######## reset_sequencer ########
--- src/rtl/reset_sequencer.sv ---
// ----------------------------------------------------------------------------
// reset_sequencer
//   Power-on / user reset sequencer for MiST cores. Holds the core in reset
//   until the PLL is locked, every required ioctl image has been downloaded and
//   a hold time has elapsed, then releases NUM_OUT reset outputs one at a time
//   with a fixed gap (SDRAM controller first, then CPU, then peripherals).
//
// Ports
//   clk_sys        in  1        system clock
//   reset          in  1        asynchronous active-high master reset
//   pll_locked     in  1        asynchronous PLL lock (synchronised here)
//   btn_reset      in  1        asynchronous reset button (synchronised here)
//   sw_reset       in  1        OSD reset request, clk_sys domain
//   ioctl_download in  1        data_io download active, clk_sys domain
//   ioctl_index    in  8        data_io image index
//   rst_out        out NUM_OUT  staged resets, active-high, bit 0 released first
//   loaded         out 8        sticky download-complete flags, indices 0..7
//   ready          out 1        high once every stage has been released
// ----------------------------------------------------------------------------
module reset_sequencer #(
  parameter int unsigned CNT_W       = 16,
  parameter int unsigned HOLD        = 16'hffff,
  parameter int unsigned NUM_OUT     = 2,
  parameter int unsigned STAGE_GAP   = 256,
  parameter logic [7:0]  REQ_MASK    = 8'h01,
  parameter int unsigned SYNC_STAGES = 2
) (
  input  logic               clk_sys,
  input  logic               reset,
  input  logic               pll_locked,
  input  logic               btn_reset,
  input  logic               sw_reset,
  input  logic               ioctl_download,
  input  logic [7:0]         ioctl_index,
  output logic [NUM_OUT-1:0] rst_out,
  output logic [7:0]         loaded,
  output logic               ready
);

  // Stage index must be able to count up to NUM_OUT (max 8).
  localparam int unsigned STG_W = 4;

  localparam logic [CNT_W-1:0] HOLD_C = CNT_W'(HOLD);
  localparam logic [CNT_W-1:0] GAP_C  = CNT_W'(STAGE_GAP);

  localparam logic [1:0] S_WAIT  = 2'd0;
  localparam logic [1:0] S_HOLD  = 2'd1;
  localparam logic [1:0] S_STAGE = 2'd2;
  localparam logic [1:0] S_RUN   = 2'd3;

  // --------------------------------------------------------------------------
  // Input synchronisers; both reset to 0 so a fresh reset looks like "no lock".
  // --------------------------------------------------------------------------
  logic [SYNC_STAGES-1:0] r_btn_sync;
  logic [SYNC_STAGES-1:0] r_pll_sync;
  logic                   w_btn_s;
  logic                   w_pll_s;

  always_ff @(posedge clk_sys or posedge reset) begin
    if (reset) begin
      r_btn_sync <= '0;
      r_pll_sync <= '0;
    end else begin
      r_btn_sync <= {r_btn_sync[SYNC_STAGES-2:0], btn_reset};
      r_pll_sync <= {r_pll_sync[SYNC_STAGES-2:0], pll_locked};
    end
  end

  assign w_btn_s = r_btn_sync[SYNC_STAGES-1];
  assign w_pll_s = r_pll_sync[SYNC_STAGES-1];

  // --------------------------------------------------------------------------
  // Download tracking: a falling edge of ioctl_download marks its index loaded.
  // Indices 8 and above are outside the flag vector and are ignored.
  // --------------------------------------------------------------------------
  logic       r_dl;
  logic       w_idx_ok;
  logic [2:0] w_idx;
  logic       w_dl_req;
  logic       w_dl_done;

  assign w_idx_ok  = (ioctl_index[7:3] == 5'd0);
  assign w_idx     = ioctl_index[2:0];
  assign w_dl_req  = ioctl_download & w_idx_ok & REQ_MASK[w_idx];
  assign w_dl_done = r_dl & ~ioctl_download & w_idx_ok;

  always_ff @(posedge clk_sys or posedge reset) begin
    if (reset) begin
      r_dl   <= 1'b0;
      loaded <= 8'd0;
    end else begin
      r_dl <= ioctl_download;
      if (w_dl_done) begin
        loaded <= loaded | (8'd1 << w_idx);
      end
    end
  end

  // --------------------------------------------------------------------------
  // Reset request and release gate.
  // --------------------------------------------------------------------------
  logic w_req;
  logic w_gate;

  assign w_req  = sw_reset | w_btn_s | ~w_pll_s | w_dl_req;
  assign w_gate = ((loaded & REQ_MASK) == REQ_MASK);

  // --------------------------------------------------------------------------
  // Sequencer state.
  // --------------------------------------------------------------------------
  logic [1:0]         r_state;
  logic [CNT_W-1:0]   r_cnt;
  logic [CNT_W-1:0]   r_gap;
  logic [STG_W-1:0]   r_stage;

  logic [1:0]         w_state_nxt;
  logic [CNT_W-1:0]   w_cnt_nxt;
  logic [CNT_W-1:0]   w_gap_nxt;
  logic [STG_W-1:0]   w_stage_nxt;
  logic [NUM_OUT-1:0] w_rst_nxt;
  logic               w_ready_nxt;

  // Next-state and next-output logic; a reset request overrides everything.
  always_comb begin
    w_state_nxt = r_state;
    w_cnt_nxt   = r_cnt;
    w_gap_nxt   = r_gap;
    w_stage_nxt = r_stage;
    w_rst_nxt   = rst_out;
    w_ready_nxt = ready;

    if (w_req) begin
      w_state_nxt = S_WAIT;
      w_cnt_nxt   = HOLD_C;
      w_rst_nxt   = '1;
      w_ready_nxt = 1'b0;
      w_stage_nxt = '0;
    end else begin
      case (r_state)
        S_WAIT: begin
          if (w_gate) begin
            w_state_nxt = S_HOLD;
            w_cnt_nxt   = HOLD_C;
          end
        end

        S_HOLD: begin
          if (r_cnt != '0) begin
            w_cnt_nxt = r_cnt - CNT_W'(1);
          end else begin
            w_rst_nxt[0] = 1'b0;
            w_stage_nxt  = STG_W'(1);
            w_gap_nxt    = GAP_C;
            if (NUM_OUT == 1) begin
              w_state_nxt = S_RUN;
              w_ready_nxt = 1'b1;
            end else begin
              w_state_nxt = S_STAGE;
            end
          end
        end

        S_STAGE: begin
          if (r_gap != '0) begin
            w_gap_nxt = r_gap - CNT_W'(1);
          end else begin
            // Release the output addressed by the current stage index.
            for (int i = 0; i < int'(NUM_OUT); i++) begin
              if (STG_W'(i) == r_stage) begin
                w_rst_nxt[i] = 1'b0;
              end
            end
            w_stage_nxt = r_stage + STG_W'(1);
            w_gap_nxt   = GAP_C;
            if (r_stage == STG_W'(NUM_OUT - 1)) begin
              w_state_nxt = S_RUN;
              w_ready_nxt = 1'b1;
            end
          end
        end

        S_RUN: begin
          w_state_nxt = S_RUN;
        end

        default: begin
          w_state_nxt = S_WAIT;
        end
      endcase
    end
  end

  // State and output registers.
  always_ff @(posedge clk_sys or posedge reset) begin
    if (reset) begin
      r_state <= S_WAIT;
      r_cnt   <= HOLD_C;
      r_gap   <= '0;
      r_stage <= '0;
      rst_out <= '1;
      ready   <= 1'b0;
    end else begin
      r_state <= w_state_nxt;
      r_cnt   <= w_cnt_nxt;
      r_gap   <= w_gap_nxt;
      r_stage <= w_stage_nxt;
      rst_out <= w_rst_nxt;
      ready   <= w_ready_nxt;
    end
  end

endmodule
--- config.mk ---
export PLATFORM = sky130hd
export DESIGN_NAME = reset_sequencer
export DESIGN_NICKNAME = d
export VERILOG_FILES = /design/src/rtl/reset_sequencer.sv
export SDC_FILE = /design/constraint.sdc
export NUM_CORES = 1
export LEC_CHECK = 0
export CORE_AREA = 4 4 81 83
export CTS_CLUSTER_DIAMETER = 200
export DETAILED_ROUTE_END_ITERATION = 8
export DIE_AREA = 0 0 85 87
export PLACE_DENSITY = 0.7
export RECOVER_POWER = 25
export SYNTH_ARGS = -nofsm -noshare
export SYNTH_HDL_FRONTEND = slang
export SYNTH_SLANG_ARGS = --single-unit
--- constraint.sdc ---
create_clock -name clk_sys -period 3.45 [get_ports clk_sys]
set_input_delay 0.5175 -clock clk_sys [delete_from_list [all_inputs] [get_ports clk_sys]]
set_output_delay 0.5175 -clock clk_sys [all_outputs]
set_load 0.05 [all_outputs]
######## proc_multiciclo_param ########
`config.mk`:
```
export PLATFORM = sky130hd
export DESIGN_NAME = proc_multiciclo_param
export DESIGN_NICKNAME = d
export VERILOG_FILES = /design/src/rtl/proc_multiciclo_param.sv
export SDC_FILE = /design/constraint.sdc
export NUM_CORES = 1
export LEC_CHECK = 0
export CAP_MARGIN = 20
export CELL_PAD_IN_SITES_DETAIL_PLACEMENT = 1
export CELL_PAD_IN_SITES_GLOBAL_PLACEMENT = 1
export CORE_UTILIZATION = 40
export CTS_CLUSTER_DIAMETER = 150
export DETAILED_ROUTE_END_ITERATION = 16
export PLACE_DENSITY_LB_ADDON = 0.1
export SLEW_MARGIN = 20
export SYNTH_ARGS = -nofsm -noshare
export SYNTH_HDL_FRONTEND = slang
export SYNTH_SLANG_ARGS = --single-unit
```
`constraint.sdc`:
```
create_clock -name CLOCK_50 -period 5.75 [get_ports CLOCK_50]
set_clock_uncertainty 0.15 [all_clocks]
set_input_delay 1.725 -clock CLOCK_50 [delete_from_list [all_inputs] [get_ports CLOCK_50]]
set_output_delay 1.725 -clock CLOCK_50 [all_outputs]
set_load 0.05 [all_outputs]
```
`src/rtl/proc_multiciclo_param.sv`:
```
// rtl/proc_multiciclo_param.sv - parametrised multicycle 16-bit-ISA processor core
//
// Purpose: FETCH/DECODE/EXEC/WB processor with a 16-entry register file, an ALU and a
// branch/jump unit. Instruction memory is external behind a req/ack handshake, so
// wait-state ROMs can be attached. step_en freezes the whole core for single-stepping.
//
// Ports:
//   CLOCK_50    in   1    system clock, rising edge
//   reset       in   1    asynchronous, active-low
//   step_en     in   1    1 = FSM advances, 0 = everything holds
//   imem_req    out  1    fetch request (high for the whole FETCH state)
//   imem_addr   out  PCW  fetch address (= PC)
//   imem_ack    in   1    fetch done, imem_rdata valid this cycle
//   imem_rdata  in   16   instruction word
//   wb_en       out  1    register write happens this cycle
//   wb_addr     out  4    destination register
//   wb_data     out  DW   value being written
//   retire      out  1    one pulse per completed instruction
//   pc_dbg      out  PCW  current PC
//   halted      out  1    core stopped by HALT
module proc_multiciclo_param #(
  parameter int DW  = 16,
  parameter int PCW = 12
) (
  input  logic           CLOCK_50,
  input  logic           reset,
  input  logic           step_en,
  output logic           imem_req,
  output logic [PCW-1:0] imem_addr,
  input  logic           imem_ack,
  input  logic [15:0]    imem_rdata,
  output logic           wb_en,
  output logic [3:0]     wb_addr,
  output logic [DW-1:0]  wb_data,
  output logic           retire,
  output logic [PCW-1:0] pc_dbg,
  output logic           halted
);

  typedef enum logic [2:0] {
    S_FETCH  = 3'd0,
    S_DECODE = 3'd1,
    S_EXEC   = 3'd2,
    S_WB     = 3'd3,
    S_HALT   = 3'd4
  } state_t;

  localparam logic [3:0] OP_ADD  = 4'd0;
  localparam logic [3:0] OP_SUB  = 4'd1;
  localparam logic [3:0] OP_AND  = 4'd2;
  localparam logic [3:0] OP_OR   = 4'd3;
  localparam logic [3:0] OP_XOR  = 4'd4;
  localparam logic [3:0] OP_SLT  = 4'd5;
  localparam logic [3:0] OP_ADDI = 4'd6;
  localparam logic [3:0] OP_SUBI = 4'd7;
  localparam logic [3:0] OP_SHLI = 4'd8;
  localparam logic [3:0] OP_SHRI = 4'd9;
  localparam logic [3:0] OP_LDI  = 4'd10;
  localparam logic [3:0] OP_BEQ  = 4'd11;
  localparam logic [3:0] OP_JMP  = 4'd12;
  localparam logic [3:0] OP_HALT = 4'd15;

  state_t         r_state;
  state_t         w_next;
  logic [PCW-1:0] r_pc;
  logic [PCW-1:0] r_npc;
  logic [15:0]    r_ir;
  logic [DW-1:0]  r_a;
  logic [DW-1:0]  r_b;
  logic [DW-1:0]  r_alu;
  logic [DW-1:0]  r_rf [16];

  logic [3:0]     w_op;
  logic [3:0]     w_rc;
  logic [3:0]     w_ra;
  logic [3:0]     w_rb;
  logic [3:0]     w_a_sel;
  logic [3:0]     w_b_sel;
  logic [DW-1:0]  w_rd_a;
  logic [DW-1:0]  w_rd_b;
  logic [DW-1:0]  w_imm4;
  logic [DW-1:0]  w_imm8;
  logic [DW-1:0]  w_lo_mask;
  logic [DW-1:0]  w_alu;
  logic [PCW-1:0] w_pc_inc;
  logic [PCW-1:0] w_br_off;
  logic [PCW-1:0] w_npc;
  logic           w_wr_op;
  logic           w_wb;

  // Instruction fields
  assign w_op = r_ir[15:12];
  assign w_rc = r_ir[11:8];
  assign w_ra = r_ir[7:4];
  assign w_rb = r_ir[3:0];

  // Immediate ops take their source from rb; BEQ compares rc with ra and LDI
  // needs the old rc value to keep its upper bits.
  assign w_a_sel = (w_op >= OP_ADDI && w_op <= OP_SHRI) ? w_rb : w_ra;
  assign w_b_sel = (w_op == OP_LDI || w_op == OP_BEQ) ? w_rc : w_rb;

  // R0 is hardwired to zero on the read side
  assign w_rd_a = (w_a_sel == 4'd0) ? '0 : r_rf[w_a_sel];
  assign w_rd_b = (w_b_sel == 4'd0) ? '0 : r_rf[w_b_sel];

  assign w_imm4    = DW'(r_ir[7:4]);
  assign w_imm8    = DW'(r_ir[7:0]);
  assign w_lo_mask = DW'(8'hFF);

  // ALU
  always_comb begin
    w_alu = '0;
    case (w_op)
      OP_ADD:  w_alu = r_a + r_b;
      OP_SUB:  w_alu = r_a - r_b;
      OP_AND:  w_alu = r_a & r_b;
      OP_OR:   w_alu = r_a | r_b;
      OP_XOR:  w_alu = r_a ^ r_b;
      OP_SLT:  w_alu = DW'($signed(r_a) < $signed(r_b));
      OP_ADDI: w_alu = r_a + w_imm4;
      OP_SUBI: w_alu = r_a - w_imm4;
      OP_SHLI: w_alu = r_a << r_ir[7:4];
      OP_SHRI: w_alu = r_a >> r_ir[7:4];
      OP_LDI:  w_alu = (r_b & ~w_lo_mask) | w_imm8;
      default: w_alu = '0;
    endcase
  end

  // Branch/jump unit; all PC arithmetic wraps at 2^PCW
  assign w_pc_inc = r_pc + PCW'(1);
  assign w_br_off = PCW'($signed(r_ir[3:0]));

  always_comb begin
    w_npc = w_pc_inc;
    if (w_op == OP_JMP) begin
      w_npc = PCW'(r_ir[11:0]);
    end else if (w_op == OP_BEQ && r_a == r_b) begin
      w_npc = w_pc_inc + w_br_off;
    end
  end

  // Ops 0..10 write rc, except that R0 is never written
  assign w_wr_op = (w_op <= OP_LDI);
  assign w_wb    = (r_state == S_WB) && w_wr_op && (w_rc != 4'd0);

  // State and datapath registers
  always_ff @(posedge CLOCK_50 or negedge reset) begin
    if (!reset) begin
      r_state <= S_FETCH;
      r_pc    <= '0;
      r_npc   <= '0;
      r_ir    <= '0;
      r_a     <= '0;
      r_b     <= '0;
      r_alu   <= '0;
      for (int i = 0; i < 16; i++) begin
        r_rf[i] <= '0;
      end
    end else if (step_en) begin
      r_state <= w_next;
      case (r_state)
        S_FETCH: begin
          if (imem_ack) begin
            r_ir <= imem_rdata;
          end
        end
        S_DECODE: begin
          r_a <= w_rd_a;
          r_b <= w_rd_b;
        end
        S_EXEC: begin
          r_alu <= w_alu;
          r_npc <= w_npc;
        end
        S_WB: begin
          r_pc <= r_npc;
          if (w_wb) begin
            r_rf[w_rc] <= r_alu;
          end
        end
        default: ;
      endcase
    end
  end

  // Next state and outputs
  always_comb begin
    w_next    = r_state;
    imem_req  = 1'b0;
    imem_addr = r_pc;
    wb_en     = 1'b0;
    wb_addr   = 4'd0;
    wb_data   = '0;
    retire    = 1'b0;
    pc_dbg    = r_pc;
    halted    = 1'b0;
    case (r_state)
      S_FETCH: begin
        imem_req = 1'b1;
        if (imem_ack) begin
          w_next = S_DECODE;
        end
      end
      S_DECODE: w_next = S_EXEC;
      S_EXEC: begin
        w_next = (w_op == OP_HALT) ? S_HALT : S_WB;
      end
      S_WB: begin
        w_next  = S_FETCH;
        retire  = 1'b1;
        wb_en   = w_wb;
        wb_addr = w_wb ? w_rc : 4'd0;
        wb_data = w_wb ? r_alu : '0;
      end
      S_HALT: halted = 1'b1;
      default: w_next = S_FETCH;
    endcase
  end

endmodule

```
######## sys_dmem_router ########
`config.mk`:
```
export PLATFORM = sky130hd
export DESIGN_NAME = sys_dmem_router
export DESIGN_NICKNAME = d
export VERILOG_FILES = /design/src/rtl/sys_bus_pkg.sv /design/src/rtl/sys_lsu_align.sv /design/src/rtl/sys_dmem_router.sv
export SDC_FILE = /design/constraint.sdc
export NUM_CORES = 1
export LEC_CHECK = 0
export ABC_CLOCK_PERIOD_IN_PS = 4400
export CAP_MARGIN = 20
export CORE_ASPECT_RATIO = 1.25
export CORE_UTILIZATION = 44
export DETAILED_ROUTE_END_ITERATION = 16
export GPL_TIMING_DRIVEN = 1
export PLACE_DENSITY = 0.92
export SLEW_MARGIN = 20
export SYNTH_ARGS = -nofsm -noshare
export SYNTH_HDL_FRONTEND = slang
export SYNTH_SLANG_ARGS = --single-unit
export TNS_END_PERCENT = 1
```
`constraint.sdc`:
```
create_clock -name clock -period 4.4 [get_ports clock]
set_input_delay 0.66 -clock clock [delete_from_list [all_inputs] [get_ports clock]]
set_output_delay 0.66 -clock clock [all_outputs]
set_load 0.05 [all_outputs]
```
`src/rtl/sys_bus_pkg.sv`:
```
// rtl/sys_bus_pkg.sv - shared types, widths and lane helpers for the data-memory bus
package sys_bus_pkg;

    localparam int WAIT_W = 4;
    localparam int DATA_W = 32;

    typedef enum logic [2:0] {
        OP_B  = 3'd0,
        OP_H  = 3'd1,
        OP_W  = 3'd2,
        OP_BU = 3'd4,
        OP_HU = 3'd5
    } memop_t;

    typedef enum logic [1:0] {
        ST_IDLE,
        ST_ACCESS,
        ST_RESP,
        ST_HALT
    } router_state_t;

    // Byte lanes touched by an access of the given size at byte offset off.
    function automatic logic [3:0] byte_en(input memop_t op, input logic [1:0] off);
        case (op)
            OP_B, OP_BU: byte_en = 4'b0001 << off;
            OP_H, OP_HU: byte_en = 4'b0011 << off;
            default:     byte_en = 4'b1111;
        endcase
    endfunction

    // Natural alignment check; unknown op encodings are never aligned.
    function automatic logic is_aligned(input memop_t op, input logic [1:0] off);
        case (op)
            OP_B, OP_BU: is_aligned = 1'b1;
            OP_H, OP_HU: is_aligned = ~off[0];
            OP_W:        is_aligned = (off == 2'b00);
            default:     is_aligned = 1'b0;
        endcase
    endfunction

endpackage

```
`src/rtl/sys_lsu_align.sv`:
```
// rtl/sys_lsu_align.sv - byte enables, store lane replication and load extension
import sys_bus_pkg::*;

module sys_lsu_align (
    input  logic [2:0]        op,
    input  logic [1:0]        off,
    input  logic [DATA_W-1:0] wdata,
    input  logic [DATA_W-1:0] rword,
    output logic [3:0]        be,
    output logic [DATA_W-1:0] wdata_lane,
    output logic [DATA_W-1:0] rdata_ext
);

    memop_t            mop;
    logic [DATA_W-1:0] shifted;

    assign mop     = memop_t'(op);
    assign shifted = rword >> {off, 3'b000};

    // Store side: enables plus data replicated across every lane of its size.
    always_comb begin
        be = byte_en(mop, off);
        case (mop)
            OP_B:    wdata_lane = {4{wdata[7:0]}};
            OP_H:    wdata_lane = {2{wdata[15:0]}};
            default: wdata_lane = wdata;
        endcase
    end

    // Load side: pull the addressed byte/halfword down to bit 0 and extend.
    always_comb begin
        case (mop)
            OP_B:    rdata_ext = {{24{shifted[7]}}, shifted[7:0]};
            OP_BU:   rdata_ext = {24'h0, shifted[7:0]};
            OP_H:    rdata_ext = {{16{shifted[15]}}, shifted[15:0]};
            OP_HU:   rdata_ext = {16'h0, shifted[15:0]};
            default: rdata_ext = rword;
        endcase
    end

endmodule

```
`src/rtl/sys_dmem_router.sv`:
```
// rtl/sys_dmem_router.sv - CPU data port to address-mapped region router with sticky fault
import sys_bus_pkg::*;

module sys_dmem_router #(
    parameter int                          NUM_REGIONS = 2,
    parameter logic [NUM_REGIONS*32-1:0]   REGION_BASE = {32'h1000_0000, 32'h0000_0000},
    parameter logic [NUM_REGIONS*32-1:0]   REGION_MASK = {32'hFFFF_F000, 32'hFFFF_0000},
    parameter logic [NUM_REGIONS*4-1:0]    REGION_WAIT = {4'd3, 4'd0}
) (
    input  logic                          clock,
    input  logic                          reset,
    input  logic                          req_valid,
    output logic                          req_ready,
    input  logic [31:0]                   req_addr,
    input  logic                          req_we,
    input  logic [2:0]                    req_op,
    input  logic [DATA_W-1:0]             req_wdata,
    output logic                          rsp_valid,
    output logic [DATA_W-1:0]             rsp_rdata,
    output logic                          fault,
    output logic [31:0]                   fault_addr,
    output logic [NUM_REGIONS-1:0]        dev_sel,
    output logic [31:0]                   dev_addr,
    output logic                          dev_we,
    output logic [3:0]                    dev_be,
    output logic [DATA_W-1:0]             dev_wdata,
    input  logic [NUM_REGIONS*DATA_W-1:0] dev_rdata
);

    router_state_t state, state_nxt;

    logic                   we_q;
    logic [2:0]             op_q;
    logic [1:0]             off_q;
    logic [DATA_W-1:0]      wdata_q;
    logic [NUM_REGIONS-1:0] sel_q;
    logic [31:0]            dev_addr_q;
    logic [WAIT_W-1:0]      cnt_q;
    logic [DATA_W-1:0]      rdata_q;
    logic [31:0]            fault_addr_q;
    logic                   halt_first_q;

    logic                   hit;
    logic [NUM_REGIONS-1:0] hit_sel;
    logic [31:0]            hit_off;
    logic [WAIT_W-1:0]      hit_wait;
    logic                   op_legal;
    logic                   req_ok;
    logic                   accept;
    logic                   active;
    logic                   last;
    logic [DATA_W-1:0]      rword;
    logic [3:0]             be_w;
    logic [DATA_W-1:0]      wdata_lane_w;
    logic [DATA_W-1:0]      rdata_ext_w;

    // Region decode; walking downwards leaves the lowest matching region in place.
    always_comb begin
        hit      = 1'b0;
        hit_sel  = '0;
        hit_off  = '0;
        hit_wait = '0;
        for (int i = NUM_REGIONS - 1; i >= 0; i--) begin
            if ((req_addr & REGION_MASK[i*32 +: 32]) == REGION_BASE[i*32 +: 32]) begin
                hit        = 1'b1;
                hit_sel    = '0;
                hit_sel[i] = 1'b1;
                hit_off    = req_addr & ~REGION_MASK[i*32 +: 32];
                hit_wait   = REGION_WAIT[i*4 +: 4];
            end
        end
    end

    // Legality: known op, no unsigned stores, naturally aligned, mapped.
    always_comb begin
        op_legal = (req_op == 3'd0) || (req_op == 3'd1) || (req_op == 3'd2) ||
                   (req_op == 3'd4) || (req_op == 3'd5);
        req_ok   = hit && op_legal && !(req_we && req_op[2]) &&
                   is_aligned(memop_t'(req_op), req_addr[1:0]);
    end

    // State register.
    always_ff @(posedge clock or posedge reset) begin
        if (reset) state <= ST_IDLE;
        else       state <= state_nxt;
    end

    // Next state and handshake outputs; req_ready depends on state only.
    always_comb begin
        state_nxt = state;
        req_ready = 1'b0;
        rsp_valid = 1'b0;
        active    = 1'b0;
        accept    = 1'b0;
        case (state)
            ST_IDLE: begin
                req_ready = 1'b1;
                if (req_valid) begin
                    accept    = 1'b1;
                    state_nxt = req_ok ? ST_ACCESS : ST_HALT;
                end
            end
            ST_ACCESS: begin
                active = 1'b1;
                if (cnt_q == '0) state_nxt = ST_RESP;
            end
            ST_RESP: begin
                rsp_valid = 1'b1;
                state_nxt = ST_IDLE;
            end
            ST_HALT: begin
                rsp_valid = halt_first_q;
            end
            default: state_nxt = ST_IDLE;
        endcase
    end

    assign last = active && (cnt_q == '0);

    // Read word of the selected region, picked by the latched one-hot select.
    always_comb begin
        rword = '0;
        for (int i = 0; i < NUM_REGIONS; i++) begin
            if (sel_q[i]) rword = dev_rdata[i*DATA_W +: DATA_W];
        end
    end

    sys_lsu_align u_align (
        .op         (op_q),
        .off        (off_q),
        .wdata      (wdata_q),
        .rword      (rword),
        .be         (be_w),
        .wdata_lane (wdata_lane_w),
        .rdata_ext  (rdata_ext_w)
    );

    // Request latch, wait counter, load capture and fault bookkeeping.
    always_ff @(posedge clock or posedge reset) begin
        if (reset) begin
            we_q         <= 1'b0;
            op_q         <= 3'd0;
            off_q        <= 2'd0;
            wdata_q      <= '0;
            sel_q        <= '0;
            dev_addr_q   <= '0;
            cnt_q        <= '0;
            rdata_q      <= '0;
            fault_addr_q <= '0;
            halt_first_q <= 1'b0;
        end else begin
            if (accept) begin
                we_q       <= req_we;
                op_q       <= req_op;
                off_q      <= req_addr[1:0];
                wdata_q    <= req_wdata;
                sel_q      <= hit_sel;
                dev_addr_q <= hit_off;
                cnt_q      <= hit_wait;
                if (!req_ok) begin
                    fault_addr_q <= req_addr;
                    halt_first_q <= 1'b1;
                end
            end
            if (active && cnt_q != '0) cnt_q <= cnt_q - 1'b1;
            if (last) rdata_q <= we_q ? '0 : rdata_ext_w;
            if (state == ST_HALT) halt_first_q <= 1'b0;
        end
    end

    // Device-side outputs are only driven while an access is in flight.
    always_comb begin
        dev_sel   = active ? sel_q        : '0;
        dev_addr  = active ? dev_addr_q   : '0;
        dev_be    = active ? be_w         : 4'b0000;
        dev_wdata = active ? wdata_lane_w : '0;
        dev_we    = last && we_q;
        rsp_rdata = (state == ST_RESP) ? rdata_q : '0;
        fault     = (state == ST_HALT);
        fault_addr = fault_addr_q;
    end

endmodule

```
**proc_multiciclo_param: metal layers overlaid**

Drawn at 1 px/um.
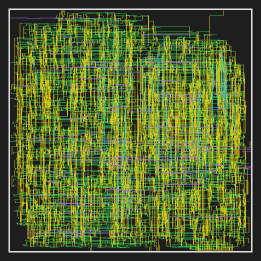
color	layer	wire length
cyan	metal 4	2,970 um
purple	metal 3	3,890 um
yellow	metal 2	40.5 mm
green	metal 1	39.0 mm

**proc_multiciclo_param: the clock network**

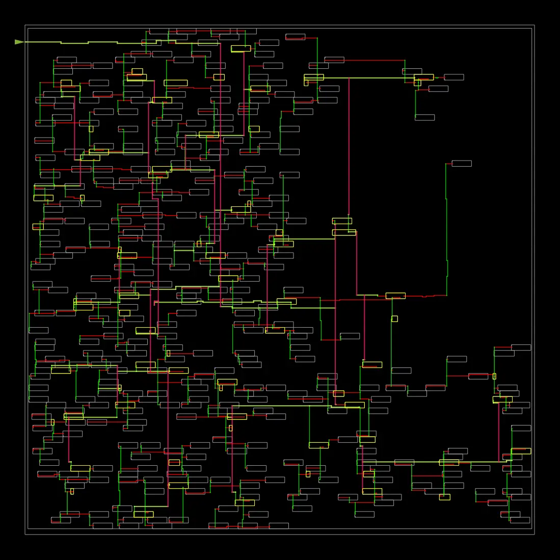
Late-Pin Clk Latency: 0.59 ns
Clock buffer cells: 63

==> flow_metrics.env, proc_multiciclo_param <==
# yosys + openroad results
export IMPL_grt_pass1_wl_mm=130
export IMPL_ctsHoldBuffers=0
export IMPL_cp_end_kind="primary output"
export IMPL_grt_pass1_vias=19141
export IMPL_outcome="completed"
export IMPL_wirelength_met1_mm=39.0
export IMPL_die_area_um2=58000
export IMPL_area_growth_pct=12.1
export IMPL_yosysTopAreaCellShare_pct=37.8
export IMPL_n_all_inverters=52
export IMPL_seq_cell_count=345
export IMPL_period_used_pct=88.1
export IMPL_r2r_slack_ns=1.28
export IMPL_report_final_slew_viol_count=0
export IMPL_die_h_um=241
export IMPL_mostFrequentLayoutCell="dfrtp_1"
export IMPL_drv_cap=0
export IMPL_crit_fanout=18
export IMPL_busiest_layer="met2"
export IMPL_largest_reg_flops=254
export IMPL_topCellsByArea="dfrtp_1, mux2_2, mux4_2, mux2i_1, ha_1"
export IMPL_flop_area_um2=8640
export IMPL_cts_sinks=345
export IMPL_worst_hold_slack_ns=0.226
export IMPL_overflow=0
export IMPL_dieWidth_um=241
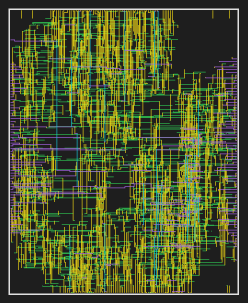
**Above:** sys_dmem_router (metal layers overlaid).
Drawn at 2 px/um.
color	layer	wire length
yellow	metal 2	10,700 um
green	metal 1	8,060 um
purple	metal 3	1,640 um
cyan	metal 4	733 um
total track usage: 26.5%
Post-Route WL: 21.2 mm
routed length per placed instance: 19.0 um
Vias: 6,222

**sys_dmem_router: routed clock nets over the placement**

Drawn at 3 px/um.
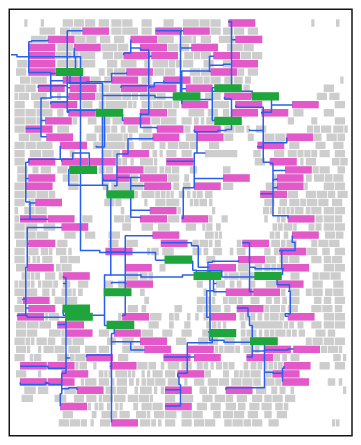
[magenta] flip-flops | count: 127
[green] clock drivers | count: 17
[blue] clock wires | length: 1,670 um
flops lie	all over the die
routed clock nets	18
Layout Skew: 0.00937 ns

==> flow_metrics.env, sys_dmem_router <==
# yosys + openroad results
export IMPL_postLayoutCellArea_um2=10100
export IMPL_hold_path_class="register to register"
export IMPL_outcome="completed"
export IMPL_setup_ws_ns=0.617
export IMPL_port_buffers=256
export IMPL_async_flop_share_pct=100
export IMPL_area_growth_pct=46.8
export IMPL_buf_share_pct=26.3
export IMPL_floorplan_core_util_pct=45.4
export IMPL_tightest_slew_ns=1.07
export IMPL_sh_seq_area_pct=31.5
export IMPL_hp_start="rdata_q[0]$_DFFE_PP0P_"
export IMPL_cts_made_buffers=17
export IMPL_drtIter0Drc=406
export IMPL_fmax_ghz=0.264
export IMPL_criticalPathCategory="register to primary output"
export IMPL_drv_cap=0
export IMPL_ios=273
export IMPL_cpPeakStageDelay_ns=1.04
export IMPL_logic_gates=460
export IMPL_placed_area_um2=9460
**reset_sequencer: the clock network**

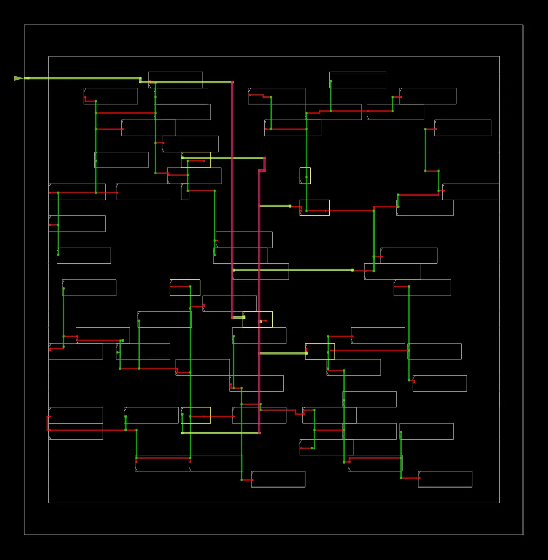
TritonCTS buffer count: 5
Clock buffer cells: 7

**reset_sequencer: routed clock nets over the placement**

Drawn at 6 px/um.
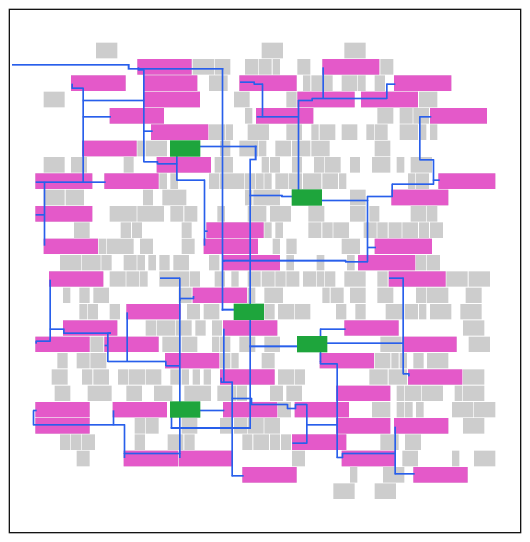
[green] clock drivers | count: 5
[magenta] flip-flops | count: 54
[blue] clock wires | length: 682 um
flops lie	all over the die
routed clock nets	6

==> flow_metrics.env, reset_sequencer <==
# yosys + openroad results
export IMPL_cpLargestDelayFamily="simple AND/OR/NAND/NOR gates"
export IMPL_rsz0062_at_grt="false"
export IMPL_topCellsByArea="dfrtp_1, dfstp_2, or4_1, a21oi_1, nor2_1"
export IMPL_port_buffers=24
export IMPL_crit_fanout=11
export IMPL_yosysWarnings=0
export IMPL_hold_violations=0
export IMPL_drv_cap=1
export IMPL_violations="capacitance limit, slew limit"
export IMPL_postLayoutCellArea_um2=3290
export IMPL_dieWidth_um=85
export IMPL_ys_cells=296
export IMPL_cts_sinks=54
export IMPL_r2r_slack_ns=0.51
export IMPL_drtIter0Drc=155
export IMPL_logic_gates=218
export IMPL_routed_wl_mm=6.41
export IMPL_drive_gt1_share_pct=13.3
export IMPL_report_final_slew_viol_count=50
export IMPL_seq_cell_count=54
export IMPL_outcome="finished, violations left"
export IMPL_dp_hpwl_mm=4.55
export IMPL_cts_root_buf="clkbuf_8"
export IMPL_area_growth_pct=14.4
export IMPL_cp_endpoint="r_gap[14]$_DFFE_PP0P_"
export IMPL_ys_seq_share_pct=47.8
export IMPL_synth_top_cells_by_count="dfrtp_1, nor2_1, a21oi_1"
export IMPL_clkLatencyLatePin_ns=0.31
export IMPL_synth_logic_top_family="simple AND/OR/NAND/NOR gates"
export IMPL_fp_nets=315
export IMPL_hold_path_class="register to register"
export IMPL_tightest_slew_ns=1.85
export IMPL_post_place_ws_ns=0.511
export IMPL_fill_cells=516
export IMPL_yosys_area_um2=2870
export IMPL_setup_viol_count_final=0
export IMPL_mux_area_share_pct=2.48
export IMPL_logic_area_um2=1400
export IMPL_min_period_ns=2.94
export IMPL_dr_pass1_iters=5
export IMPL_edf_count=0
export IMPL_wl_met3_um=347

==> notes/layouts.md <==
Pictures saved along the way, in no particular order.

Met3 routing.
panel A
Drawn at 2 px/um.
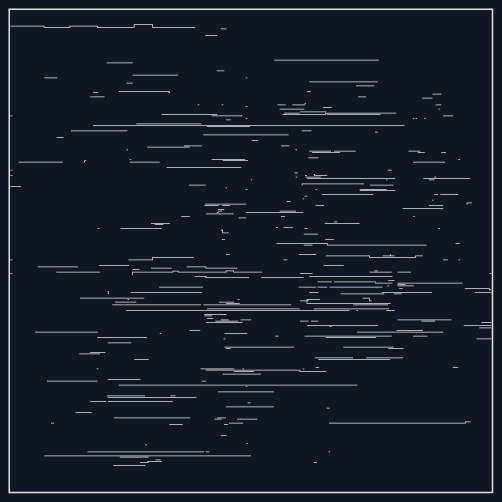
panel B
Drawn at 3 px/um.
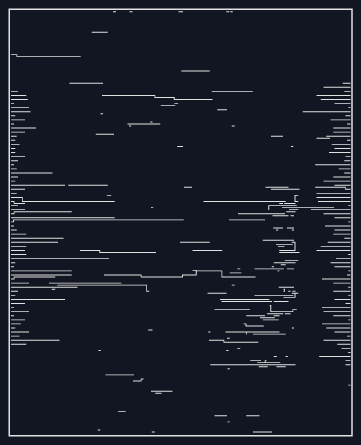
panel C
Drawn at 6 px/um.
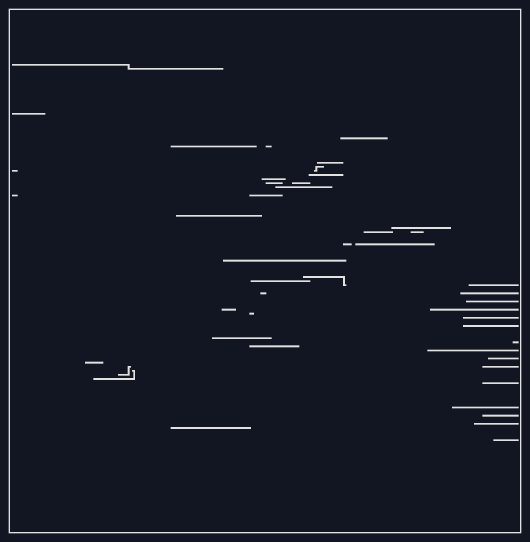
| picture | from |
|---|---|
| panel B | sys_dmem_router |
| panel A | proc_multiciclo_param |
| panel C | reset_sequencer |


######## voice_allocator ########
<file path="config.mk">
export PLATFORM = sky130hd
export DESIGN_NAME = voice_allocator
export DESIGN_NICKNAME = d
export VERILOG_FILES = /design/src/rtl/midi_pkg.sv /design/src/rtl/voice_lru.sv /design/src/rtl/voice_allocator.sv
export SDC_FILE = /design/constraint.sdc
export NUM_CORES = 1
export LEC_CHECK = 0
export CAP_MARGIN = 20
export CORE_ASPECT_RATIO = 1.1
export CORE_MARGIN = 8
export CORE_UTILIZATION = 47
export DETAILED_ROUTE_END_ITERATION = 10
export PLACE_DENSITY = 0.77
export REMOVE_ABC_BUFFERS = 1
export SETUP_SLACK_MARGIN = 0.05
export SKIP_LAST_GASP = 1
export SLEW_MARGIN = 20
export SYNTH_ARGS = -nofsm -noshare
export SYNTH_HDL_FRONTEND = slang
export SYNTH_SLANG_ARGS = --single-unit
</file>
<file path="constraint.sdc">
create_clock -name clk -period 2.3 [get_ports clk]
set_input_delay 0.46 -clock clk [delete_from_list [all_inputs] [get_ports clk]]
set_output_delay 0.46 -clock clk [all_outputs]
set_load 0.02 [all_outputs]
</file>
<file path="src/rtl/midi_pkg.sv">
// Shared MIDI types and voice-allocator FSM encoding.
package midi_pkg;

  localparam int unsigned NumVoicesDefault = 4;
  localparam int unsigned MidiW            = 7;

  typedef logic [MidiW-1:0] key_t;
  typedef logic [MidiW-1:0] vel_t;

  typedef enum logic [1:0] {
    StIdle   = 2'b00,
    StMatch  = 2'b01,
    StCommit = 2'b10
  } alloc_state_e;

endpackage

</file>
<file path="src/rtl/voice_lru.sv">
// Age-rank bookkeeping: ages form a permutation of 0..NUM_VOICES-1, highest = oldest.
module voice_lru import midi_pkg::*; #(
  parameter int unsigned NUM_VOICES = NumVoicesDefault,
  parameter int unsigned AGE_W      = $clog2(NUM_VOICES)
) (
  input  logic                          clk,
  input  logic                          rst,
  input  logic                          assign_en,
  input  logic [$clog2(NUM_VOICES)-1:0] assign_idx,
  output logic [$clog2(NUM_VOICES)-1:0] oldest_idx,
  output logic [NUM_VOICES*AGE_W-1:0]   ages
);

  localparam int unsigned IdxW = $clog2(NUM_VOICES);

  logic [AGE_W-1:0] age_q [NUM_VOICES];
  logic [AGE_W-1:0] age_d [NUM_VOICES];

  // Assigned voice becomes youngest; everything younger than its old rank ages by one.
  always_comb begin
    for (int i = 0; i < int'(NUM_VOICES); i++) begin
      age_d[i] = age_q[i];
      if (assign_en) begin
        if (IdxW'(i) == assign_idx) begin
          age_d[i] = '0;
        end else if (age_q[i] < age_q[assign_idx]) begin
          age_d[i] = age_q[i] + 1'b1;
        end
      end
    end
  end

  // Age registers; reset leaves voice 0 as the oldest.
  always_ff @(posedge clk) begin
    if (rst) begin
      for (int i = 0; i < int'(NUM_VOICES); i++) begin
        age_q[i] <= AGE_W'(int'(NUM_VOICES) - 1 - i);
      end
    end else begin
      age_q <= age_d;
    end
  end

  // Oldest voice is the one holding the top rank; pack ages for observers.
  always_comb begin
    oldest_idx = '0;
    ages       = '0;
    for (int i = 0; i < int'(NUM_VOICES); i++) begin
      ages[AGE_W*i +: AGE_W] = age_q[i];
      if (age_q[i] == AGE_W'(NUM_VOICES - 1)) begin
        oldest_idx = IdxW'(i);
      end
    end
  end

endmodule

</file>
<file path="src/rtl/voice_allocator.sv">
// Polyphonic voice allocator: IDLE latches an event, MATCH registers the search
// results, COMMIT applies them. Outputs show the committed result during COMMIT.
module voice_allocator import midi_pkg::*; #(
  parameter int unsigned NUM_VOICES = NumVoicesDefault,
  parameter int unsigned AGE_W      = $clog2(NUM_VOICES)
) (
  input  logic                    clk,
  input  logic                    rst,
  input  logic                    note_on,
  input  logic [6:0]              midi_key,
  input  logic [6:0]              midi_vel,
  input  logic                    midi_valid,
  output logic [NUM_VOICES-1:0]   voice_active,
  output logic [7*NUM_VOICES-1:0] voice_key,
  output logic [7*NUM_VOICES-1:0] voice_vel,
  output logic [NUM_VOICES-1:0]   voice_trig,
  output logic                    busy,
  output logic                    drop_err
);

  localparam int unsigned IdxW = $clog2(NUM_VOICES);

  alloc_state_e state_q, state_d;
  logic         accept;

  logic ev_on_q;
  key_t ev_key_q;
  vel_t ev_vel_q;

  logic [NUM_VOICES-1:0] match_q, match_d;
  logic                  free_found_q, free_found_d;
  logic [IdxW-1:0]       free_idx_q, free_idx_d;
  logic [IdxW-1:0]       oldest_q, oldest_idx;

  logic [NUM_VOICES-1:0] active_q, active_d;
  key_t                  key_q [NUM_VOICES];
  key_t                  key_d [NUM_VOICES];
  vel_t                  vel_q [NUM_VOICES];
  vel_t                  vel_d [NUM_VOICES];
  logic                  drop_q;

  logic            is_on, commit, assign_en;
  logic [IdxW-1:0] target;

  logic [NUM_VOICES*AGE_W-1:0] ages;
  logic                        unused_ages;

  assign unused_ages = ^ages;
  assign drop_err    = drop_q;

  // FSM next state; stray encodings fall back to idle.
  always_comb begin
    state_d = StIdle;
    accept  = 1'b0;
    busy    = 1'b0;
    case (state_q)
      StIdle: begin
        if (midi_valid) begin
          accept  = 1'b1;
          state_d = StMatch;
        end
      end
      StMatch: begin
        busy    = 1'b1;
        state_d = StCommit;
      end
      StCommit: begin
        busy    = 1'b1;
        state_d = StIdle;
      end
      default: state_d = StIdle;
    endcase
  end

  // Search: key matches among active voices and the lowest-index free voice.
  always_comb begin
    match_d      = '0;
    free_found_d = 1'b0;
    free_idx_d   = '0;
    for (int i = int'(NUM_VOICES) - 1; i >= 0; i--) begin
      match_d[i] = active_q[i] && (key_q[i] == ev_key_q);
      if (!active_q[i]) begin
        free_found_d = 1'b1;
        free_idx_d   = IdxW'(i);
      end
    end
  end

  // Commit: vel=0 note-on acts as note-off; match beats free beats steal-oldest.
  always_comb begin
    is_on  = ev_on_q && (ev_vel_q != '0);
    commit = (state_q == StCommit);
    target = oldest_q;
    if (free_found_q) target = free_idx_q;
    for (int i = int'(NUM_VOICES) - 1; i >= 0; i--) begin
      if (match_q[i]) target = IdxW'(i);
    end
    assign_en  = commit && is_on;
    active_d   = active_q;
    key_d      = key_q;
    vel_d      = vel_q;
    voice_trig = '0;
    if (assign_en) begin
      active_d[target]   = 1'b1;
      key_d[target]      = ev_key_q;
      vel_d[target]      = ev_vel_q;
      voice_trig[target] = 1'b1;
    end else if (commit) begin
      active_d = active_q & ~match_q;
    end
  end

  // State, event, search-result and voice registers.
  always_ff @(posedge clk) begin
    if (rst) begin
      state_q      <= StIdle;
      ev_on_q      <= 1'b0;
      ev_key_q     <= '0;
      ev_vel_q     <= '0;
      match_q      <= '0;
      free_found_q <= 1'b0;
      free_idx_q   <= '0;
      oldest_q     <= '0;
      active_q     <= '0;
      drop_q       <= 1'b0;
      for (int i = 0; i < int'(NUM_VOICES); i++) begin
        key_q[i] <= '0;
        vel_q[i] <= '0;
      end
    end else begin
      state_q  <= state_d;
      active_q <= active_d;
      key_q    <= key_d;
      vel_q    <= vel_d;
      if (accept) begin
        ev_on_q  <= note_on;
        ev_key_q <= midi_key;
        ev_vel_q <= midi_vel;
      end
      if (state_q == StMatch) begin
        match_q      <= match_d;
        free_found_q <= free_found_d;
        free_idx_q   <= free_idx_d;
        oldest_q     <= oldest_idx;
      end
      if (midi_valid && busy) drop_q <= 1'b1;
    end
  end

  // Outputs track the next-state so a commit is visible in its own cycle.
  always_comb begin
    voice_active = active_d;
    voice_key    = '0;
    voice_vel    = '0;
    for (int i = 0; i < int'(NUM_VOICES); i++) begin
      voice_key[7*i +: 7] = key_d[i];
      voice_vel[7*i +: 7] = vel_d[i];
    end
  end

  voice_lru #(
    .NUM_VOICES (NUM_VOICES),
    .AGE_W      (AGE_W)
  ) u_voice_lru (
    .clk        (clk),
    .rst        (rst),
    .assign_en  (assign_en),
    .assign_idx (target),
    .oldest_idx (oldest_idx),
    .ages       (ages)
  );

endmodule

</file>
######## apb2nmi_bridge ########
--- src/rtl/nmi_apb_pkg.sv ---
// Shared definitions for the APB-to-NMI bridge: FSM encoding and timeout default.
package nmi_apb_pkg;

  // Bridge FSM states; encoding is visible on debug taps, keep it fixed.
  typedef enum logic [1:0] {
    IDLE = 2'd0,
    REQ  = 2'd1,
    RESP = 2'd2
  } nmi_state_e;

  // Default number of cycles the bridge waits for m_nmi_ready.
  localparam int NMI_TIMEOUT_DEF = 16;

  // Width of the wait counter; TIMEOUT is limited to 2..255.
  localparam int NMI_CNT_W = 8;

  // Terminal count for a given timeout: the last cycle valid may be held.
  function automatic logic [NMI_CNT_W-1:0] nmi_last_cnt(input int timeout);
    return NMI_CNT_W'(timeout - 1);
  endfunction

endpackage

--- src/rtl/nmi_timeout_cnt.sv ---
// Wait-cycle counter for an outstanding NMI request; flags the last allowed cycle.
module nmi_timeout_cnt
  import nmi_apb_pkg::*;
#(
  parameter int TIMEOUT = NMI_TIMEOUT_DEF
) (
  input  logic clk,
  input  logic rstn,
  input  logic clear,
  input  logic enable,
  output logic expired
);

  logic [NMI_CNT_W-1:0] cnt;

  // Count REQ cycles without a handshake; clear has priority over enable.
  always_ff @(posedge clk) begin
    if (!rstn)       cnt <= '0;
    else if (clear)  cnt <= '0;
    else if (enable) cnt <= cnt + 1'b1;
  end

  assign expired = (cnt == nmi_last_cnt(TIMEOUT));

endmodule

--- src/rtl/apb2nmi_bridge.sv ---
// APB slave to NMI master bridge: one NMI request per APB transfer, with timeout.
module apb2nmi_bridge
  import nmi_apb_pkg::*;
#(
  parameter int ADDR_WIDTH  = 32,
  parameter int DATA_WIDTH  = 32,
  parameter int TIMEOUT     = NMI_TIMEOUT_DEF,
  parameter int WSTRB_WIDTH = (DATA_WIDTH - 1) / 8 + 1
) (
  input  logic                   clk,
  input  logic                   rstn,
  // APB slave
  input  logic                   s_apb_psel,
  input  logic                   s_apb_penable,
  input  logic                   s_apb_pwrite,
  input  logic [ADDR_WIDTH-1:0]  s_apb_paddr,
  input  logic [DATA_WIDTH-1:0]  s_apb_pwdata,
  input  logic [WSTRB_WIDTH-1:0] s_apb_pstrb,
  output logic                   s_apb_pready,
  output logic [DATA_WIDTH-1:0]  s_apb_prdata,
  output logic                   s_apb_pslverr,
  // NMI master
  output logic                   m_nmi_valid,
  output logic                   m_nmi_instr,
  input  logic                   m_nmi_ready,
  output logic [ADDR_WIDTH-1:0]  m_nmi_addr,
  output logic [DATA_WIDTH-1:0]  m_nmi_wdata,
  output logic [WSTRB_WIDTH-1:0] m_nmi_wstrb,
  input  logic [DATA_WIDTH-1:0]  m_nmi_rdata
);

  nmi_state_e             state;
  logic [ADDR_WIDTH-1:0]  addr_q;
  logic [DATA_WIDTH-1:0]  wdata_q;
  logic [WSTRB_WIDTH-1:0] wstrb_q;
  logic [DATA_WIDTH-1:0]  prdata_q;
  logic                   wr_q;
  logic                   err_q;
  logic                   valid_q;
  logic                   pready_q;

  logic setup;
  logic cnt_clr;
  logic cnt_en;
  logic cnt_exp;

  // APB setup phase seen while idle starts a new NMI request.
  assign setup   = s_apb_psel && !s_apb_penable;
  assign cnt_clr = (state == IDLE) && setup;
  // Stop counting once expired so the counter never wraps.
  assign cnt_en  = (state == REQ) && !m_nmi_ready && !cnt_exp;

  nmi_timeout_cnt #(
    .TIMEOUT (TIMEOUT)
  ) u_tmo (
    .clk     (clk),
    .rstn    (rstn),
    .clear   (cnt_clr),
    .enable  (cnt_en),
    .expired (cnt_exp)
  );

  // Bridge FSM with registered payload, read data and handshake outputs.
  always_ff @(posedge clk) begin
    if (!rstn) begin
      state    <= IDLE;
      addr_q   <= '0;
      wdata_q  <= '0;
      wstrb_q  <= '0;
      prdata_q <= '0;
      wr_q     <= 1'b0;
      err_q    <= 1'b0;
      valid_q  <= 1'b0;
      pready_q <= 1'b0;
    end else begin
      case (state)
        IDLE: begin
          if (setup) begin
            addr_q   <= s_apb_paddr;
            wdata_q  <= s_apb_pwdata;
            // Reads present an all-zero strobe to the NMI slave.
            wstrb_q  <= s_apb_pwrite ? s_apb_pstrb : '0;
            wr_q     <= s_apb_pwrite;
            prdata_q <= '0;
            valid_q  <= 1'b1;
            state    <= REQ;
          end
        end
        REQ: begin
          if (m_nmi_ready) begin
            prdata_q <= wr_q ? '0 : m_nmi_rdata;
            err_q    <= 1'b0;
            valid_q  <= 1'b0;
            pready_q <= 1'b1;
            state    <= RESP;
          end else if (cnt_exp) begin
            // Slave never answered: abandon the request and report an error.
            prdata_q <= '0;
            err_q    <= 1'b1;
            valid_q  <= 1'b0;
            pready_q <= 1'b1;
            state    <= RESP;
          end
        end
        RESP: begin
          // Completed access phase or an aborted transfer both return to idle.
          if (!s_apb_psel || s_apb_penable) begin
            pready_q <= 1'b0;
            state    <= IDLE;
          end
        end
        default: begin
          valid_q  <= 1'b0;
          pready_q <= 1'b0;
          state    <= IDLE;
        end
      endcase
    end
  end

  assign s_apb_pready  = pready_q;
  assign s_apb_pslverr = pready_q && err_q;
  assign s_apb_prdata  = prdata_q;
  assign m_nmi_valid   = valid_q;
  assign m_nmi_instr   = 1'b0;
  assign m_nmi_addr    = addr_q;
  assign m_nmi_wdata   = wdata_q;
  assign m_nmi_wstrb   = wstrb_q;

endmodule

--- config.mk ---
export PLATFORM = sky130hd
export DESIGN_NAME = apb2nmi_bridge
export DESIGN_NICKNAME = d
export VERILOG_FILES = /design/src/rtl/nmi_apb_pkg.sv /design/src/rtl/nmi_timeout_cnt.sv /design/src/rtl/apb2nmi_bridge.sv
export SDC_FILE = /design/constraint.sdc
export NUM_CORES = 1
export LEC_CHECK = 0
export CAP_MARGIN = 10
export CORE_ASPECT_RATIO = 0.9
export CORE_UTILIZATION = 41
export CTS_BUF_LIST = sky130_fd_sc_hd__clkbuf_2 sky130_fd_sc_hd__clkbuf_4 sky130_fd_sc_hd__clkbuf_8
export DETAILED_ROUTE_END_ITERATION = 16
export PLACE_DENSITY = 0.83
export SLEW_MARGIN = 20
export SYNTH_ARGS = -nofsm -noshare
export SYNTH_HDL_FRONTEND = slang
export SYNTH_HIERARCHICAL = 1
export SYNTH_SLANG_ARGS = --single-unit
--- constraint.sdc ---
create_clock -name clk -period 2.6 [get_ports clk]
set_input_delay 0.78 -clock clk [delete_from_list [all_inputs] [get_ports clk]]
set_output_delay 0.78 -clock clk [all_outputs]
set_load 0.1 [all_outputs]
######## chunked_adder_seq ########
`config.mk`:
```
export PLATFORM = sky130hd
export DESIGN_NAME = chunked_adder_seq
export DESIGN_NICKNAME = d
export VERILOG_FILES = /design/src/rtl/chunked_adder_seq.sv
export SDC_FILE = /design/constraint.sdc
export NUM_CORES = 1
export LEC_CHECK = 0
export ABC_AREA = 1
export CORE_ASPECT_RATIO = 0.5
export CORE_MARGIN = 8
export CORE_UTILIZATION = 50
export CTS_CLUSTER_DIAMETER = 30
export CTS_CLUSTER_SIZE = 14
export DETAILED_ROUTE_END_ITERATION = 16
export GPL_TIMING_DRIVEN = 0
export PLACE_DENSITY_LB_ADDON = 0.2
export SYNTH_ARGS = -nofsm -noshare
export SYNTH_HDL_FRONTEND = slang
export SYNTH_SLANG_ARGS = --single-unit
```
`constraint.sdc`:
```
create_clock -name clk -period 2.95 [get_ports clk]
set_input_delay 0.4425 -clock clk [delete_from_list [all_inputs] [get_ports clk]]
set_output_delay 0.4425 -clock clk [all_outputs]
set_load 0.05 [all_outputs]
```
`src/rtl/chunked_adder_seq.sv`:
```
// Multi-cycle adder/subtractor: adds a WIDTH-bit operand pair CHUNK bits per clock,
// carrying between chunks in a register, with valid/ready handshakes on both sides.
module chunked_adder_seq #(
    parameter int WIDTH = 8,
    parameter int CHUNK = 2
) (
    input  logic             clk,
    input  logic             rst,
    input  logic             in_valid,
    output logic             in_ready,
    input  logic [WIDTH-1:0] a,
    input  logic [WIDTH-1:0] b,
    input  logic             cin,
    input  logic             sub,
    output logic             out_valid,
    input  logic             out_ready,
    output logic [WIDTH-1:0] sum,
    output logic             cout,
    output logic             ovf,
    output logic             busy
);

    localparam int N  = WIDTH / CHUNK;
    localparam int CW = (N > 1) ? $clog2(N) : 1;

    localparam logic [1:0] IDLE = 2'b00;
    localparam logic [1:0] RUN  = 2'b01;
    localparam logic [1:0] DONE = 2'b10;

    function automatic logic [CHUNK:0] chunk_add(input logic [CHUNK-1:0] x,
                                                 input logic [CHUNK-1:0] y,
                                                 input logic             c);
        chunk_add = {1'b0, x} + {1'b0, y} + {{CHUNK{1'b0}}, c};
    endfunction

    logic [1:0]       state_r;
    logic [CW-1:0]    cnt_r;
    logic             carry_r;
    logic [WIDTH-1:0] a_r;
    logic [WIDTH-1:0] b_r;
    logic [WIDTH-1:0] sum_r;
    logic             cout_r;
    logic             ovf_r;
    logic             in_ready_r;
    logic             out_valid_r;
    logic             busy_r;

    logic [CHUNK-1:0] a_chunk_s;
    logic [CHUNK-1:0] b_chunk_s;
    logic [CHUNK:0]   res_s;
    logic             msb_cin_s;
    logic             last_s;

    // Select the current chunk of both operands and add it with the stored carry.
    always_comb begin
        a_chunk_s = {CHUNK{1'b0}};
        b_chunk_s = {CHUNK{1'b0}};
        for (int k = 0; k < N; k++) begin
            a_chunk_s = a_chunk_s | (a_r[k*CHUNK +: CHUNK] & {CHUNK{cnt_r == CW'(k)}});
            b_chunk_s = b_chunk_s | (b_r[k*CHUNK +: CHUNK] & {CHUNK{cnt_r == CW'(k)}});
        end
        res_s     = chunk_add(a_chunk_s, b_chunk_s, carry_r);
        // Carry into the top bit of this chunk; only meaningful on the last chunk.
        msb_cin_s = a_chunk_s[CHUNK-1] ^ b_chunk_s[CHUNK-1] ^ res_s[CHUNK-1];
        last_s    = (cnt_r == CW'(N - 1));
    end

    // Control FSM, operand capture and chunk-by-chunk result accumulation.
    always_ff @(posedge clk or posedge rst) begin
        if (rst) begin
            state_r     <= IDLE;
            cnt_r       <= {CW{1'b0}};
            carry_r     <= 1'b0;
            a_r         <= {WIDTH{1'b0}};
            b_r         <= {WIDTH{1'b0}};
            sum_r       <= {WIDTH{1'b0}};
            cout_r      <= 1'b0;
            ovf_r       <= 1'b0;
            in_ready_r  <= 1'b1;
            out_valid_r <= 1'b0;
            busy_r      <= 1'b0;
        end else begin
            case (state_r)
                IDLE: begin
                    if (in_valid) begin
                        a_r        <= a;
                        b_r        <= b ^ {WIDTH{sub}};
                        carry_r    <= cin ^ sub;
                        cnt_r      <= {CW{1'b0}};
                        state_r    <= RUN;
                        in_ready_r <= 1'b0;
                        busy_r     <= 1'b1;
                    end
                end
                RUN: begin
                    for (int k = 0; k < N; k++) begin
                        if (cnt_r == CW'(k)) begin
                            sum_r[k*CHUNK +: CHUNK] <= res_s[CHUNK-1:0];
                        end
                    end
                    carry_r <= res_s[CHUNK];
                    if (last_s) begin
                        cout_r      <= res_s[CHUNK];
                        ovf_r       <= msb_cin_s ^ res_s[CHUNK];
                        cnt_r       <= {CW{1'b0}};
                        state_r     <= DONE;
                        out_valid_r <= 1'b1;
                    end else begin
                        cnt_r <= cnt_r + CW'(1);
                    end
                end
                DONE: begin
                    if (out_ready) begin
                        state_r     <= IDLE;
                        out_valid_r <= 1'b0;
                        in_ready_r  <= 1'b1;
                        busy_r      <= 1'b0;
                    end
                end
                default: begin
                    state_r     <= IDLE;
                    out_valid_r <= 1'b0;
                    in_ready_r  <= 1'b1;
                    busy_r      <= 1'b0;
                end
            endcase
        end
    end

    assign in_ready  = in_ready_r;
    assign out_valid = out_valid_r;
    assign busy      = busy_r;
    assign sum       = sum_r;
    assign cout      = cout_r;
    assign ovf       = ovf_r;

endmodule

```
######## serial_adder ########
==> config.mk <==
export PLATFORM = sky130hd
export DESIGN_NAME = serial_adder
export DESIGN_NICKNAME = d
export VERILOG_FILES = /design/src/rtl/serial_adder.sv
export SDC_FILE = /design/constraint.sdc
export NUM_CORES = 1
export LEC_CHECK = 0
export ABC_AREA = 1
export CAP_MARGIN = 20
export CELL_PAD_IN_SITES_DETAIL_PLACEMENT = 0
export CELL_PAD_IN_SITES_GLOBAL_PLACEMENT = 1
export CORE_MARGIN = 4
export CORE_UTILIZATION = 35
export CTS_CLUSTER_DIAMETER = 30
export DETAILED_ROUTE_END_ITERATION = 6
export PLACE_DENSITY = 0.79
export SETUP_SLACK_MARGIN = 0.15
export SLEW_MARGIN = 10
export SYNTH_ARGS = -nofsm -noshare
export SYNTH_HDL_FRONTEND = slang
export SYNTH_SLANG_ARGS = --single-unit
==> constraint.sdc <==
create_clock -name clk -period 2.95 [get_ports clk]
set_input_delay 0.295 -clock clk [delete_from_list [all_inputs] [get_ports clk]]
set_output_delay 0.295 -clock clk [all_outputs]
set_load 0.01 [all_outputs]
==> src/rtl/serial_adder.sv <==
// Bit-serial adder: captures a/b/cin, adds one bit per clock LSB-first,
// then holds sum/cout in DONE until the consumer accepts them.
module serial_adder #(
    parameter int WIDTH = 8
) (
    input  logic             clk,
    input  logic             rst_n,
    input  logic             in_valid,
    output logic             in_ready,
    input  logic [WIDTH-1:0] a,
    input  logic [WIDTH-1:0] b,
    input  logic             cin,
    output logic             out_valid,
    input  logic             out_ready,
    output logic [WIDTH-1:0] sum,
    output logic             cout,
    output logic             busy
);
    localparam int CW = (WIDTH > 1) ? $clog2(WIDTH) : 1;

    typedef enum logic [1:0] {S_IDLE, S_SHIFT, S_DONE} state_t;

    state_t           r_state, w_next;
    logic [WIDTH-1:0] r_a, r_b, r_sum;
    logic             r_carry;
    logic [CW-1:0]    r_cnt;
    logic             w_s, w_c, w_last;
    logic [WIDTH:0]   w_sum_ext;

    assign w_s       = r_a[0] ^ r_b[0] ^ r_carry;
    assign w_c       = (r_a[0] & r_b[0]) | (r_b[0] & r_carry) | (r_a[0] & r_carry);
    assign w_last    = (r_cnt == CW'(WIDTH - 1));
    // New bit enters at the MSB; the concatenation keeps WIDTH=1 legal.
    assign w_sum_ext = {w_s, r_sum};

    always_ff @(posedge clk or negedge rst_n) begin
        if (!rst_n) r_state <= S_IDLE;
        else        r_state <= w_next;
    end

    always_comb begin
        w_next = r_state;
        case (r_state)
            S_IDLE:  if (in_valid)  w_next = S_SHIFT;
            S_SHIFT: if (w_last)    w_next = S_DONE;
            S_DONE:  if (out_ready) w_next = S_IDLE;
            default:                w_next = S_IDLE;
        endcase
    end

    always_ff @(posedge clk or negedge rst_n) begin
        if (!rst_n) begin
            r_a     <= '0;
            r_b     <= '0;
            r_sum   <= '0;
            r_carry <= 1'b0;
            r_cnt   <= '0;
        end else begin
            case (r_state)
                S_IDLE: begin
                    if (in_valid) begin
                        r_a     <= a;
                        r_b     <= b;
                        r_sum   <= '0;
                        r_carry <= cin;
                        r_cnt   <= '0;
                    end
                end
                S_SHIFT: begin
                    r_a     <= r_a >> 1;
                    r_b     <= r_b >> 1;
                    r_sum   <= w_sum_ext[WIDTH:1];
                    r_carry <= w_c;
                    if (!w_last) r_cnt <= r_cnt + 1'b1;
                end
                default: ;
            endcase
        end
    end

    assign in_ready  = (r_state == S_IDLE);
    assign out_valid = (r_state == S_DONE);
    assign busy      = (r_state != S_IDLE);
    assign sum       = r_sum;
    assign cout      = r_carry;
endmodule


==> screenshots <==
Routed clock nets over the placement.
shot_01.png
Drawn at 4 px/um.
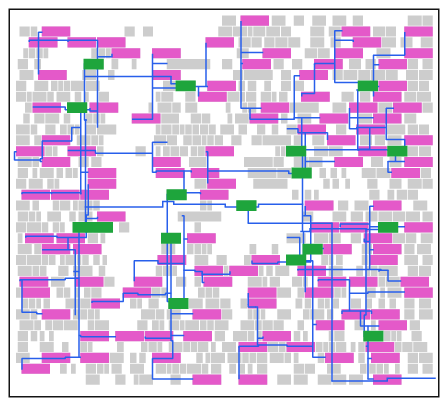
shot_02.png
Drawn at 6 px/um.
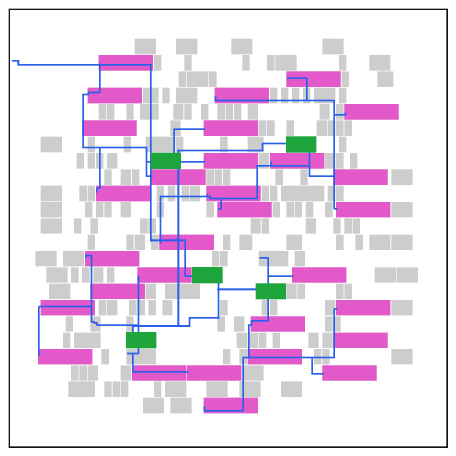
shot_03.png
Drawn at 4 px/um.
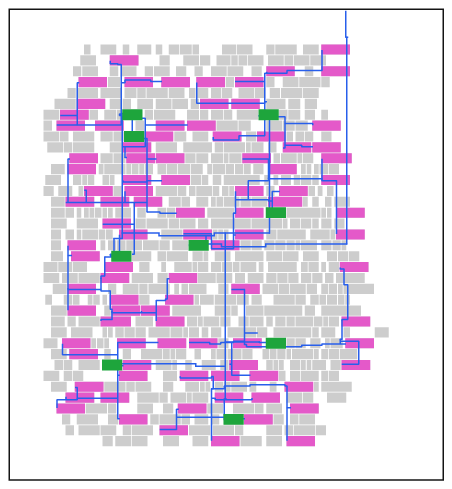
shot_04.png
Drawn at 6 px/um.
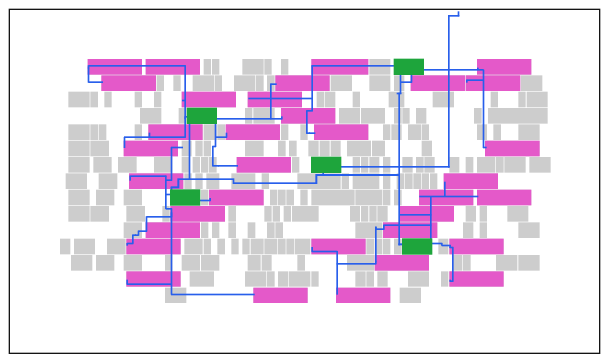
shot_01.png: apb2nmi_bridge
shot_03.png: voice_allocator
shot_02.png: serial_adder
shot_04.png: chunked_adder_seq

Key to shot_04.png:
[magenta] flip-flops | count: 34
[green] clock drivers | count: 5
[blue] clock wires | length: 449 um
routed clock nets	6

**serial_adder: gate-type map**

Drawn at 4 px/um.
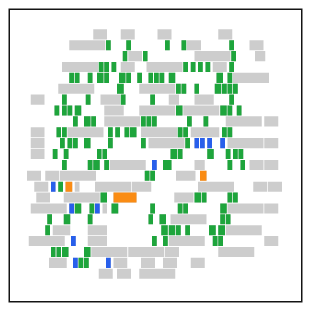
color	family	cells
blue	inv cells	11
orange	aoi and oai cells	3
green	nand cells	132
combinational share of cell area: 31.9%
Commonest Layout Cell: nand2_1
fin cells: 274

==> flow_metrics.env, serial_adder <==
# yosys + openroad results
export IMPL_outcome="completed"
export IMPL_cp_end_kind="primary output"
export IMPL_busiest_layer="met2"
export IMPL_cts_root_buf="clkbuf_8"
export IMPL_die_area_um2=5290
export IMPL_top_area_cell="dfrtp_1"
export IMPL_rr_worst_depth=6
export IMPL_post_place_ws_ns=1.15
export IMPL_xor_share_pct=0
export IMPL_dominant_cells="flip-flops and latches"
export IMPL_synth_top_cells_by_count="nand2_1, dfrtp_1, nand3_1"
export IMPL_ctsHoldBuffers=0
export IMPL_worst_hold_slack_ns=0.399
export IMPL_dp_hpwl_mm=2.16
export IMPL_synth_most_common_cell="nand2_1"
export IMPL_syn_area_um2=1470
export IMPL_clk_transition_reported_paths_ns=0.07
export IMPL_postSynthCellCount=190
export IMPL_arrival_ns=1.77
export IMPL_mux_area_share_pct=0
export IMPL_sh_seq_area_pct=39.1
export IMPL_netSwitchingPower_uw=742
export IMPL_cpPeakStageDelay_ns=0.60
export IMPL_irDropWorstVdd_v=0.000414
export IMPL_yosysTopAreaCellShare_pct=51.2
export IMPL_swShare_pct=38.6
export IMPL_openroad_warnings=26
export IMPL_min_period_ns=2.07
export IMPL_n_all_inverters=11
export IMPL_overflow=0
export IMPL_cpLargestDelayFamily="buffers and inverters"
export IMPL_n_clock_buffer=8
export IMPL_rr_endpoint="r_a[4]$_DFFE_PN0P_"
export IMPL_antennaDiodeCount=0
export IMPL_cts_resized=0
export IMPL_synthAoiAreaFrac_pct=1.79
export IMPL_tritoncts="built"
export IMPL_synth_logic_top_family="simple AND/OR/NAND/NOR gates"
export IMPL_cp_slowest_cell="clkdlybuf4s50_1"
export IMPL_rsz0062_at_grt="false"
export IMPL_dieWidth_um=72.7
export IMPL_layout_nets=247
export IMPL_p_comb_share_pct=42.4
export IMPL_ys_seq_share_pct=51.2
export IMPL_relSlewSlack_pct=64.7
export IMPL_powerComb_uw=814
export IMPL_drtAntennaViolNets=0
export IMPL_clkLatencyLatePin_ns=0.28
export IMPL_antenna_found_initial=0
export IMPL_wirelength_met1_mm=1.50
export IMPL_simple_gate_share_pct=36.9
export IMPL_critical_path_buf_inv_count=1
export IMPL_placed_cells_incl_taps=266
export IMPL_post_drt_wl_per_cell_um=11.7
export IMPL_cp_required_ns=2.65
export IMPL_clockBufferDepth=2
export IMPL_clkCellAreaFrac_pct=5.74
export IMPL_fmax_ghz=0.483
export IMPL_cp_start_kind="register"
export IMPL_fa_ha_area_share_pct=3.07
export IMPL_power_frac_clock_pct=20.1
export IMPL_drv_cap=0
export IMPL_wl_met3_um=176
export IMPL_routed_wl_mm=3.22
export IMPL_cp_cell_sequence="nor2_1 -> clkdlybuf4s50_1"
export IMPL_lay_top_cells="nand2_1, clkdlybuf4s50_1, dfrtp_1"
export IMPL_buf_share_pct=17.9
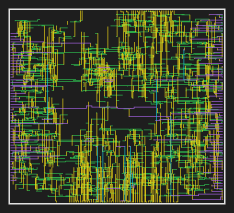
**Above:** apb2nmi_bridge (metal layers overlaid).
Drawn at 2 px/um.
color	layer	wire length
green	metal 1	4,520 um
purple	metal 3	1,090 um
cyan	metal 4	216 um
yellow	metal 2	5,190 um

**apb2nmi_bridge: the clock network**

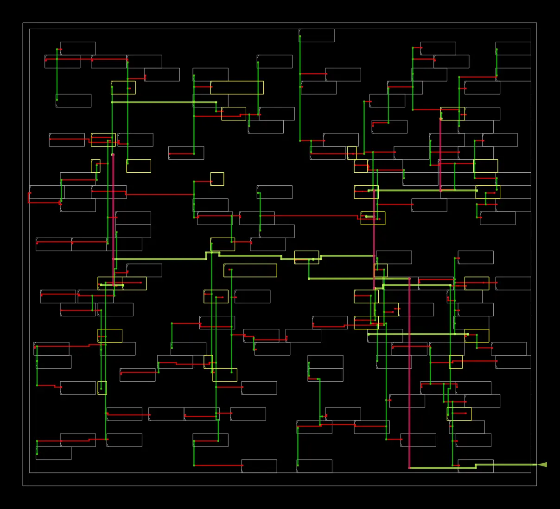
Flops: 114
clock sinks: 114
Clock net power: 1680 uW
Clock buffer cells: 23

==> flow_metrics.env, apb2nmi_bridge <==
# yosys + openroad results
export IMPL_outcome="completed"
export IMPL_num_rows=34
export IMPL_cp_num_cells=8
export IMPL_gp_congestion=0.865
export IMPL_placed_area_um2=6000
export IMPL_wl_met2_mm=5.19
export IMPL_drc=0
export IMPL_routed_top_layer="met4"
export IMPL_placed_cells_incl_taps=753
export IMPL_simple_gate_share_pct=20.2
export IMPL_cts_post_setup_buffers_inserted=0
export IMPL_cp_endpoint="s_apb_prdata[23]$_SDFFE_PN0P_"
export IMPL_drv_cap=0
export IMPL_hold_path_depth=2
export IMPL_yosysTopAreaCellShare_pct=56.1
export IMPL_overflow=0
export IMPL_rr_endpoint="s_apb_prdata[23]$_SDFFE_PN0P_"
export IMPL_cts_made_buffers=17
export IMPL_htree_levels=4
export IMPL_logic_gates=293
export IMPL_drtIter0Drc=250
export IMPL_logic_area_um2=1600
export IMPL_dp_hpwl_mm=7.59
export IMPL_hp_start="m_nmi_wdata[30]$_SDFFE_PN0P_"
export IMPL_async_flop_share_pct=0
export IMPL_gr_usage_met1_pct=24.3
export IMPL_min_period_ns=2.12
export IMPL_synth_logic_top_family="simple AND/OR/NAND/NOR gates"
export IMPL_grt_pass1_vias=3560
export IMPL_busiest_layer="met2"
export IMPL_swShare_pct=31.2
export IMPL_tapCellCount=126
export IMPL_cpLargestDelayFamily="simple AND/OR/NAND/NOR gates"
export IMPL_flop_area_um2=2280
export IMPL_postSynthAreaPerCell_um2=9.08
export IMPL_crit_top_cell="buf_4"
export IMPL_clock_skew_ns=0.00942
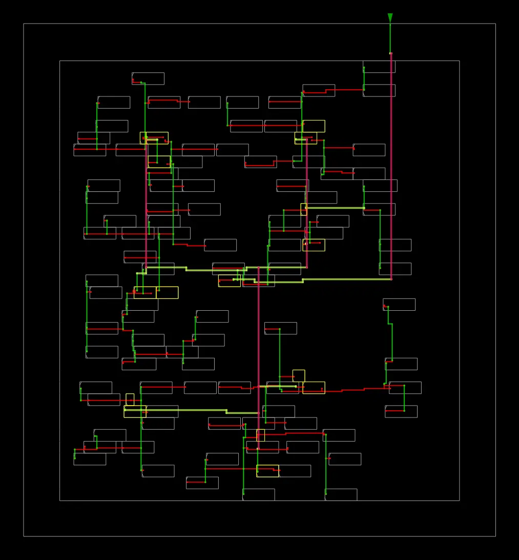
**Above:** voice_allocator (the clock network).
Flops: 95
Late-Pin Clk Latency: 0.37 ns
TritonCTS buffer count: 9

==> flow_metrics.env, voice_allocator <==
# yosys + openroad results
export IMPL_outcome="finished, violations left"
export IMPL_violations="setup timing"
export IMPL_gp_congestion=0.803
export IMPL_tapCellCount=117
export IMPL_sh_seq_area_pct=29.5
export IMPL_logic_gates=320
export IMPL_dieWidth_um=108
export IMPL_edf_count=0
export IMPL_layout_nets=626
export IMPL_p_per_area_nw_per_um2=473
export IMPL_p_total_uw=3060
export IMPL_openroad_warnings=29
export IMPL_layout_cells_non_filler=724
export IMPL_ys_cells=452
export IMPL_async_flop_share_pct=0
export IMPL_port_buffers=83
export IMPL_cp_num_cells=8
export IMPL_post_drt_wl_per_cell_um=18.5
export IMPL_crit_fanout=5
export IMPL_netSwitchingPower_uw=779
export IMPL_pg_clk_uw=1010
export IMPL_setup_viol_count_final=69
export IMPL_yosysWarnings=0
export IMPL_setup_ws_ns=-0.565
export IMPL_use_met2_pct=34.1
export IMPL_track_usage_pct=20.3
export IMPL_clk_transition_reported_paths_ns=0.09
export IMPL_hp_start="free_idx_q[1]$_SDFFE_PP0P_"
export IMPL_placed_area_um2=5630
export IMPL_finish_utilization_pct=70.2
export IMPL_synth_seq_cells=95
export IMPL_cp_start_kind="register"
export IMPL_critical_path_buf_inv_count=3
export IMPL_postLayoutCellArea_um2=6460
export IMPL_p_comb_share_pct=11.0
export IMPL_syn_area_um2=4390
export IMPL_synth_logic_top_family="simple AND/OR/NAND/NOR gates"
export IMPL_area_growth_pct=47.4
export IMPL_cp_endpoint="voice_key[9]"
export IMPL_worst_hold_slack_ns=0.495
export IMPL_power_frac_clock_pct=33.1
export IMPL_criticalPathCategory="register to primary output"
export IMPL_met3_usage_pct=4.55
export IMPL_r2r_slack_ns=-0.12
export IMPL_mux_area_share_pct=15.4
export IMPL_drtAntennaViolNets=0
export IMPL_die_h_um=117
export IMPL_mostFrequentLayoutCell="dfxtp_1"
export IMPL_cts_post_setup_buffers_inserted=18
export IMPL_tightest_slew_ns=0.616
export IMPL_arrival_ns=2.41
export IMPL_antennaDiodeCount=0
export IMPL_lay_top_cells="dfxtp_1, buf_4, and2_1"
export IMPL_postSynthAreaPerCell_um2=9.70
export IMPL_wirelength_met1_mm=5.55
export IMPL_report_final_slew_viol_count=0
**chunked_adder_seq: the clock network**

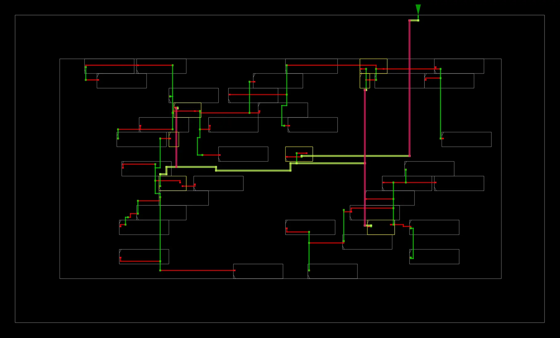
Layout Skew: 0.00379 ns
TritonCTS buffer count: 5
Flops: 34
Late-Pin Clk Latency: 0.29 ns
Clock buffer cells: 5

**chunked_adder_seq: metal layers overlaid**

Drawn at 4 px/um.
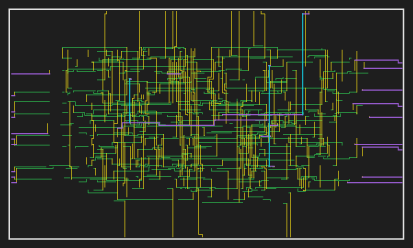
color	layer	wire length
green	metal 1	1,700 um
yellow	metal 2	1,540 um
purple	metal 3	195 um
cyan	metal 4	61.2 um

==> flow_metrics.env, chunked_adder_seq <==
# yosys + openroad results
export IMPL_drc=0
export IMPL_dp_hpwl_mm=2.73
export IMPL_netSwitchingPower_uw=1270
export IMPL_fa_ha_area_share_pct=6.08
export IMPL_outcome="completed"
export IMPL_dominant_cells="flip-flops and latches"
export IMPL_ios=35
export IMPL_postSynthCellCount=190
export IMPL_yosysWarnings=0
export IMPL_cp_endpoint="ovf$_DFFE_PP0P_"
export IMPL_drtAntennaViolNets=0
export IMPL_mux_area_share_pct=0
export IMPL_cp_slowest_cell="fa_1"
export IMPL_crit_fanout=7
export IMPL_area_growth_pct=29.0
export IMPL_synth_seq_cells=34
export IMPL_report_final_slew_viol_count=0
export IMPL_ys_cells=190
export IMPL_wl_met3_um=195
export IMPL_min_period_ns=2.49
export IMPL_worst_hold_slack_ns=0.442
export IMPL_fmax_ghz=0.402
export IMPL_synth_top_cells_by_count="nand2_1, dfrtp_1, inv_1"
export IMPL_p_total_uw=2640
export IMPL_top_power_group="combinational cells"
export IMPL_post_drt_wl_per_cell_um=12.8
export IMPL_openroad_warnings=30
export IMPL_buf_share_pct=18.0
export IMPL_xor_share_pct=4.67
export IMPL_logic_area_um2=711
export IMPL_tightest_slew_ns=0.518
export IMPL_clkCellAreaFrac_pct=3.62
export IMPL_layout_nets=260
export IMPL_cts_post_setup_buffers_inserted=0
export IMPL_routed_top_layer="met4"
export IMPL_n_all_inverters=23
export IMPL_tritoncts="built"
export IMPL_synth_cell_types=27
export IMPL_grt_pass1_wl_mm=5.97
export IMPL_dieWidth_um=98.2
export IMPL_p_per_area_nw_per_um2=1210
export IMPL_synthAoiAreaFrac_pct=10.3
export IMPL_gr_usage_met1_pct=16.4
export IMPL_rr_worst_depth=12
export IMPL_tns_ns=0
export IMPL_postSynthAreaPerCell_um2=8.88
export IMPL_yosys_most_used_dff="dfrtp_1"
export IMPL_pg_clk_uw=322
export IMPL_die_h_um=57.1
export IMPL_setup_ws_ns=0.464
export IMPL_cp_cell_sequence="inv_1 -> ha_1 -> nand2_1 -> nand4_1 -> fa_1 -> inv_1 -> fa_1 -> inv_1 -> nand2_1 -> nand3_1 -> nand3_1 -> nand2_1"
export IMPL_finish_utilization_pct=65.2
export IMPL_grt_pass1_vias=1306
export IMPL_powerComb_uw=1510
export IMPL_critical_path_buf_inv_count=3
export IMPL_placed_cells_incl_taps=265
export IMPL_postLayoutCellArea_um2=2180
export IMPL_ctsHoldBuffers=0
export IMPL_relSlewSlack_pct=65.2
export IMPL_criticalPathCategory="register to register"
export IMPL_irDropWorstVdd_v=0.000488
export IMPL_placed_area_um2=2070
export IMPL_synth_logic_top_family="simple AND/OR/NAND/NOR gates"
export IMPL_drive_gt1_share_pct=13.0
export IMPL_clk_transition_reported_paths_ns=0.06
export IMPL_viasPerCell=4.81
export IMPL_fp_nets=219
export IMPL_dr_pass1_iters=4
export IMPL_hold_path_class="primary input to asynchronous set/reset pin"
export IMPL_num_vias=1314

######## fifo_wr_arbiter ########
[src/rtl/fifo_arb_pkg.sv]
// Shared types and constants for the FIFO write-side arbiter.
// Optional grant statistics are enabled with FIFO_ARB_STATS_EN.
package fifo_arb_pkg;

    typedef enum logic {
        IDLE  = 1'b0,
        BURST = 1'b1
    } arb_state_e;

    localparam int DEF_NUM_REQ    = 4;
    localparam int DEF_DATA_WIDTH = 16;
    localparam int DEF_MAX_BURST  = 4;
    localparam int CNT_WIDTH      = 16;

    // Index width that stays at least one bit wide for a single entry.
    function automatic int id_width(input int n);
        return (n > 1) ? $clog2(n) : 1;
    endfunction

endpackage

[src/rtl/fifo_wr_arbiter_rr_pick.sv]
// Rotating priority encoder: first set bit of req starting at ptr.
// Purely combinational so it can also serve a read-side scheduler.
module rr_pick
    import fifo_arb_pkg::*;
#(
    parameter int N   = DEF_NUM_REQ,
    parameter int IDW = id_width(DEF_NUM_REQ)
) (
    input  logic [N-1:0]   req,
    input  logic [IDW-1:0] ptr,
    output logic [IDW-1:0] idx,
    output logic           found
);

    // Scan from the farthest offset down so the nearest one wins.
    always_comb begin
        idx   = '0;
        found = 1'b0;
        for (int k = N - 1; k >= 0; k--) begin
            if (req[(int'(ptr) + k) % N]) begin
                idx   = IDW'((int'(ptr) + k) % N);
                found = 1'b1;
            end
        end
    end

endmodule

[src/rtl/fifo_wr_arbiter.sv]
// Round-robin, burst-locked arbiter for the FIFO write port.
// Define FIFO_ARB_STATS_EN to build the per-requester grant counters.
module fifo_wr_arbiter
    import fifo_arb_pkg::*;
#(
    parameter int NUM_REQ    = DEF_NUM_REQ,
    parameter int DATA_WIDTH = DEF_DATA_WIDTH,
    parameter int MAX_BURST  = DEF_MAX_BURST
) (
    input  logic                            clk,
    input  logic                            rst,
    input  logic [NUM_REQ-1:0]              req_valid,
    input  logic [NUM_REQ*DATA_WIDTH-1:0]   req_data,
    output logic [NUM_REQ-1:0]              req_ready,
    input  logic                            fifo_full,
    input  logic                            fifo_almostfull,
    output logic                            wr_en,
    output logic [DATA_WIDTH-1:0]           data_in,
    output logic [id_width(NUM_REQ)-1:0]    grant_id,
    output logic                            busy,
    output logic [NUM_REQ*CNT_WIDTH-1:0]    grant_count
);

    localparam int IDW = id_width(NUM_REQ);
    localparam int BCW = id_width(MAX_BURST);

    arb_state_e            state;
    arb_state_e            next_state;
    logic [IDW-1:0]        rr_ptr;
    logic [IDW-1:0]        pick_idx;
    logic [IDW-1:0]        next_ptr;
    logic                  pick_found;
    logic [BCW-1:0]        burst_cnt;
    logic                  stall;
    logic                  owner_valid;
    logic [DATA_WIDTH-1:0] owner_data;
    logic                  xfer;
    logic                  last_word;
    logic                  burst_end;

    rr_pick #(
        .N   (NUM_REQ),
        .IDW (IDW)
    ) u_pick (
        .req   (req_valid),
        .ptr   (rr_ptr),
        .idx   (pick_idx),
        .found (pick_found)
    );

    // A registered write in flight takes the last free slot.
    assign stall = fifo_full | (fifo_almostfull & wr_en);

    // Select the current owner's valid and data.
    always_comb begin
        owner_valid = 1'b0;
        owner_data  = '0;
        for (int i = 0; i < NUM_REQ; i++) begin
            if (grant_id == IDW'(i)) begin
                owner_valid = req_valid[i];
                owner_data  = req_data[i*DATA_WIDTH +: DATA_WIDTH];
            end
        end
    end

    assign xfer      = (state == BURST) && owner_valid && !stall;
    assign last_word = burst_cnt == BCW'(MAX_BURST - 1);
    assign burst_end = (state == BURST) && ((xfer && last_word) || !owner_valid);
    assign next_ptr  = (grant_id == IDW'(NUM_REQ - 1)) ? '0 : grant_id + IDW'(1);

    // State register.
    always_ff @(posedge clk) begin
        if (rst) state <= IDLE;
        else     state <= next_state;
    end

    // Next-state: arbitrate in IDLE, leave BURST on limit or owner drop.
    always_comb begin
        next_state = state;
        unique case (state)
            IDLE:    if (pick_found) next_state = BURST;
            BURST:   if (burst_end)  next_state = IDLE;
            default: next_state = IDLE;
        endcase
    end

    // Ready only to the owner, only in BURST, only without stall.
    always_comb begin
        req_ready = '0;
        for (int i = 0; i < NUM_REQ; i++) begin
            req_ready[i] = (state == BURST) && (grant_id == IDW'(i)) && !stall;
        end
    end

    // Registered write port, grant bookkeeping and round-robin pointer.
    always_ff @(posedge clk) begin
        if (rst) begin
            wr_en     <= 1'b0;
            data_in   <= '0;
            grant_id  <= '0;
            busy      <= 1'b0;
            burst_cnt <= '0;
            rr_ptr    <= '0;
        end else begin
            wr_en <= xfer;
            if (xfer) begin
                data_in   <= owner_data;
                burst_cnt <= burst_cnt + BCW'(1);
            end
            if (state == IDLE && pick_found) begin
                grant_id  <= pick_idx;
                burst_cnt <= '0;
                busy      <= 1'b1;
            end
            if (burst_end) begin
                busy   <= 1'b0;
                rr_ptr <= next_ptr;
            end
        end
    end

`ifdef FIFO_ARB_STATS_EN
    for (genvar g = 0; g < NUM_REQ; g++) begin : g_cnt
        logic [CNT_WIDTH-1:0] cnt;

        // Saturating count of words accepted from requester g.
        always_ff @(posedge clk) begin
            if (rst)
                cnt <= '0;
            else if (req_valid[g] && req_ready[g] && cnt != '1)
                cnt <= cnt + CNT_WIDTH'(1);
        end

        assign grant_count[g*CNT_WIDTH +: CNT_WIDTH] = cnt;
    end

    // At most one requester may ever see ready.
    always_comb begin
        if (!rst) begin
            assert ($onehot0(req_ready))
            else $error("req_ready not one-hot: %b", req_ready);
        end
    end
`else
    assign grant_count = '0;
`endif

endmodule

[config.mk]
export PLATFORM = sky130hd
export DESIGN_NAME = fifo_wr_arbiter
export DESIGN_NICKNAME = d
export VERILOG_FILES = /design/src/rtl/fifo_arb_pkg.sv /design/src/rtl/fifo_wr_arbiter_rr_pick.sv /design/src/rtl/fifo_wr_arbiter.sv
export SDC_FILE = /design/constraint.sdc
export NUM_CORES = 1
export LEC_CHECK = 0
export ABC_CLOCK_PERIOD_IN_PS = 2200
export CAP_MARGIN = 25
export CELL_PAD_IN_SITES_DETAIL_PLACEMENT = 0
export CELL_PAD_IN_SITES_GLOBAL_PLACEMENT = 1
export CORE_MARGIN = 10
export CORE_UTILIZATION = 23
export CTS_CLUSTER_SIZE = 10
export DETAILED_ROUTE_END_ITERATION = 12
export PLACE_DENSITY = 0.78
export RECOVER_POWER = 50
export SKIP_CTS_REPAIR_TIMING = 1
export SLEW_MARGIN = 10
export SYNTH_ARGS = -nofsm -noshare
export SYNTH_HDL_FRONTEND = slang
export SYNTH_SLANG_ARGS = --single-unit
[constraint.sdc]
create_clock -name clk -period 2.2 [get_ports clk]
set_clock_uncertainty 0.05 [all_clocks]
set_input_delay 0.22 -clock clk [delete_from_list [all_inputs] [get_ports clk]]
set_output_delay 0.22 -clock clk [all_outputs]
set_load 0.005 [all_outputs]
######## timer_controller ########
--- config.mk ---
export PLATFORM = sky130hd
export DESIGN_NAME = timer_controller
export DESIGN_NICKNAME = d
export VERILOG_FILES = /design/src/rtl/timer_controller.sv
export SDC_FILE = /design/constraint.sdc
export NUM_CORES = 1
export LEC_CHECK = 0
export ABC_AREA = 1
export CORE_AREA = 10 10 109 111
export DETAILED_ROUTE_END_ITERATION = 10
export DIE_AREA = 0 0 119 121
export PLACE_DENSITY = 0.68
export SYNTH_ARGS = -nofsm -noshare
export SYNTH_HDL_FRONTEND = slang
export SYNTH_SLANG_ARGS = --single-unit
export TNS_END_PERCENT = 10
--- constraint.sdc ---
create_clock -name clk -period 3.6 [get_ports clk]
set_input_delay 0.72 -clock clk [delete_from_list [all_inputs] [get_ports clk]]
set_output_delay 0.72 -clock clk [all_outputs]
set_load 0.05 [all_outputs]
--- src/rtl/timer_controller.sv ---
// -----------------------------------------------------------------------------
// timer_controller
//   Prescaled up/down timer with period-end interrupt, compare match pulse and
//   PWM output. Runs in continuous (auto-reload) or one-shot mode.
//
// Ports
//   clk        in   1          single clock, rising edge
//   rst        in   1          synchronous reset, active-low
//   start      in   1          pulse: arm and start (IDLE/DONE only)
//   stop       in   1          pulse: halt (RUN only); beats a coincident start
//   one_shot   in   1          1 = single period, 0 = continuous
//   count_up   in   1          1 = count up, 0 = count down
//   prescale   in   PRE_WIDTH  one tick every prescale+1 cycles
//   top        in   WIDTH      period end value (used live)
//   compare    in   WIDTH      compare / PWM threshold (used live)
//   irq_clear  in   1          clears the sticky irq flag
//   value      out  WIDTH      registered counter value
//   running    out  1          state is RUN
//   done       out  1          state is DONE
//   match      out  1          one-cycle pulse after a tick landing on compare
//   pwm        out  1          registered (RUN && value < compare)
//   irq        out  1          sticky period-end flag
// -----------------------------------------------------------------------------
module timer_controller #(
  parameter int WIDTH     = 16,
  parameter int PRE_WIDTH = 8
) (
  input  logic                 clk,
  input  logic                 rst,
  input  logic                 start,
  input  logic                 stop,
  input  logic                 one_shot,
  input  logic                 count_up,
  input  logic [PRE_WIDTH-1:0] prescale,
  input  logic [WIDTH-1:0]     top,
  input  logic [WIDTH-1:0]     compare,
  input  logic                 irq_clear,
  output logic [WIDTH-1:0]     value,
  output logic                 running,
  output logic                 done,
  output logic                 match,
  output logic                 pwm,
  output logic                 irq
);

  typedef enum logic [1:0] {
    S_IDLE = 2'd0,
    S_RUN  = 2'd1,
    S_DONE = 2'd2
  } state_t;

  state_t               r_state;
  state_t               w_state_nxt;
  logic [WIDTH-1:0]     r_value;
  logic [WIDTH-1:0]     w_value_nxt;
  logic [PRE_WIDTH-1:0] r_pre;
  logic [PRE_WIDTH-1:0] w_pre_nxt;
  logic                 r_one_shot;
  logic                 w_one_shot_nxt;
  logic                 r_count_up;
  logic                 w_count_up_nxt;
  logic [PRE_WIDTH-1:0] r_prescale;
  logic [PRE_WIDTH-1:0] w_prescale_nxt;
  logic                 r_match;
  logic                 w_match_nxt;
  logic                 r_pwm;
  logic                 w_pwm_nxt;
  logic                 r_irq;
  logic                 w_irq_nxt;

  logic                 w_tick;
  logic                 w_period_end;

  // A stop in RUN suppresses the tick of that cycle: the counter freezes.
  assign w_tick       = (r_state == S_RUN) && !stop && (r_pre == r_prescale);
  assign w_period_end = w_tick &&
                        (r_count_up ? (r_value == top) : (r_value == '0));

  always_comb begin
    w_state_nxt    = r_state;
    w_value_nxt    = r_value;
    w_pre_nxt      = r_pre;
    w_one_shot_nxt = r_one_shot;
    w_count_up_nxt = r_count_up;
    w_prescale_nxt = r_prescale;

    case (r_state)
      S_RUN: begin
        if (stop) begin
          w_state_nxt = S_IDLE;
        end else begin
          w_pre_nxt = w_tick ? '0 : r_pre + 1'b1;
          if (w_period_end) begin
            // One-shot holds the final value; continuous reloads.
            if (r_one_shot) w_state_nxt = S_DONE;
            else            w_value_nxt = r_count_up ? '0 : top;
          end else if (w_tick) begin
            // Plain modulo step: a top lowered below value is reached only
            // after wrapping through all-ones.
            w_value_nxt = r_count_up ? r_value + 1'b1 : r_value - 1'b1;
          end
        end
      end
      default: begin
        if (start && !stop) begin
          w_state_nxt    = S_RUN;
          w_one_shot_nxt = one_shot;
          w_count_up_nxt = count_up;
          w_prescale_nxt = prescale;
          w_value_nxt    = count_up ? '0 : top;
          w_pre_nxt      = '0;
        end
      end
    endcase

    // Gated on the next state so a one-shot finishing tick never shows
    // match or pwm while in DONE.
    w_match_nxt = w_tick && (w_state_nxt == S_RUN) && (w_value_nxt == compare);
    w_pwm_nxt   = (w_state_nxt == S_RUN) && (w_value_nxt < compare);
    // Set wins over clear.
    w_irq_nxt   = w_period_end ? 1'b1 : (irq_clear ? 1'b0 : r_irq);
  end

  always_ff @(posedge clk) begin
    if (!rst) begin
      r_state    <= S_IDLE;
      r_value    <= '0;
      r_pre      <= '0;
      r_one_shot <= 1'b0;
      r_count_up <= 1'b1;
      r_prescale <= '0;
      r_match    <= 1'b0;
      r_pwm      <= 1'b0;
      r_irq      <= 1'b0;
    end else begin
      r_state    <= w_state_nxt;
      r_value    <= w_value_nxt;
      r_pre      <= w_pre_nxt;
      r_one_shot <= w_one_shot_nxt;
      r_count_up <= w_count_up_nxt;
      r_prescale <= w_prescale_nxt;
      r_match    <= w_match_nxt;
      r_pwm      <= w_pwm_nxt;
      r_irq      <= w_irq_nxt;
    end
  end

  assign value   = r_value;
  assign running = (r_state == S_RUN);
  assign done    = (r_state == S_DONE);
  assign match   = r_match;
  assign pwm     = r_pwm;
  assign irq     = r_irq;

endmodule

######## jpeg_bit_packer ########
File: config.mk
export PLATFORM = sky130hd
export DESIGN_NAME = jpeg_bit_packer
export DESIGN_NICKNAME = d
export VERILOG_FILES = /design/src/rtl/jpeg_pkg.sv /design/src/rtl/jpeg_byte_stuffer.sv /design/src/rtl/jpeg_bit_packer.sv
export SDC_FILE = /design/constraint.sdc
export NUM_CORES = 1
export LEC_CHECK = 0
export CAP_MARGIN = 0
export CELL_PAD_IN_SITES_DETAIL_PLACEMENT = 0
export CELL_PAD_IN_SITES_GLOBAL_PLACEMENT = 1
export CORE_MARGIN = 1.5
export CORE_UTILIZATION = 35
export CTS_CLUSTER_SIZE = 8
export DETAILED_ROUTE_END_ITERATION = 8
export PLACE_DENSITY_LB_ADDON = 0.1
export SYNTH_ARGS = -nofsm -noshare
export SYNTH_HDL_FRONTEND = slang
export SYNTH_SLANG_ARGS = --single-unit
export TNS_END_PERCENT = 30
File: constraint.sdc
create_clock -name clock -period 14.9 [get_ports clock]
set_input_delay 1.49 -clock clock [delete_from_list [all_inputs] [get_ports clock]]
set_output_delay 1.49 -clock clock [all_outputs]
set_load 0.02 [all_outputs]
File: src/rtl/jpeg_pkg.sv
// Shared constants, output FSM encoding and field helpers for the JPEG bit packer.
// Optional feature macro: JPEG_BYTE_STUFF_EN (adds the STUFF state and 0xFF/0x00 stuffing).
package jpeg_pkg;

    localparam int unsigned ACC_W        = 64;
    localparam int unsigned CNT_W        = 7;
    localparam int unsigned MAX_SYM_BITS = 41;
    localparam int unsigned IN_READY_MAX = ACC_W - MAX_SYM_BITS;
    localparam int unsigned DC_CODE_MAX  = 9;
    localparam int unsigned AC_CODE_MAX  = 16;
    localparam int unsigned AMP_MAX      = 8;

    typedef enum logic [1:0] {
        EMIT        = 2'd0,
`ifdef JPEG_BYTE_STUFF_EN
        STUFF       = 2'd1,
`endif
        FLUSH_PAD   = 2'd2,
        FLUSH_DRAIN = 2'd3
    } out_state_t;

    // Limit a requested field length to the field's maximum width.
    function automatic logic [CNT_W-1:0] clamp_len(input logic [7:0] len, input logic [7:0] lim);
        return (len > lim) ? CNT_W'(lim) : CNT_W'(len);
    endfunction

    // Keep only the n least-significant bits of a field, zero-extended to the accumulator width.
    function automatic logic [ACC_W-1:0] field_bits(input logic [15:0] val, input logic [CNT_W-1:0] n);
        return ACC_W'(val) & ((ACC_W'(1) << n) - ACC_W'(1));
    endfunction

endpackage

File: src/rtl/jpeg_byte_stuffer.sv
// Output byte register with valid/ready on both sides; inserts 0x00 after 0xFF
// when JPEG_BYTE_STUFF_EN is defined.
module jpeg_byte_stuffer
    import jpeg_pkg::*;
(
    input  logic       clock,
    input  logic       reset_n,
    input  logic       s_valid,
    input  logic [7:0] s_data,
    output logic       s_ready_c,
    output logic       stuff_busy,
    output logic [7:0] byte_out,
    output logic       byte_valid,
    input  logic       byte_ready
);

    logic slot_free_c;

    assign slot_free_c = !byte_valid || byte_ready;

`ifdef JPEG_BYTE_STUFF_EN
    // Accept a new byte only when the slot frees and no stuff byte is owed.
    assign s_ready_c = slot_free_c && !stuff_busy;

    // Output register plus the owed-0x00 flag.
    always_ff @(posedge clock) begin
        if (!reset_n) begin
            byte_out   <= 8'h00;
            byte_valid <= 1'b0;
            stuff_busy <= 1'b0;
        end else if (s_valid && s_ready_c) begin
            byte_out   <= s_data;
            byte_valid <= 1'b1;
            stuff_busy <= (s_data == 8'hFF);
        end else if (stuff_busy && slot_free_c) begin
            byte_out   <= 8'h00;
            byte_valid <= 1'b1;
            stuff_busy <= 1'b0;
        end else if (byte_ready) begin
            byte_valid <= 1'b0;
        end
    end
`else
    assign s_ready_c  = slot_free_c;
    assign stuff_busy = 1'b0;

    // Output register; holds while downstream stalls.
    always_ff @(posedge clock) begin
        if (!reset_n) begin
            byte_out   <= 8'h00;
            byte_valid <= 1'b0;
        end else if (s_valid && s_ready_c) begin
            byte_out   <= s_data;
            byte_valid <= 1'b1;
        end else if (byte_ready) begin
            byte_valid <= 1'b0;
        end
    end
`endif

endmodule

File: src/rtl/jpeg_bit_packer.sv
// Packs Huffman codes and amplitude bits MSB-first into entropy-coded bytes.
// Optional feature macro: JPEG_BYTE_STUFF_EN (0xFF bytes followed by 0x00).
module jpeg_bit_packer
    import jpeg_pkg::*;
(
    input  logic        clock,
    input  logic        reset_n,
    input  logic        jpeg_out_enable,
    input  logic        jpeg_out_end,
    input  logic [8:0]  jpeg_dc_out,
    input  logic [7:0]  jpeg_dc_out_length,
    input  logic [7:0]  jpeg_dc_code_list,
    input  logic [7:0]  jpeg_dc_code_size,
    input  logic [15:0] huffman_code,
    input  logic [7:0]  huffman_code_length,
    input  logic [7:0]  code_out,
    input  logic [7:0]  code_size_out,
    input  logic        flush,
    output logic        in_ready,
    output logic [7:0]  byte_out,
    output logic        byte_valid,
    input  logic        byte_ready,
    output logic        block_done,
    output logic        flush_done,
    output logic        overflow_err
);

    out_state_t        state, state_n;
    logic [ACC_W-1:0]  acc, acc_n, acc_d, sym;
    logic [CNT_W-1:0]  bit_count, bit_count_n, bc_d, add_len, n;
    logic              dc_armed;
    logic              accept_c, flush_take_c, drain_c;
    logic              in_ready_n, flush_done_n;
    logic              s_ready_c, stuff_busy;

    assign accept_c     = jpeg_out_enable && in_ready;
    assign flush_take_c = flush && (state == EMIT) && !jpeg_out_enable;

    // Output register and optional stuffing.
    jpeg_byte_stuffer u_stuffer (
        .clock      (clock),
        .reset_n    (reset_n),
        .s_valid    (drain_c),
        .s_data     (acc[ACC_W-1 -: 8]),
        .s_ready_c  (s_ready_c),
        .stuff_busy (stuff_busy),
        .byte_out   (byte_out),
        .byte_valid (byte_valid),
        .byte_ready (byte_ready)
    );

    // Output FSM state register.
    always_ff @(posedge clock) begin
        if (!reset_n) state <= EMIT;
        else          state <= state_n;
    end

    // Next state, symbol/pad assembly and accumulator update.
    always_comb begin
        state_n      = state;
        flush_done_n = 1'b0;
        sym          = '0;
        add_len      = '0;
        n            = '0;

        drain_c = (bit_count >= CNT_W'(8)) && s_ready_c;
`ifdef JPEG_BYTE_STUFF_EN
        if (state == STUFF) drain_c = 1'b0;
`endif

        unique case (state)
            EMIT: begin
                if (flush_take_c) state_n = FLUSH_PAD;
`ifdef JPEG_BYTE_STUFF_EN
                else if (drain_c && (acc[ACC_W-1 -: 8] == 8'hFF)) state_n = STUFF;
`endif
            end
`ifdef JPEG_BYTE_STUFF_EN
            STUFF: begin
                if (!stuff_busy) state_n = EMIT;
            end
`endif
            FLUSH_PAD: begin
                state_n = FLUSH_DRAIN;
            end
            FLUSH_DRAIN: begin
                if ((bit_count == '0) && !stuff_busy) begin
                    flush_done_n = 1'b1;
                    state_n      = EMIT;
                end
            end
            default: state_n = EMIT;
        endcase

        // Pad with 1s to the byte boundary, or assemble the strobed fields.
        if (state == FLUSH_PAD) begin
            add_len = (bit_count[2:0] == 3'd0) ? '0 : CNT_W'(4'd8 - {1'b0, bit_count[2:0]});
            sym     = field_bits(16'h00FF, add_len);
        end else if (accept_c) begin
            if (dc_armed) begin
                n       = clamp_len(jpeg_dc_out_length, 8'(DC_CODE_MAX));
                sym     = field_bits(16'(jpeg_dc_out), n);
                add_len = n;
                n       = clamp_len(jpeg_dc_code_size, 8'(AMP_MAX));
                sym     = (sym << n) | field_bits(16'(jpeg_dc_code_list), n);
                add_len = add_len + n;
            end
            n       = clamp_len(huffman_code_length, 8'(AC_CODE_MAX));
            sym     = (sym << n) | field_bits(huffman_code, n);
            add_len = add_len + n;
            n       = clamp_len(code_size_out, 8'(AMP_MAX));
            sym     = (sym << n) | field_bits(16'(code_out), n);
            add_len = add_len + n;
        end

        // Drain first, then place new bits right after what remains.
        acc_d       = drain_c ? (acc << 8) : acc;
        bc_d        = drain_c ? (bit_count - CNT_W'(8)) : bit_count;
        acc_n       = acc_d | (sym << (CNT_W'(ACC_W) - bc_d - add_len));
        bit_count_n = bc_d + add_len;

        in_ready_n = (bit_count_n <= CNT_W'(IN_READY_MAX)) && (state_n == EMIT);
`ifdef JPEG_BYTE_STUFF_EN
        if ((bit_count_n <= CNT_W'(IN_READY_MAX)) && (state_n == STUFF)) in_ready_n = 1'b1;
`endif
    end

    // Accumulator, DC prefix arming and status outputs.
    always_ff @(posedge clock) begin
        if (!reset_n) begin
            acc          <= '0;
            bit_count    <= '0;
            dc_armed     <= 1'b1;
            in_ready     <= 1'b1;
            block_done   <= 1'b0;
            flush_done   <= 1'b0;
            overflow_err <= 1'b0;
        end else begin
            acc        <= acc_n;
            bit_count  <= bit_count_n;
            in_ready   <= in_ready_n;
            block_done <= accept_c && jpeg_out_end;
            flush_done <= flush_done_n;
            if (accept_c) dc_armed <= jpeg_out_end;
            if (jpeg_out_enable && !in_ready) overflow_err <= 1'b1;
        end
    end

endmodule

**fifo_wr_arbiter: metal layers overlaid**

Drawn at 2 px/um.
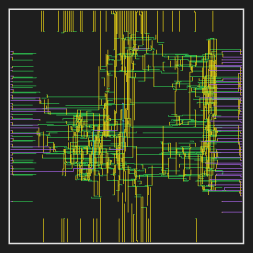
color	layer	wire length
purple	metal 3	812 um
yellow	metal 2	3,620 um
green	metal 1	3,370 um
cyan	metal 4	42.2 um

==> flow_metrics.env, fifo_wr_arbiter <==
# yosys + openroad results
export IMPL_outcome="completed"
export IMPL_rr_endpoint="data_in[7]$_SDFFE_PP0P_"
export IMPL_post_drt_wl_per_cell_um=17.0
export IMPL_topCellsByArea="dfxtp_1, buf_4, a221oi_1, mux2_4, nor2b_1"
export IMPL_die_h_um=116
export IMPL_yosys_most_used_dff="dfxtp_1"
export IMPL_seq_cell_count=25
export IMPL_min_period_ns=2.13
export IMPL_cp_required_ns=1.93
export IMPL_fill_cells=984
export IMPL_hold_path_depth=2
export IMPL_r2r_slack_ns=0.09
export IMPL_sh_seq_area_pct=16.1
export IMPL_flop_area_um2=500
export IMPL_die_area_um2=13500
export IMPL_rsz0062_at_grt="true"
export IMPL_hp_start="data_in[13]$_SDFFE_PP0P_"
export IMPL_busiest_layer="met2"
export IMPL_syn_area_um2=2140
export IMPL_post_place_ws_ns=0.0911
export IMPL_num_vias=2010
export IMPL_drtAntennaViolNets=0
export IMPL_ys_seq_share_pct=23.4
export IMPL_buffers_excl_clock=112
export IMPL_lay_top_cells="clkdlybuf4s50_1, conb_1, dfxtp_1"
export IMPL_gp_congestion=0.793
export IMPL_top_area_cell="dfxtp_1"
export IMPL_wirelength_met1_mm=3.37
export IMPL_cp_num_cells=4
export IMPL_postLayoutCellArea_um2=3120
export IMPL_synth_seq_cells=25
export IMPL_clk_transition_reported_paths_ns=0.09
export IMPL_cts_made_buffers=3
export IMPL_layout_cells_non_filler=461
export IMPL_synth_top_cells_by_count="buf_4, dfxtp_1, a221oi_1, nor2b_1, nor3_1"
export IMPL_placed_area_um2=3060
export IMPL_mux_area_share_pct=9.96
export IMPL_htree_levels=1
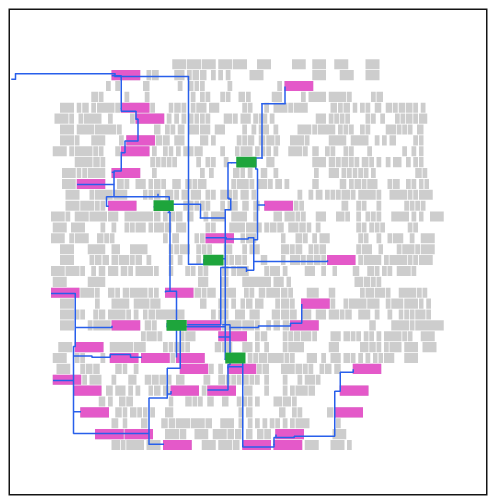
**Above:** timer_controller (routed clock nets over the placement).
Drawn at 4 px/um.
[magenta] flip-flops | count: 39
[blue] clock wires | length: 689 um
[green] clock drivers | count: 5
routed clock nets	6
Layout Skew: 0.00400 ns
Late-Pin Clk Latency: 0.31 ns

==> flow_metrics.env, timer_controller <==
# yosys + openroad results
export IMPL_outcome="completed"
export IMPL_layout_cells_non_filler=974
export IMPL_cp_start_kind="primary input"
export IMPL_wl_met3_mm=1.06
export IMPL_yosysWarnings=0
export IMPL_busiest_layer="met2"
export IMPL_logic_area_um2=2940
export IMPL_postLayoutCellArea_um2=5470
export IMPL_hold_path_class="register to register"
export IMPL_topCellsByArea="nand2_1, dfxtp_1, inv_1, ha_1, nor2_1"
export IMPL_reg2reg_from="r_count_up$_SDFFE_PN1P_"
export IMPL_port_buffers=67
export IMPL_r2r_slack_ns=0.21
export IMPL_track_usage_pct=19.6
export IMPL_fp_nets=829
export IMPL_hp_start="irq$_SDFFE_PN0P_"
export IMPL_yosys_most_used_dff="dfxtp_1"
export IMPL_tapCellCount=133
export IMPL_overflow=0
export IMPL_yosysTopAreaCellShare_pct=20.4
export IMPL_fill_cells=997
export IMPL_rr_endpoint="pwm$_SDFF_PN0_"
export IMPL_grt_pass1_vias=4874
export IMPL_simple_gate_share_pct=42.3
export IMPL_rr_worst_depth=21
export IMPL_ios=68
export IMPL_placed_cells_incl_taps=960
export IMPL_dominant_cells="multi-input combinational cells"
export IMPL_routed_wl_mm=14.2
export IMPL_gp_congestion=0.895
export IMPL_tightest_slew_ns=0.527
export IMPL_cp_required_ns=3.85
**jpeg_bit_packer: metal layers overlaid**

Drawn at 1.5 px/um.
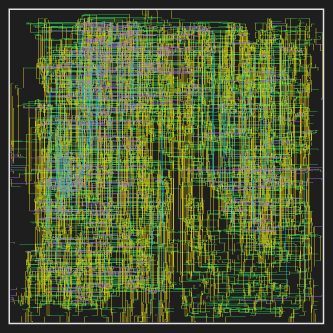
color	layer	wire length
purple	metal 3	7,840 um
green	metal 1	31.9 mm
yellow	metal 2	36.5 mm
cyan	metal 4	4,540 um

==> flow_metrics.env, jpeg_bit_packer <==
# yosys + openroad results
export IMPL_ios=92
export IMPL_htree_levels=3
export IMPL_dieWidth_um=208
export IMPL_tapCellCount=539
export IMPL_yosysWarnings=0
export IMPL_clock_skew_ns=0.00797
export IMPL_drv_cap=0
export IMPL_coreArea_um2=41800
export IMPL_finish_utilization_pct=39.4
export IMPL_report_final_slew_viol_count=0
export IMPL_met3_usage_pct=7.06
export IMPL_regMostFlops="acc"
export IMPL_topCellsByArea="dfxtp_1, nand2_1, nor2_1, o21ai_0, a21oi_1"
export IMPL_cts_made_buffers=9
export IMPL_synth_top_cells_by_count="nand2_1, nor2_1, o21ai_0"
export IMPL_cp_num_cells=25
export IMPL_openroad_warnings=36
export IMPL_routed_top_layer="met4"
export IMPL_hp_start="u_stuffer.byte_out[2]$_SDFFE_PN0P_"
export IMPL_hold_path_class="register to register"
export IMPL_overflow=0
export IMPL_fill_cells=4574
export IMPL_outcome="completed"
export IMPL_worstSetupStartpoint="huffman_code_length[7]"
export IMPL_tightest_slew_ns=1.24
export IMPL_relSlewSlack_pct=16.1
export IMPL_ys_seq_share_pct=11.8
export IMPL_cp_endpoint="acc[52]$_SDFF_PN0_"
export IMPL_yosysTopAreaCellShare_pct=11.8
export IMPL_buffers_excl_clock=145
export IMPL_grt_max_degree=65
export IMPL_period_used_pct=62.6
export IMPL_yosys_most_used_dff="dfxtp_1"
export IMPL_cpLargestDelayFamily="simple AND/OR/NAND/NOR gates"
export IMPL_comb_area_share_pct=74.0
export IMPL_dominant_cells="multi-input combinational cells"
export IMPL_hold_path_end="u_stuffer.byte_out[2]$_SDFFE_PN0P_"
export IMPL_drtAntennaViolNets=0
export IMPL_cp_slowest_cell="or4_1"
export IMPL_num_vias=19352
export IMPL_num_rows=75
export IMPL_wirelength_met1_mm=31.9
export IMPL_grt_pass1_vias=18310
export IMPL_rr_worst_depth=17

## Gallery

The clock network.
picture 1
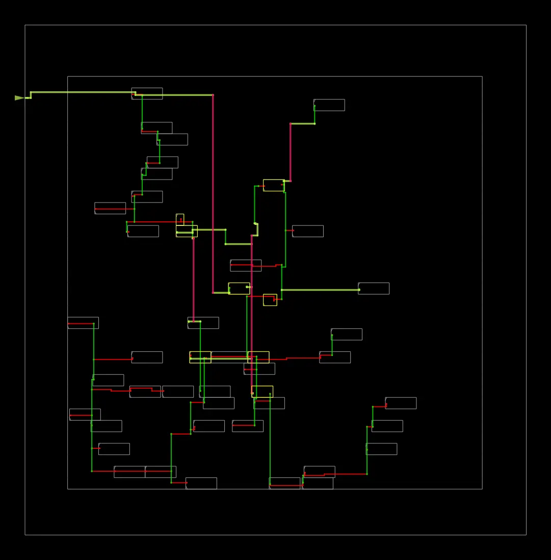
picture 2
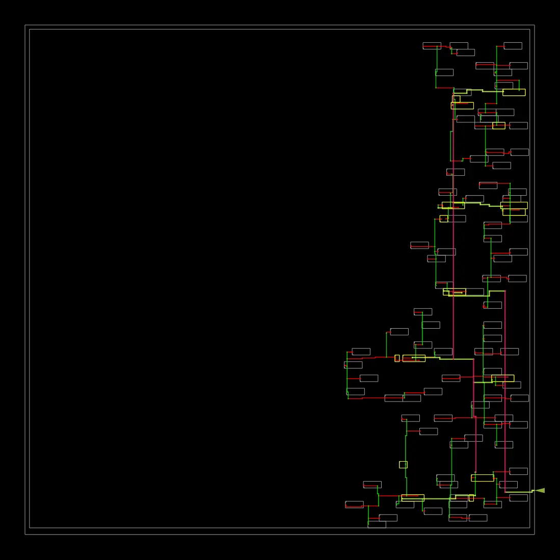
picture 3
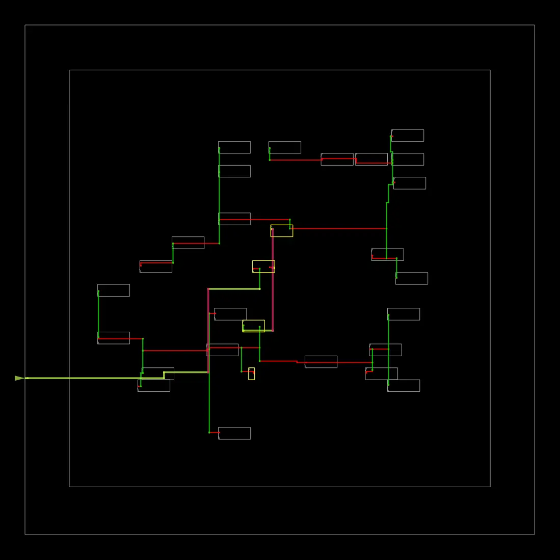
Picture 3 is fifo_wr_arbiter.
Picture 2 is jpeg_bit_packer.
Picture 1 is timer_controller.
- most clock buffers: picture 2


######## seq_frame_tx ########
File: src/rtl/seq_tx_pkg.sv
// seq_tx_pkg: shared states, preamble constants and counter sizing for seq_frame_tx.
package seq_tx_pkg;

   typedef enum logic [2:0] {IDLE, PRE, DATA, PAR, GAP} state_t;

   localparam logic [2:0] PREAMBLE     = 3'b001;
   localparam int         PREAMBLE_LEN = 3;
   localparam logic       IDLE_LEVEL   = 1'b0;

   function automatic int cnt_width(input int width, input int gap);
      int m;
      m = width > gap ? width : gap;
      m = m > PREAMBLE_LEN ? m : PREAMBLE_LEN;
      return $clog2(m + 1);
   endfunction

endpackage

File: src/rtl/seq_tx_shifter.sv
// seq_tx_shifter: payload load/shift-left register with MSB tap and parity captured at load.
module seq_tx_shifter #(
   parameter int WIDTH = 8
) (
   input  logic             clk,
   input  logic             reset,
   input  logic             load,
   input  logic             shift,
   input  logic [WIDTH-1:0] data,
   output logic             msb,
   output logic             parity
);

   logic [WIDTH-1:0] sr;
   logic             par;

   // parity is latched at load so shifting does not disturb it
   always_ff @(posedge clk or posedge reset) begin
      if (reset) begin
         sr  <= '0;
         par <= 1'b0;
      end else if (load) begin
         sr  <= data;
         par <= ^data;
      end else if (shift) begin
         sr  <= sr << 1;
      end
   end

   assign msb    = sr[WIDTH-1];
   assign parity = par;

endmodule

File: src/rtl/seq_frame_tx.sv
// seq_frame_tx: serial frame transmitter (001 preamble, payload MSB-first, optional parity, idle gap).
// Define SEQ_TX_PARITY_EN to include the even-parity bit after the payload.
module seq_frame_tx
   import seq_tx_pkg::*;
#(
   parameter int WIDTH = 8,
   parameter int GAP   = 2
) (
   input  logic             clk,
   input  logic             reset,
   input  logic [WIDTH-1:0] in_data,
   input  logic             in_valid,
   output logic             in_ready,
   output logic             out_seq,
   output logic             out_active,
   output logic             tx_done
);

   localparam int             CW        = cnt_width(WIDTH, GAP);
   localparam logic [CW-1:0]  GAP_LOAD  = CW'(GAP == 0 ? 0 : GAP - 1);
   localparam state_t         AFTER     = GAP == 0 ? IDLE : seq_tx_pkg::GAP;

   state_t        state, state_n;
   logic [CW-1:0] cnt, cnt_n;
   logic          accept, last, msb, par_bit;
   logic [3:0]    pre_ext;

   assign accept  = in_valid && in_ready;
   assign last    = cnt == '0;
   assign pre_ext = {1'b0, PREAMBLE};

   seq_tx_shifter #(.WIDTH(WIDTH)) u_shifter (
      .clk    (clk),
      .reset  (reset),
      .load   (accept),
      .shift  (state == DATA),
      .data   (in_data),
      .msb    (msb),
      .parity (par_bit)
   );

   always_ff @(posedge clk or posedge reset) begin
      if (reset) begin
         state <= IDLE;
         cnt   <= '0;
      end else begin
         state <= state_n;
         cnt   <= cnt_n;
      end
   end

   // counter counts down to zero in each state and reloads on every state entry
   always_comb begin
      state_n = state;
      cnt_n   = last ? cnt : cnt - 1'b1;
      case (state)
         IDLE: if (accept) begin
            state_n = PRE;
            cnt_n   = CW'(PREAMBLE_LEN - 1);
         end
         PRE: if (last) begin
            state_n = DATA;
            cnt_n   = CW'(WIDTH - 1);
         end
         DATA: if (last) begin
`ifdef SEQ_TX_PARITY_EN
            state_n = PAR;
            cnt_n   = '0;
`else
            state_n = AFTER;
            cnt_n   = GAP_LOAD;
`endif
         end
         PAR: begin
            state_n = AFTER;
            cnt_n   = GAP_LOAD;
         end
         seq_tx_pkg::GAP: if (last) state_n = IDLE;
         default: state_n = IDLE;
      endcase
   end

   assign in_ready   = state == IDLE;
   assign out_active = state == PRE || state == DATA || state == PAR;
   assign out_seq    = state == PRE  ? pre_ext[cnt[1:0]] :
                       state == DATA ? msb :
                       state == PAR  ? par_bit : IDLE_LEVEL;
`ifdef SEQ_TX_PARITY_EN
   assign tx_done    = state == PAR;
`else
   assign tx_done    = state == DATA && last;
`endif

endmodule

File: config.mk
export PLATFORM = sky130hd
export DESIGN_NAME = seq_frame_tx
export DESIGN_NICKNAME = d
export VERILOG_FILES = /design/src/rtl/seq_tx_pkg.sv /design/src/rtl/seq_tx_shifter.sv /design/src/rtl/seq_frame_tx.sv
export SDC_FILE = /design/constraint.sdc
export NUM_CORES = 1
export LEC_CHECK = 0
export ABC_AREA = 1
export CELL_PAD_IN_SITES_DETAIL_PLACEMENT = 1
export CELL_PAD_IN_SITES_GLOBAL_PLACEMENT = 2
export CORE_MARGIN = 1
export CORE_UTILIZATION = 31
export DETAILED_ROUTE_END_ITERATION = 10
export GPL_ROUTABILITY_DRIVEN = 0
export PLACE_DENSITY_LB_ADDON = 0.1
export SLEW_MARGIN = 20
export SYNTH_ARGS = -nofsm -noshare
export SYNTH_HDL_FRONTEND = slang
export SYNTH_SLANG_ARGS = --single-unit
File: constraint.sdc
create_clock -name clk -period 1.9 [get_ports clk]
set_input_delay 0.19 -clock clk [delete_from_list [all_inputs] [get_ports clk]]
set_output_delay 0.19 -clock clk [all_outputs]
set_load 0.05 [all_outputs]
**seq_frame_tx: the clock network**

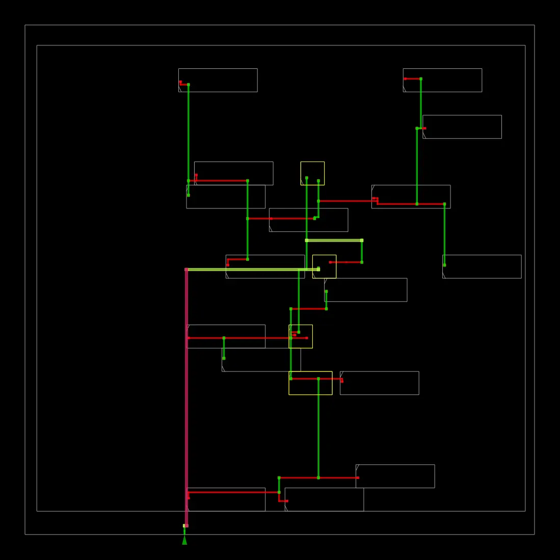
Layout Skew: 0.00753 ns
Flops: 16

==> flow_metrics.env <==
# yosys + openroad results
export IMPL_die_area_um2=3540
export IMPL_cts_root_buf="clkbuf_4"
export IMPL_synth_most_common_cell="nand2_1"
export IMPL_setup_ws_ns=0.171
export IMPL_drive_gt1_share_pct=12.0
export IMPL_floorplan_core_util_pct=33.0
export IMPL_synth_cell_types=20
export IMPL_pg_clk_uw=229
export IMPL_wl_met2_mm=1.18
export IMPL_cp_end_kind="primary output"
export IMPL_mux_area_share_pct=0
export IMPL_drv_cap=0
export IMPL_xor_share_pct=2.56
export IMPL_dominant_cells="multi-input combinational cells"
export IMPL_outcome="completed"
export IMPL_viasPerCell=4.52
export IMPL_buf_share_pct=12.8
export IMPL_clkCellAreaFrac_pct=2.86
export IMPL_yosysWarnings=0
export IMPL_sh_seq_area_pct=31.7
export IMPL_fill_cells=417
export IMPL_min_period_ns=1.73
export IMPL_cp_start_kind="register"
export IMPL_reg2reg_from="cnt[0]$_DFF_PP0_"
export IMPL_busiest_layer="met2"
export IMPL_period_used_pct=91.0
export IMPL_swShare_pct=49.5
export IMPL_rr_endpoint="cnt[1]$_DFF_PP0_"
export IMPL_synth_seq_cells=16
export IMPL_lay_top_cells="nand2_1, inv_1, dfrtp_1"
export IMPL_report_final_slew_viol_count=0
export IMPL_simple_gate_share_pct=29.5
export IMPL_num_rows=20
export IMPL_openroad_warnings=26
export IMPL_tightest_slew_ns=0.633
export IMPL_fa_ha_area_share_pct=2.44
export IMPL_cts_made_buffers=3
export IMPL_internal_power_uw=1110
export IMPL_grt_pass1_wl_mm=4.21
export IMPL_tns_ns=0
export IMPL_ios=15
export IMPL_post_place_ws_ns=0.398
export IMPL_cp_cell_sequence="inv_1 -> ha_1 -> nand2_2 -> nor2_1 -> buf_12"
export IMPL_hold_path_class="primary input to asynchronous set/reset pin"
export IMPL_htree_levels=1
export IMPL_wirelength_met1_mm=1.08
export IMPL_buffers_excl_clock=15
export IMPL_r2r_slack_ns=0.48
**seq_frame_tx: gate-type map**

Drawn at 4 px/um.
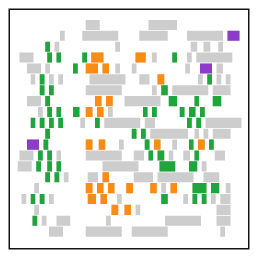
color	family	cells
orange	aoi and oai cells	24
green	nand cells	57
purple	xor and xnor cells	3



## Gallery

Metal layers overlaid.
image #1
Drawn at 2 px/um.
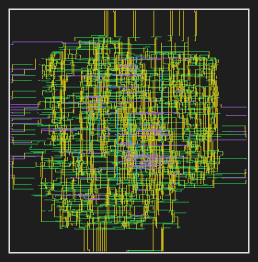
image #2
Drawn at 4 px/um.
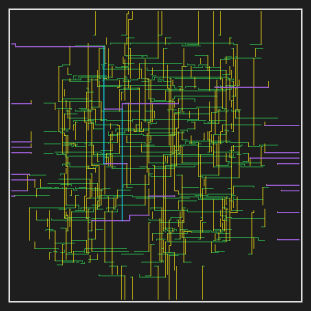
image #3
Drawn at 2 px/um.
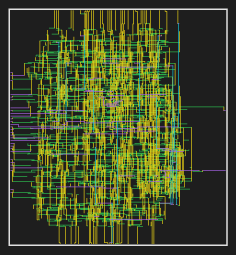
image #4
Drawn at 3 px/um.
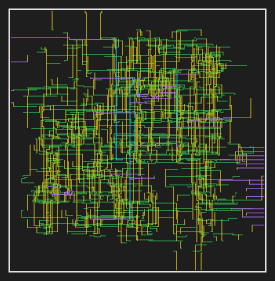
image #5
Drawn at 4 px/um.
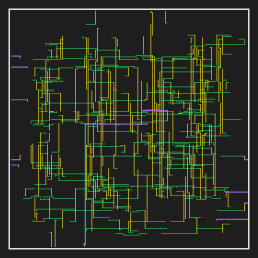
seq_frame_tx: image #5
timer_controller: image #1
serial_adder: image #2
reset_sequencer: image #4
voice_allocator: image #3
The one with the least wire is image #5.
The one with the smallest die is image #5.

Key to image #1:
color	layer	wire length
cyan	metal 4	230 um
purple	metal 3	1,060 um
green	metal 1	6,730 um
yellow	metal 2	6,200 um


==> notes/layouts.md <==
Pictures saved along the way, in no particular order.

Routed clock nets over the placement.
Plate I
Drawn at 8 px/um.
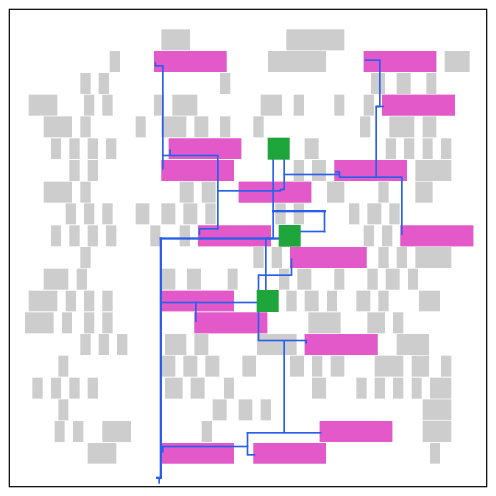
Plate II
Drawn at 2 px/um.
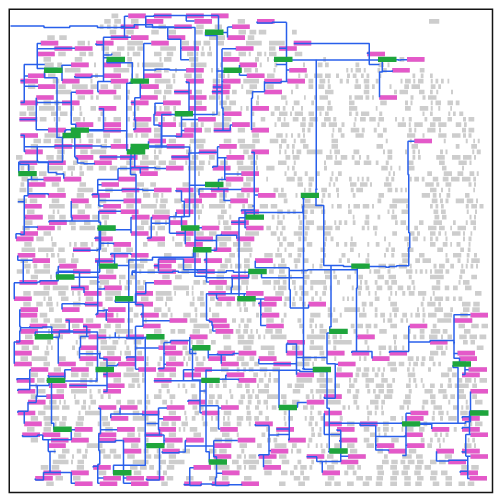
Plate III
Drawn at 2 px/um.
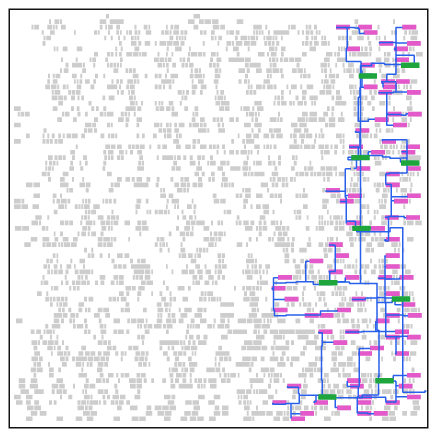
Plate IV
Drawn at 4 px/um.
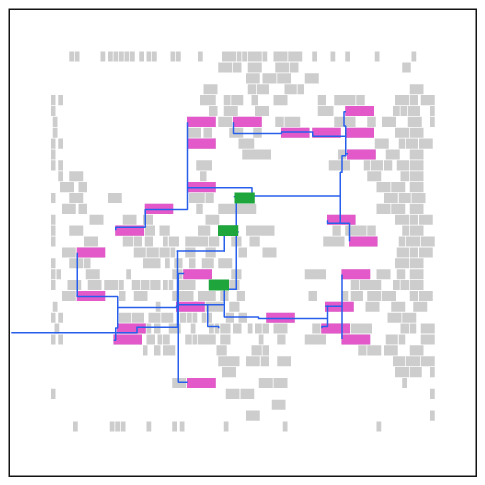
| from | picture |
|---|---|
| jpeg_bit_packer | Plate III |
| proc_multiciclo_param | Plate II |
| fifo_wr_arbiter | Plate IV |
| seq_frame_tx | Plate I |

Power is estimated from default activity; no workload was simulated.
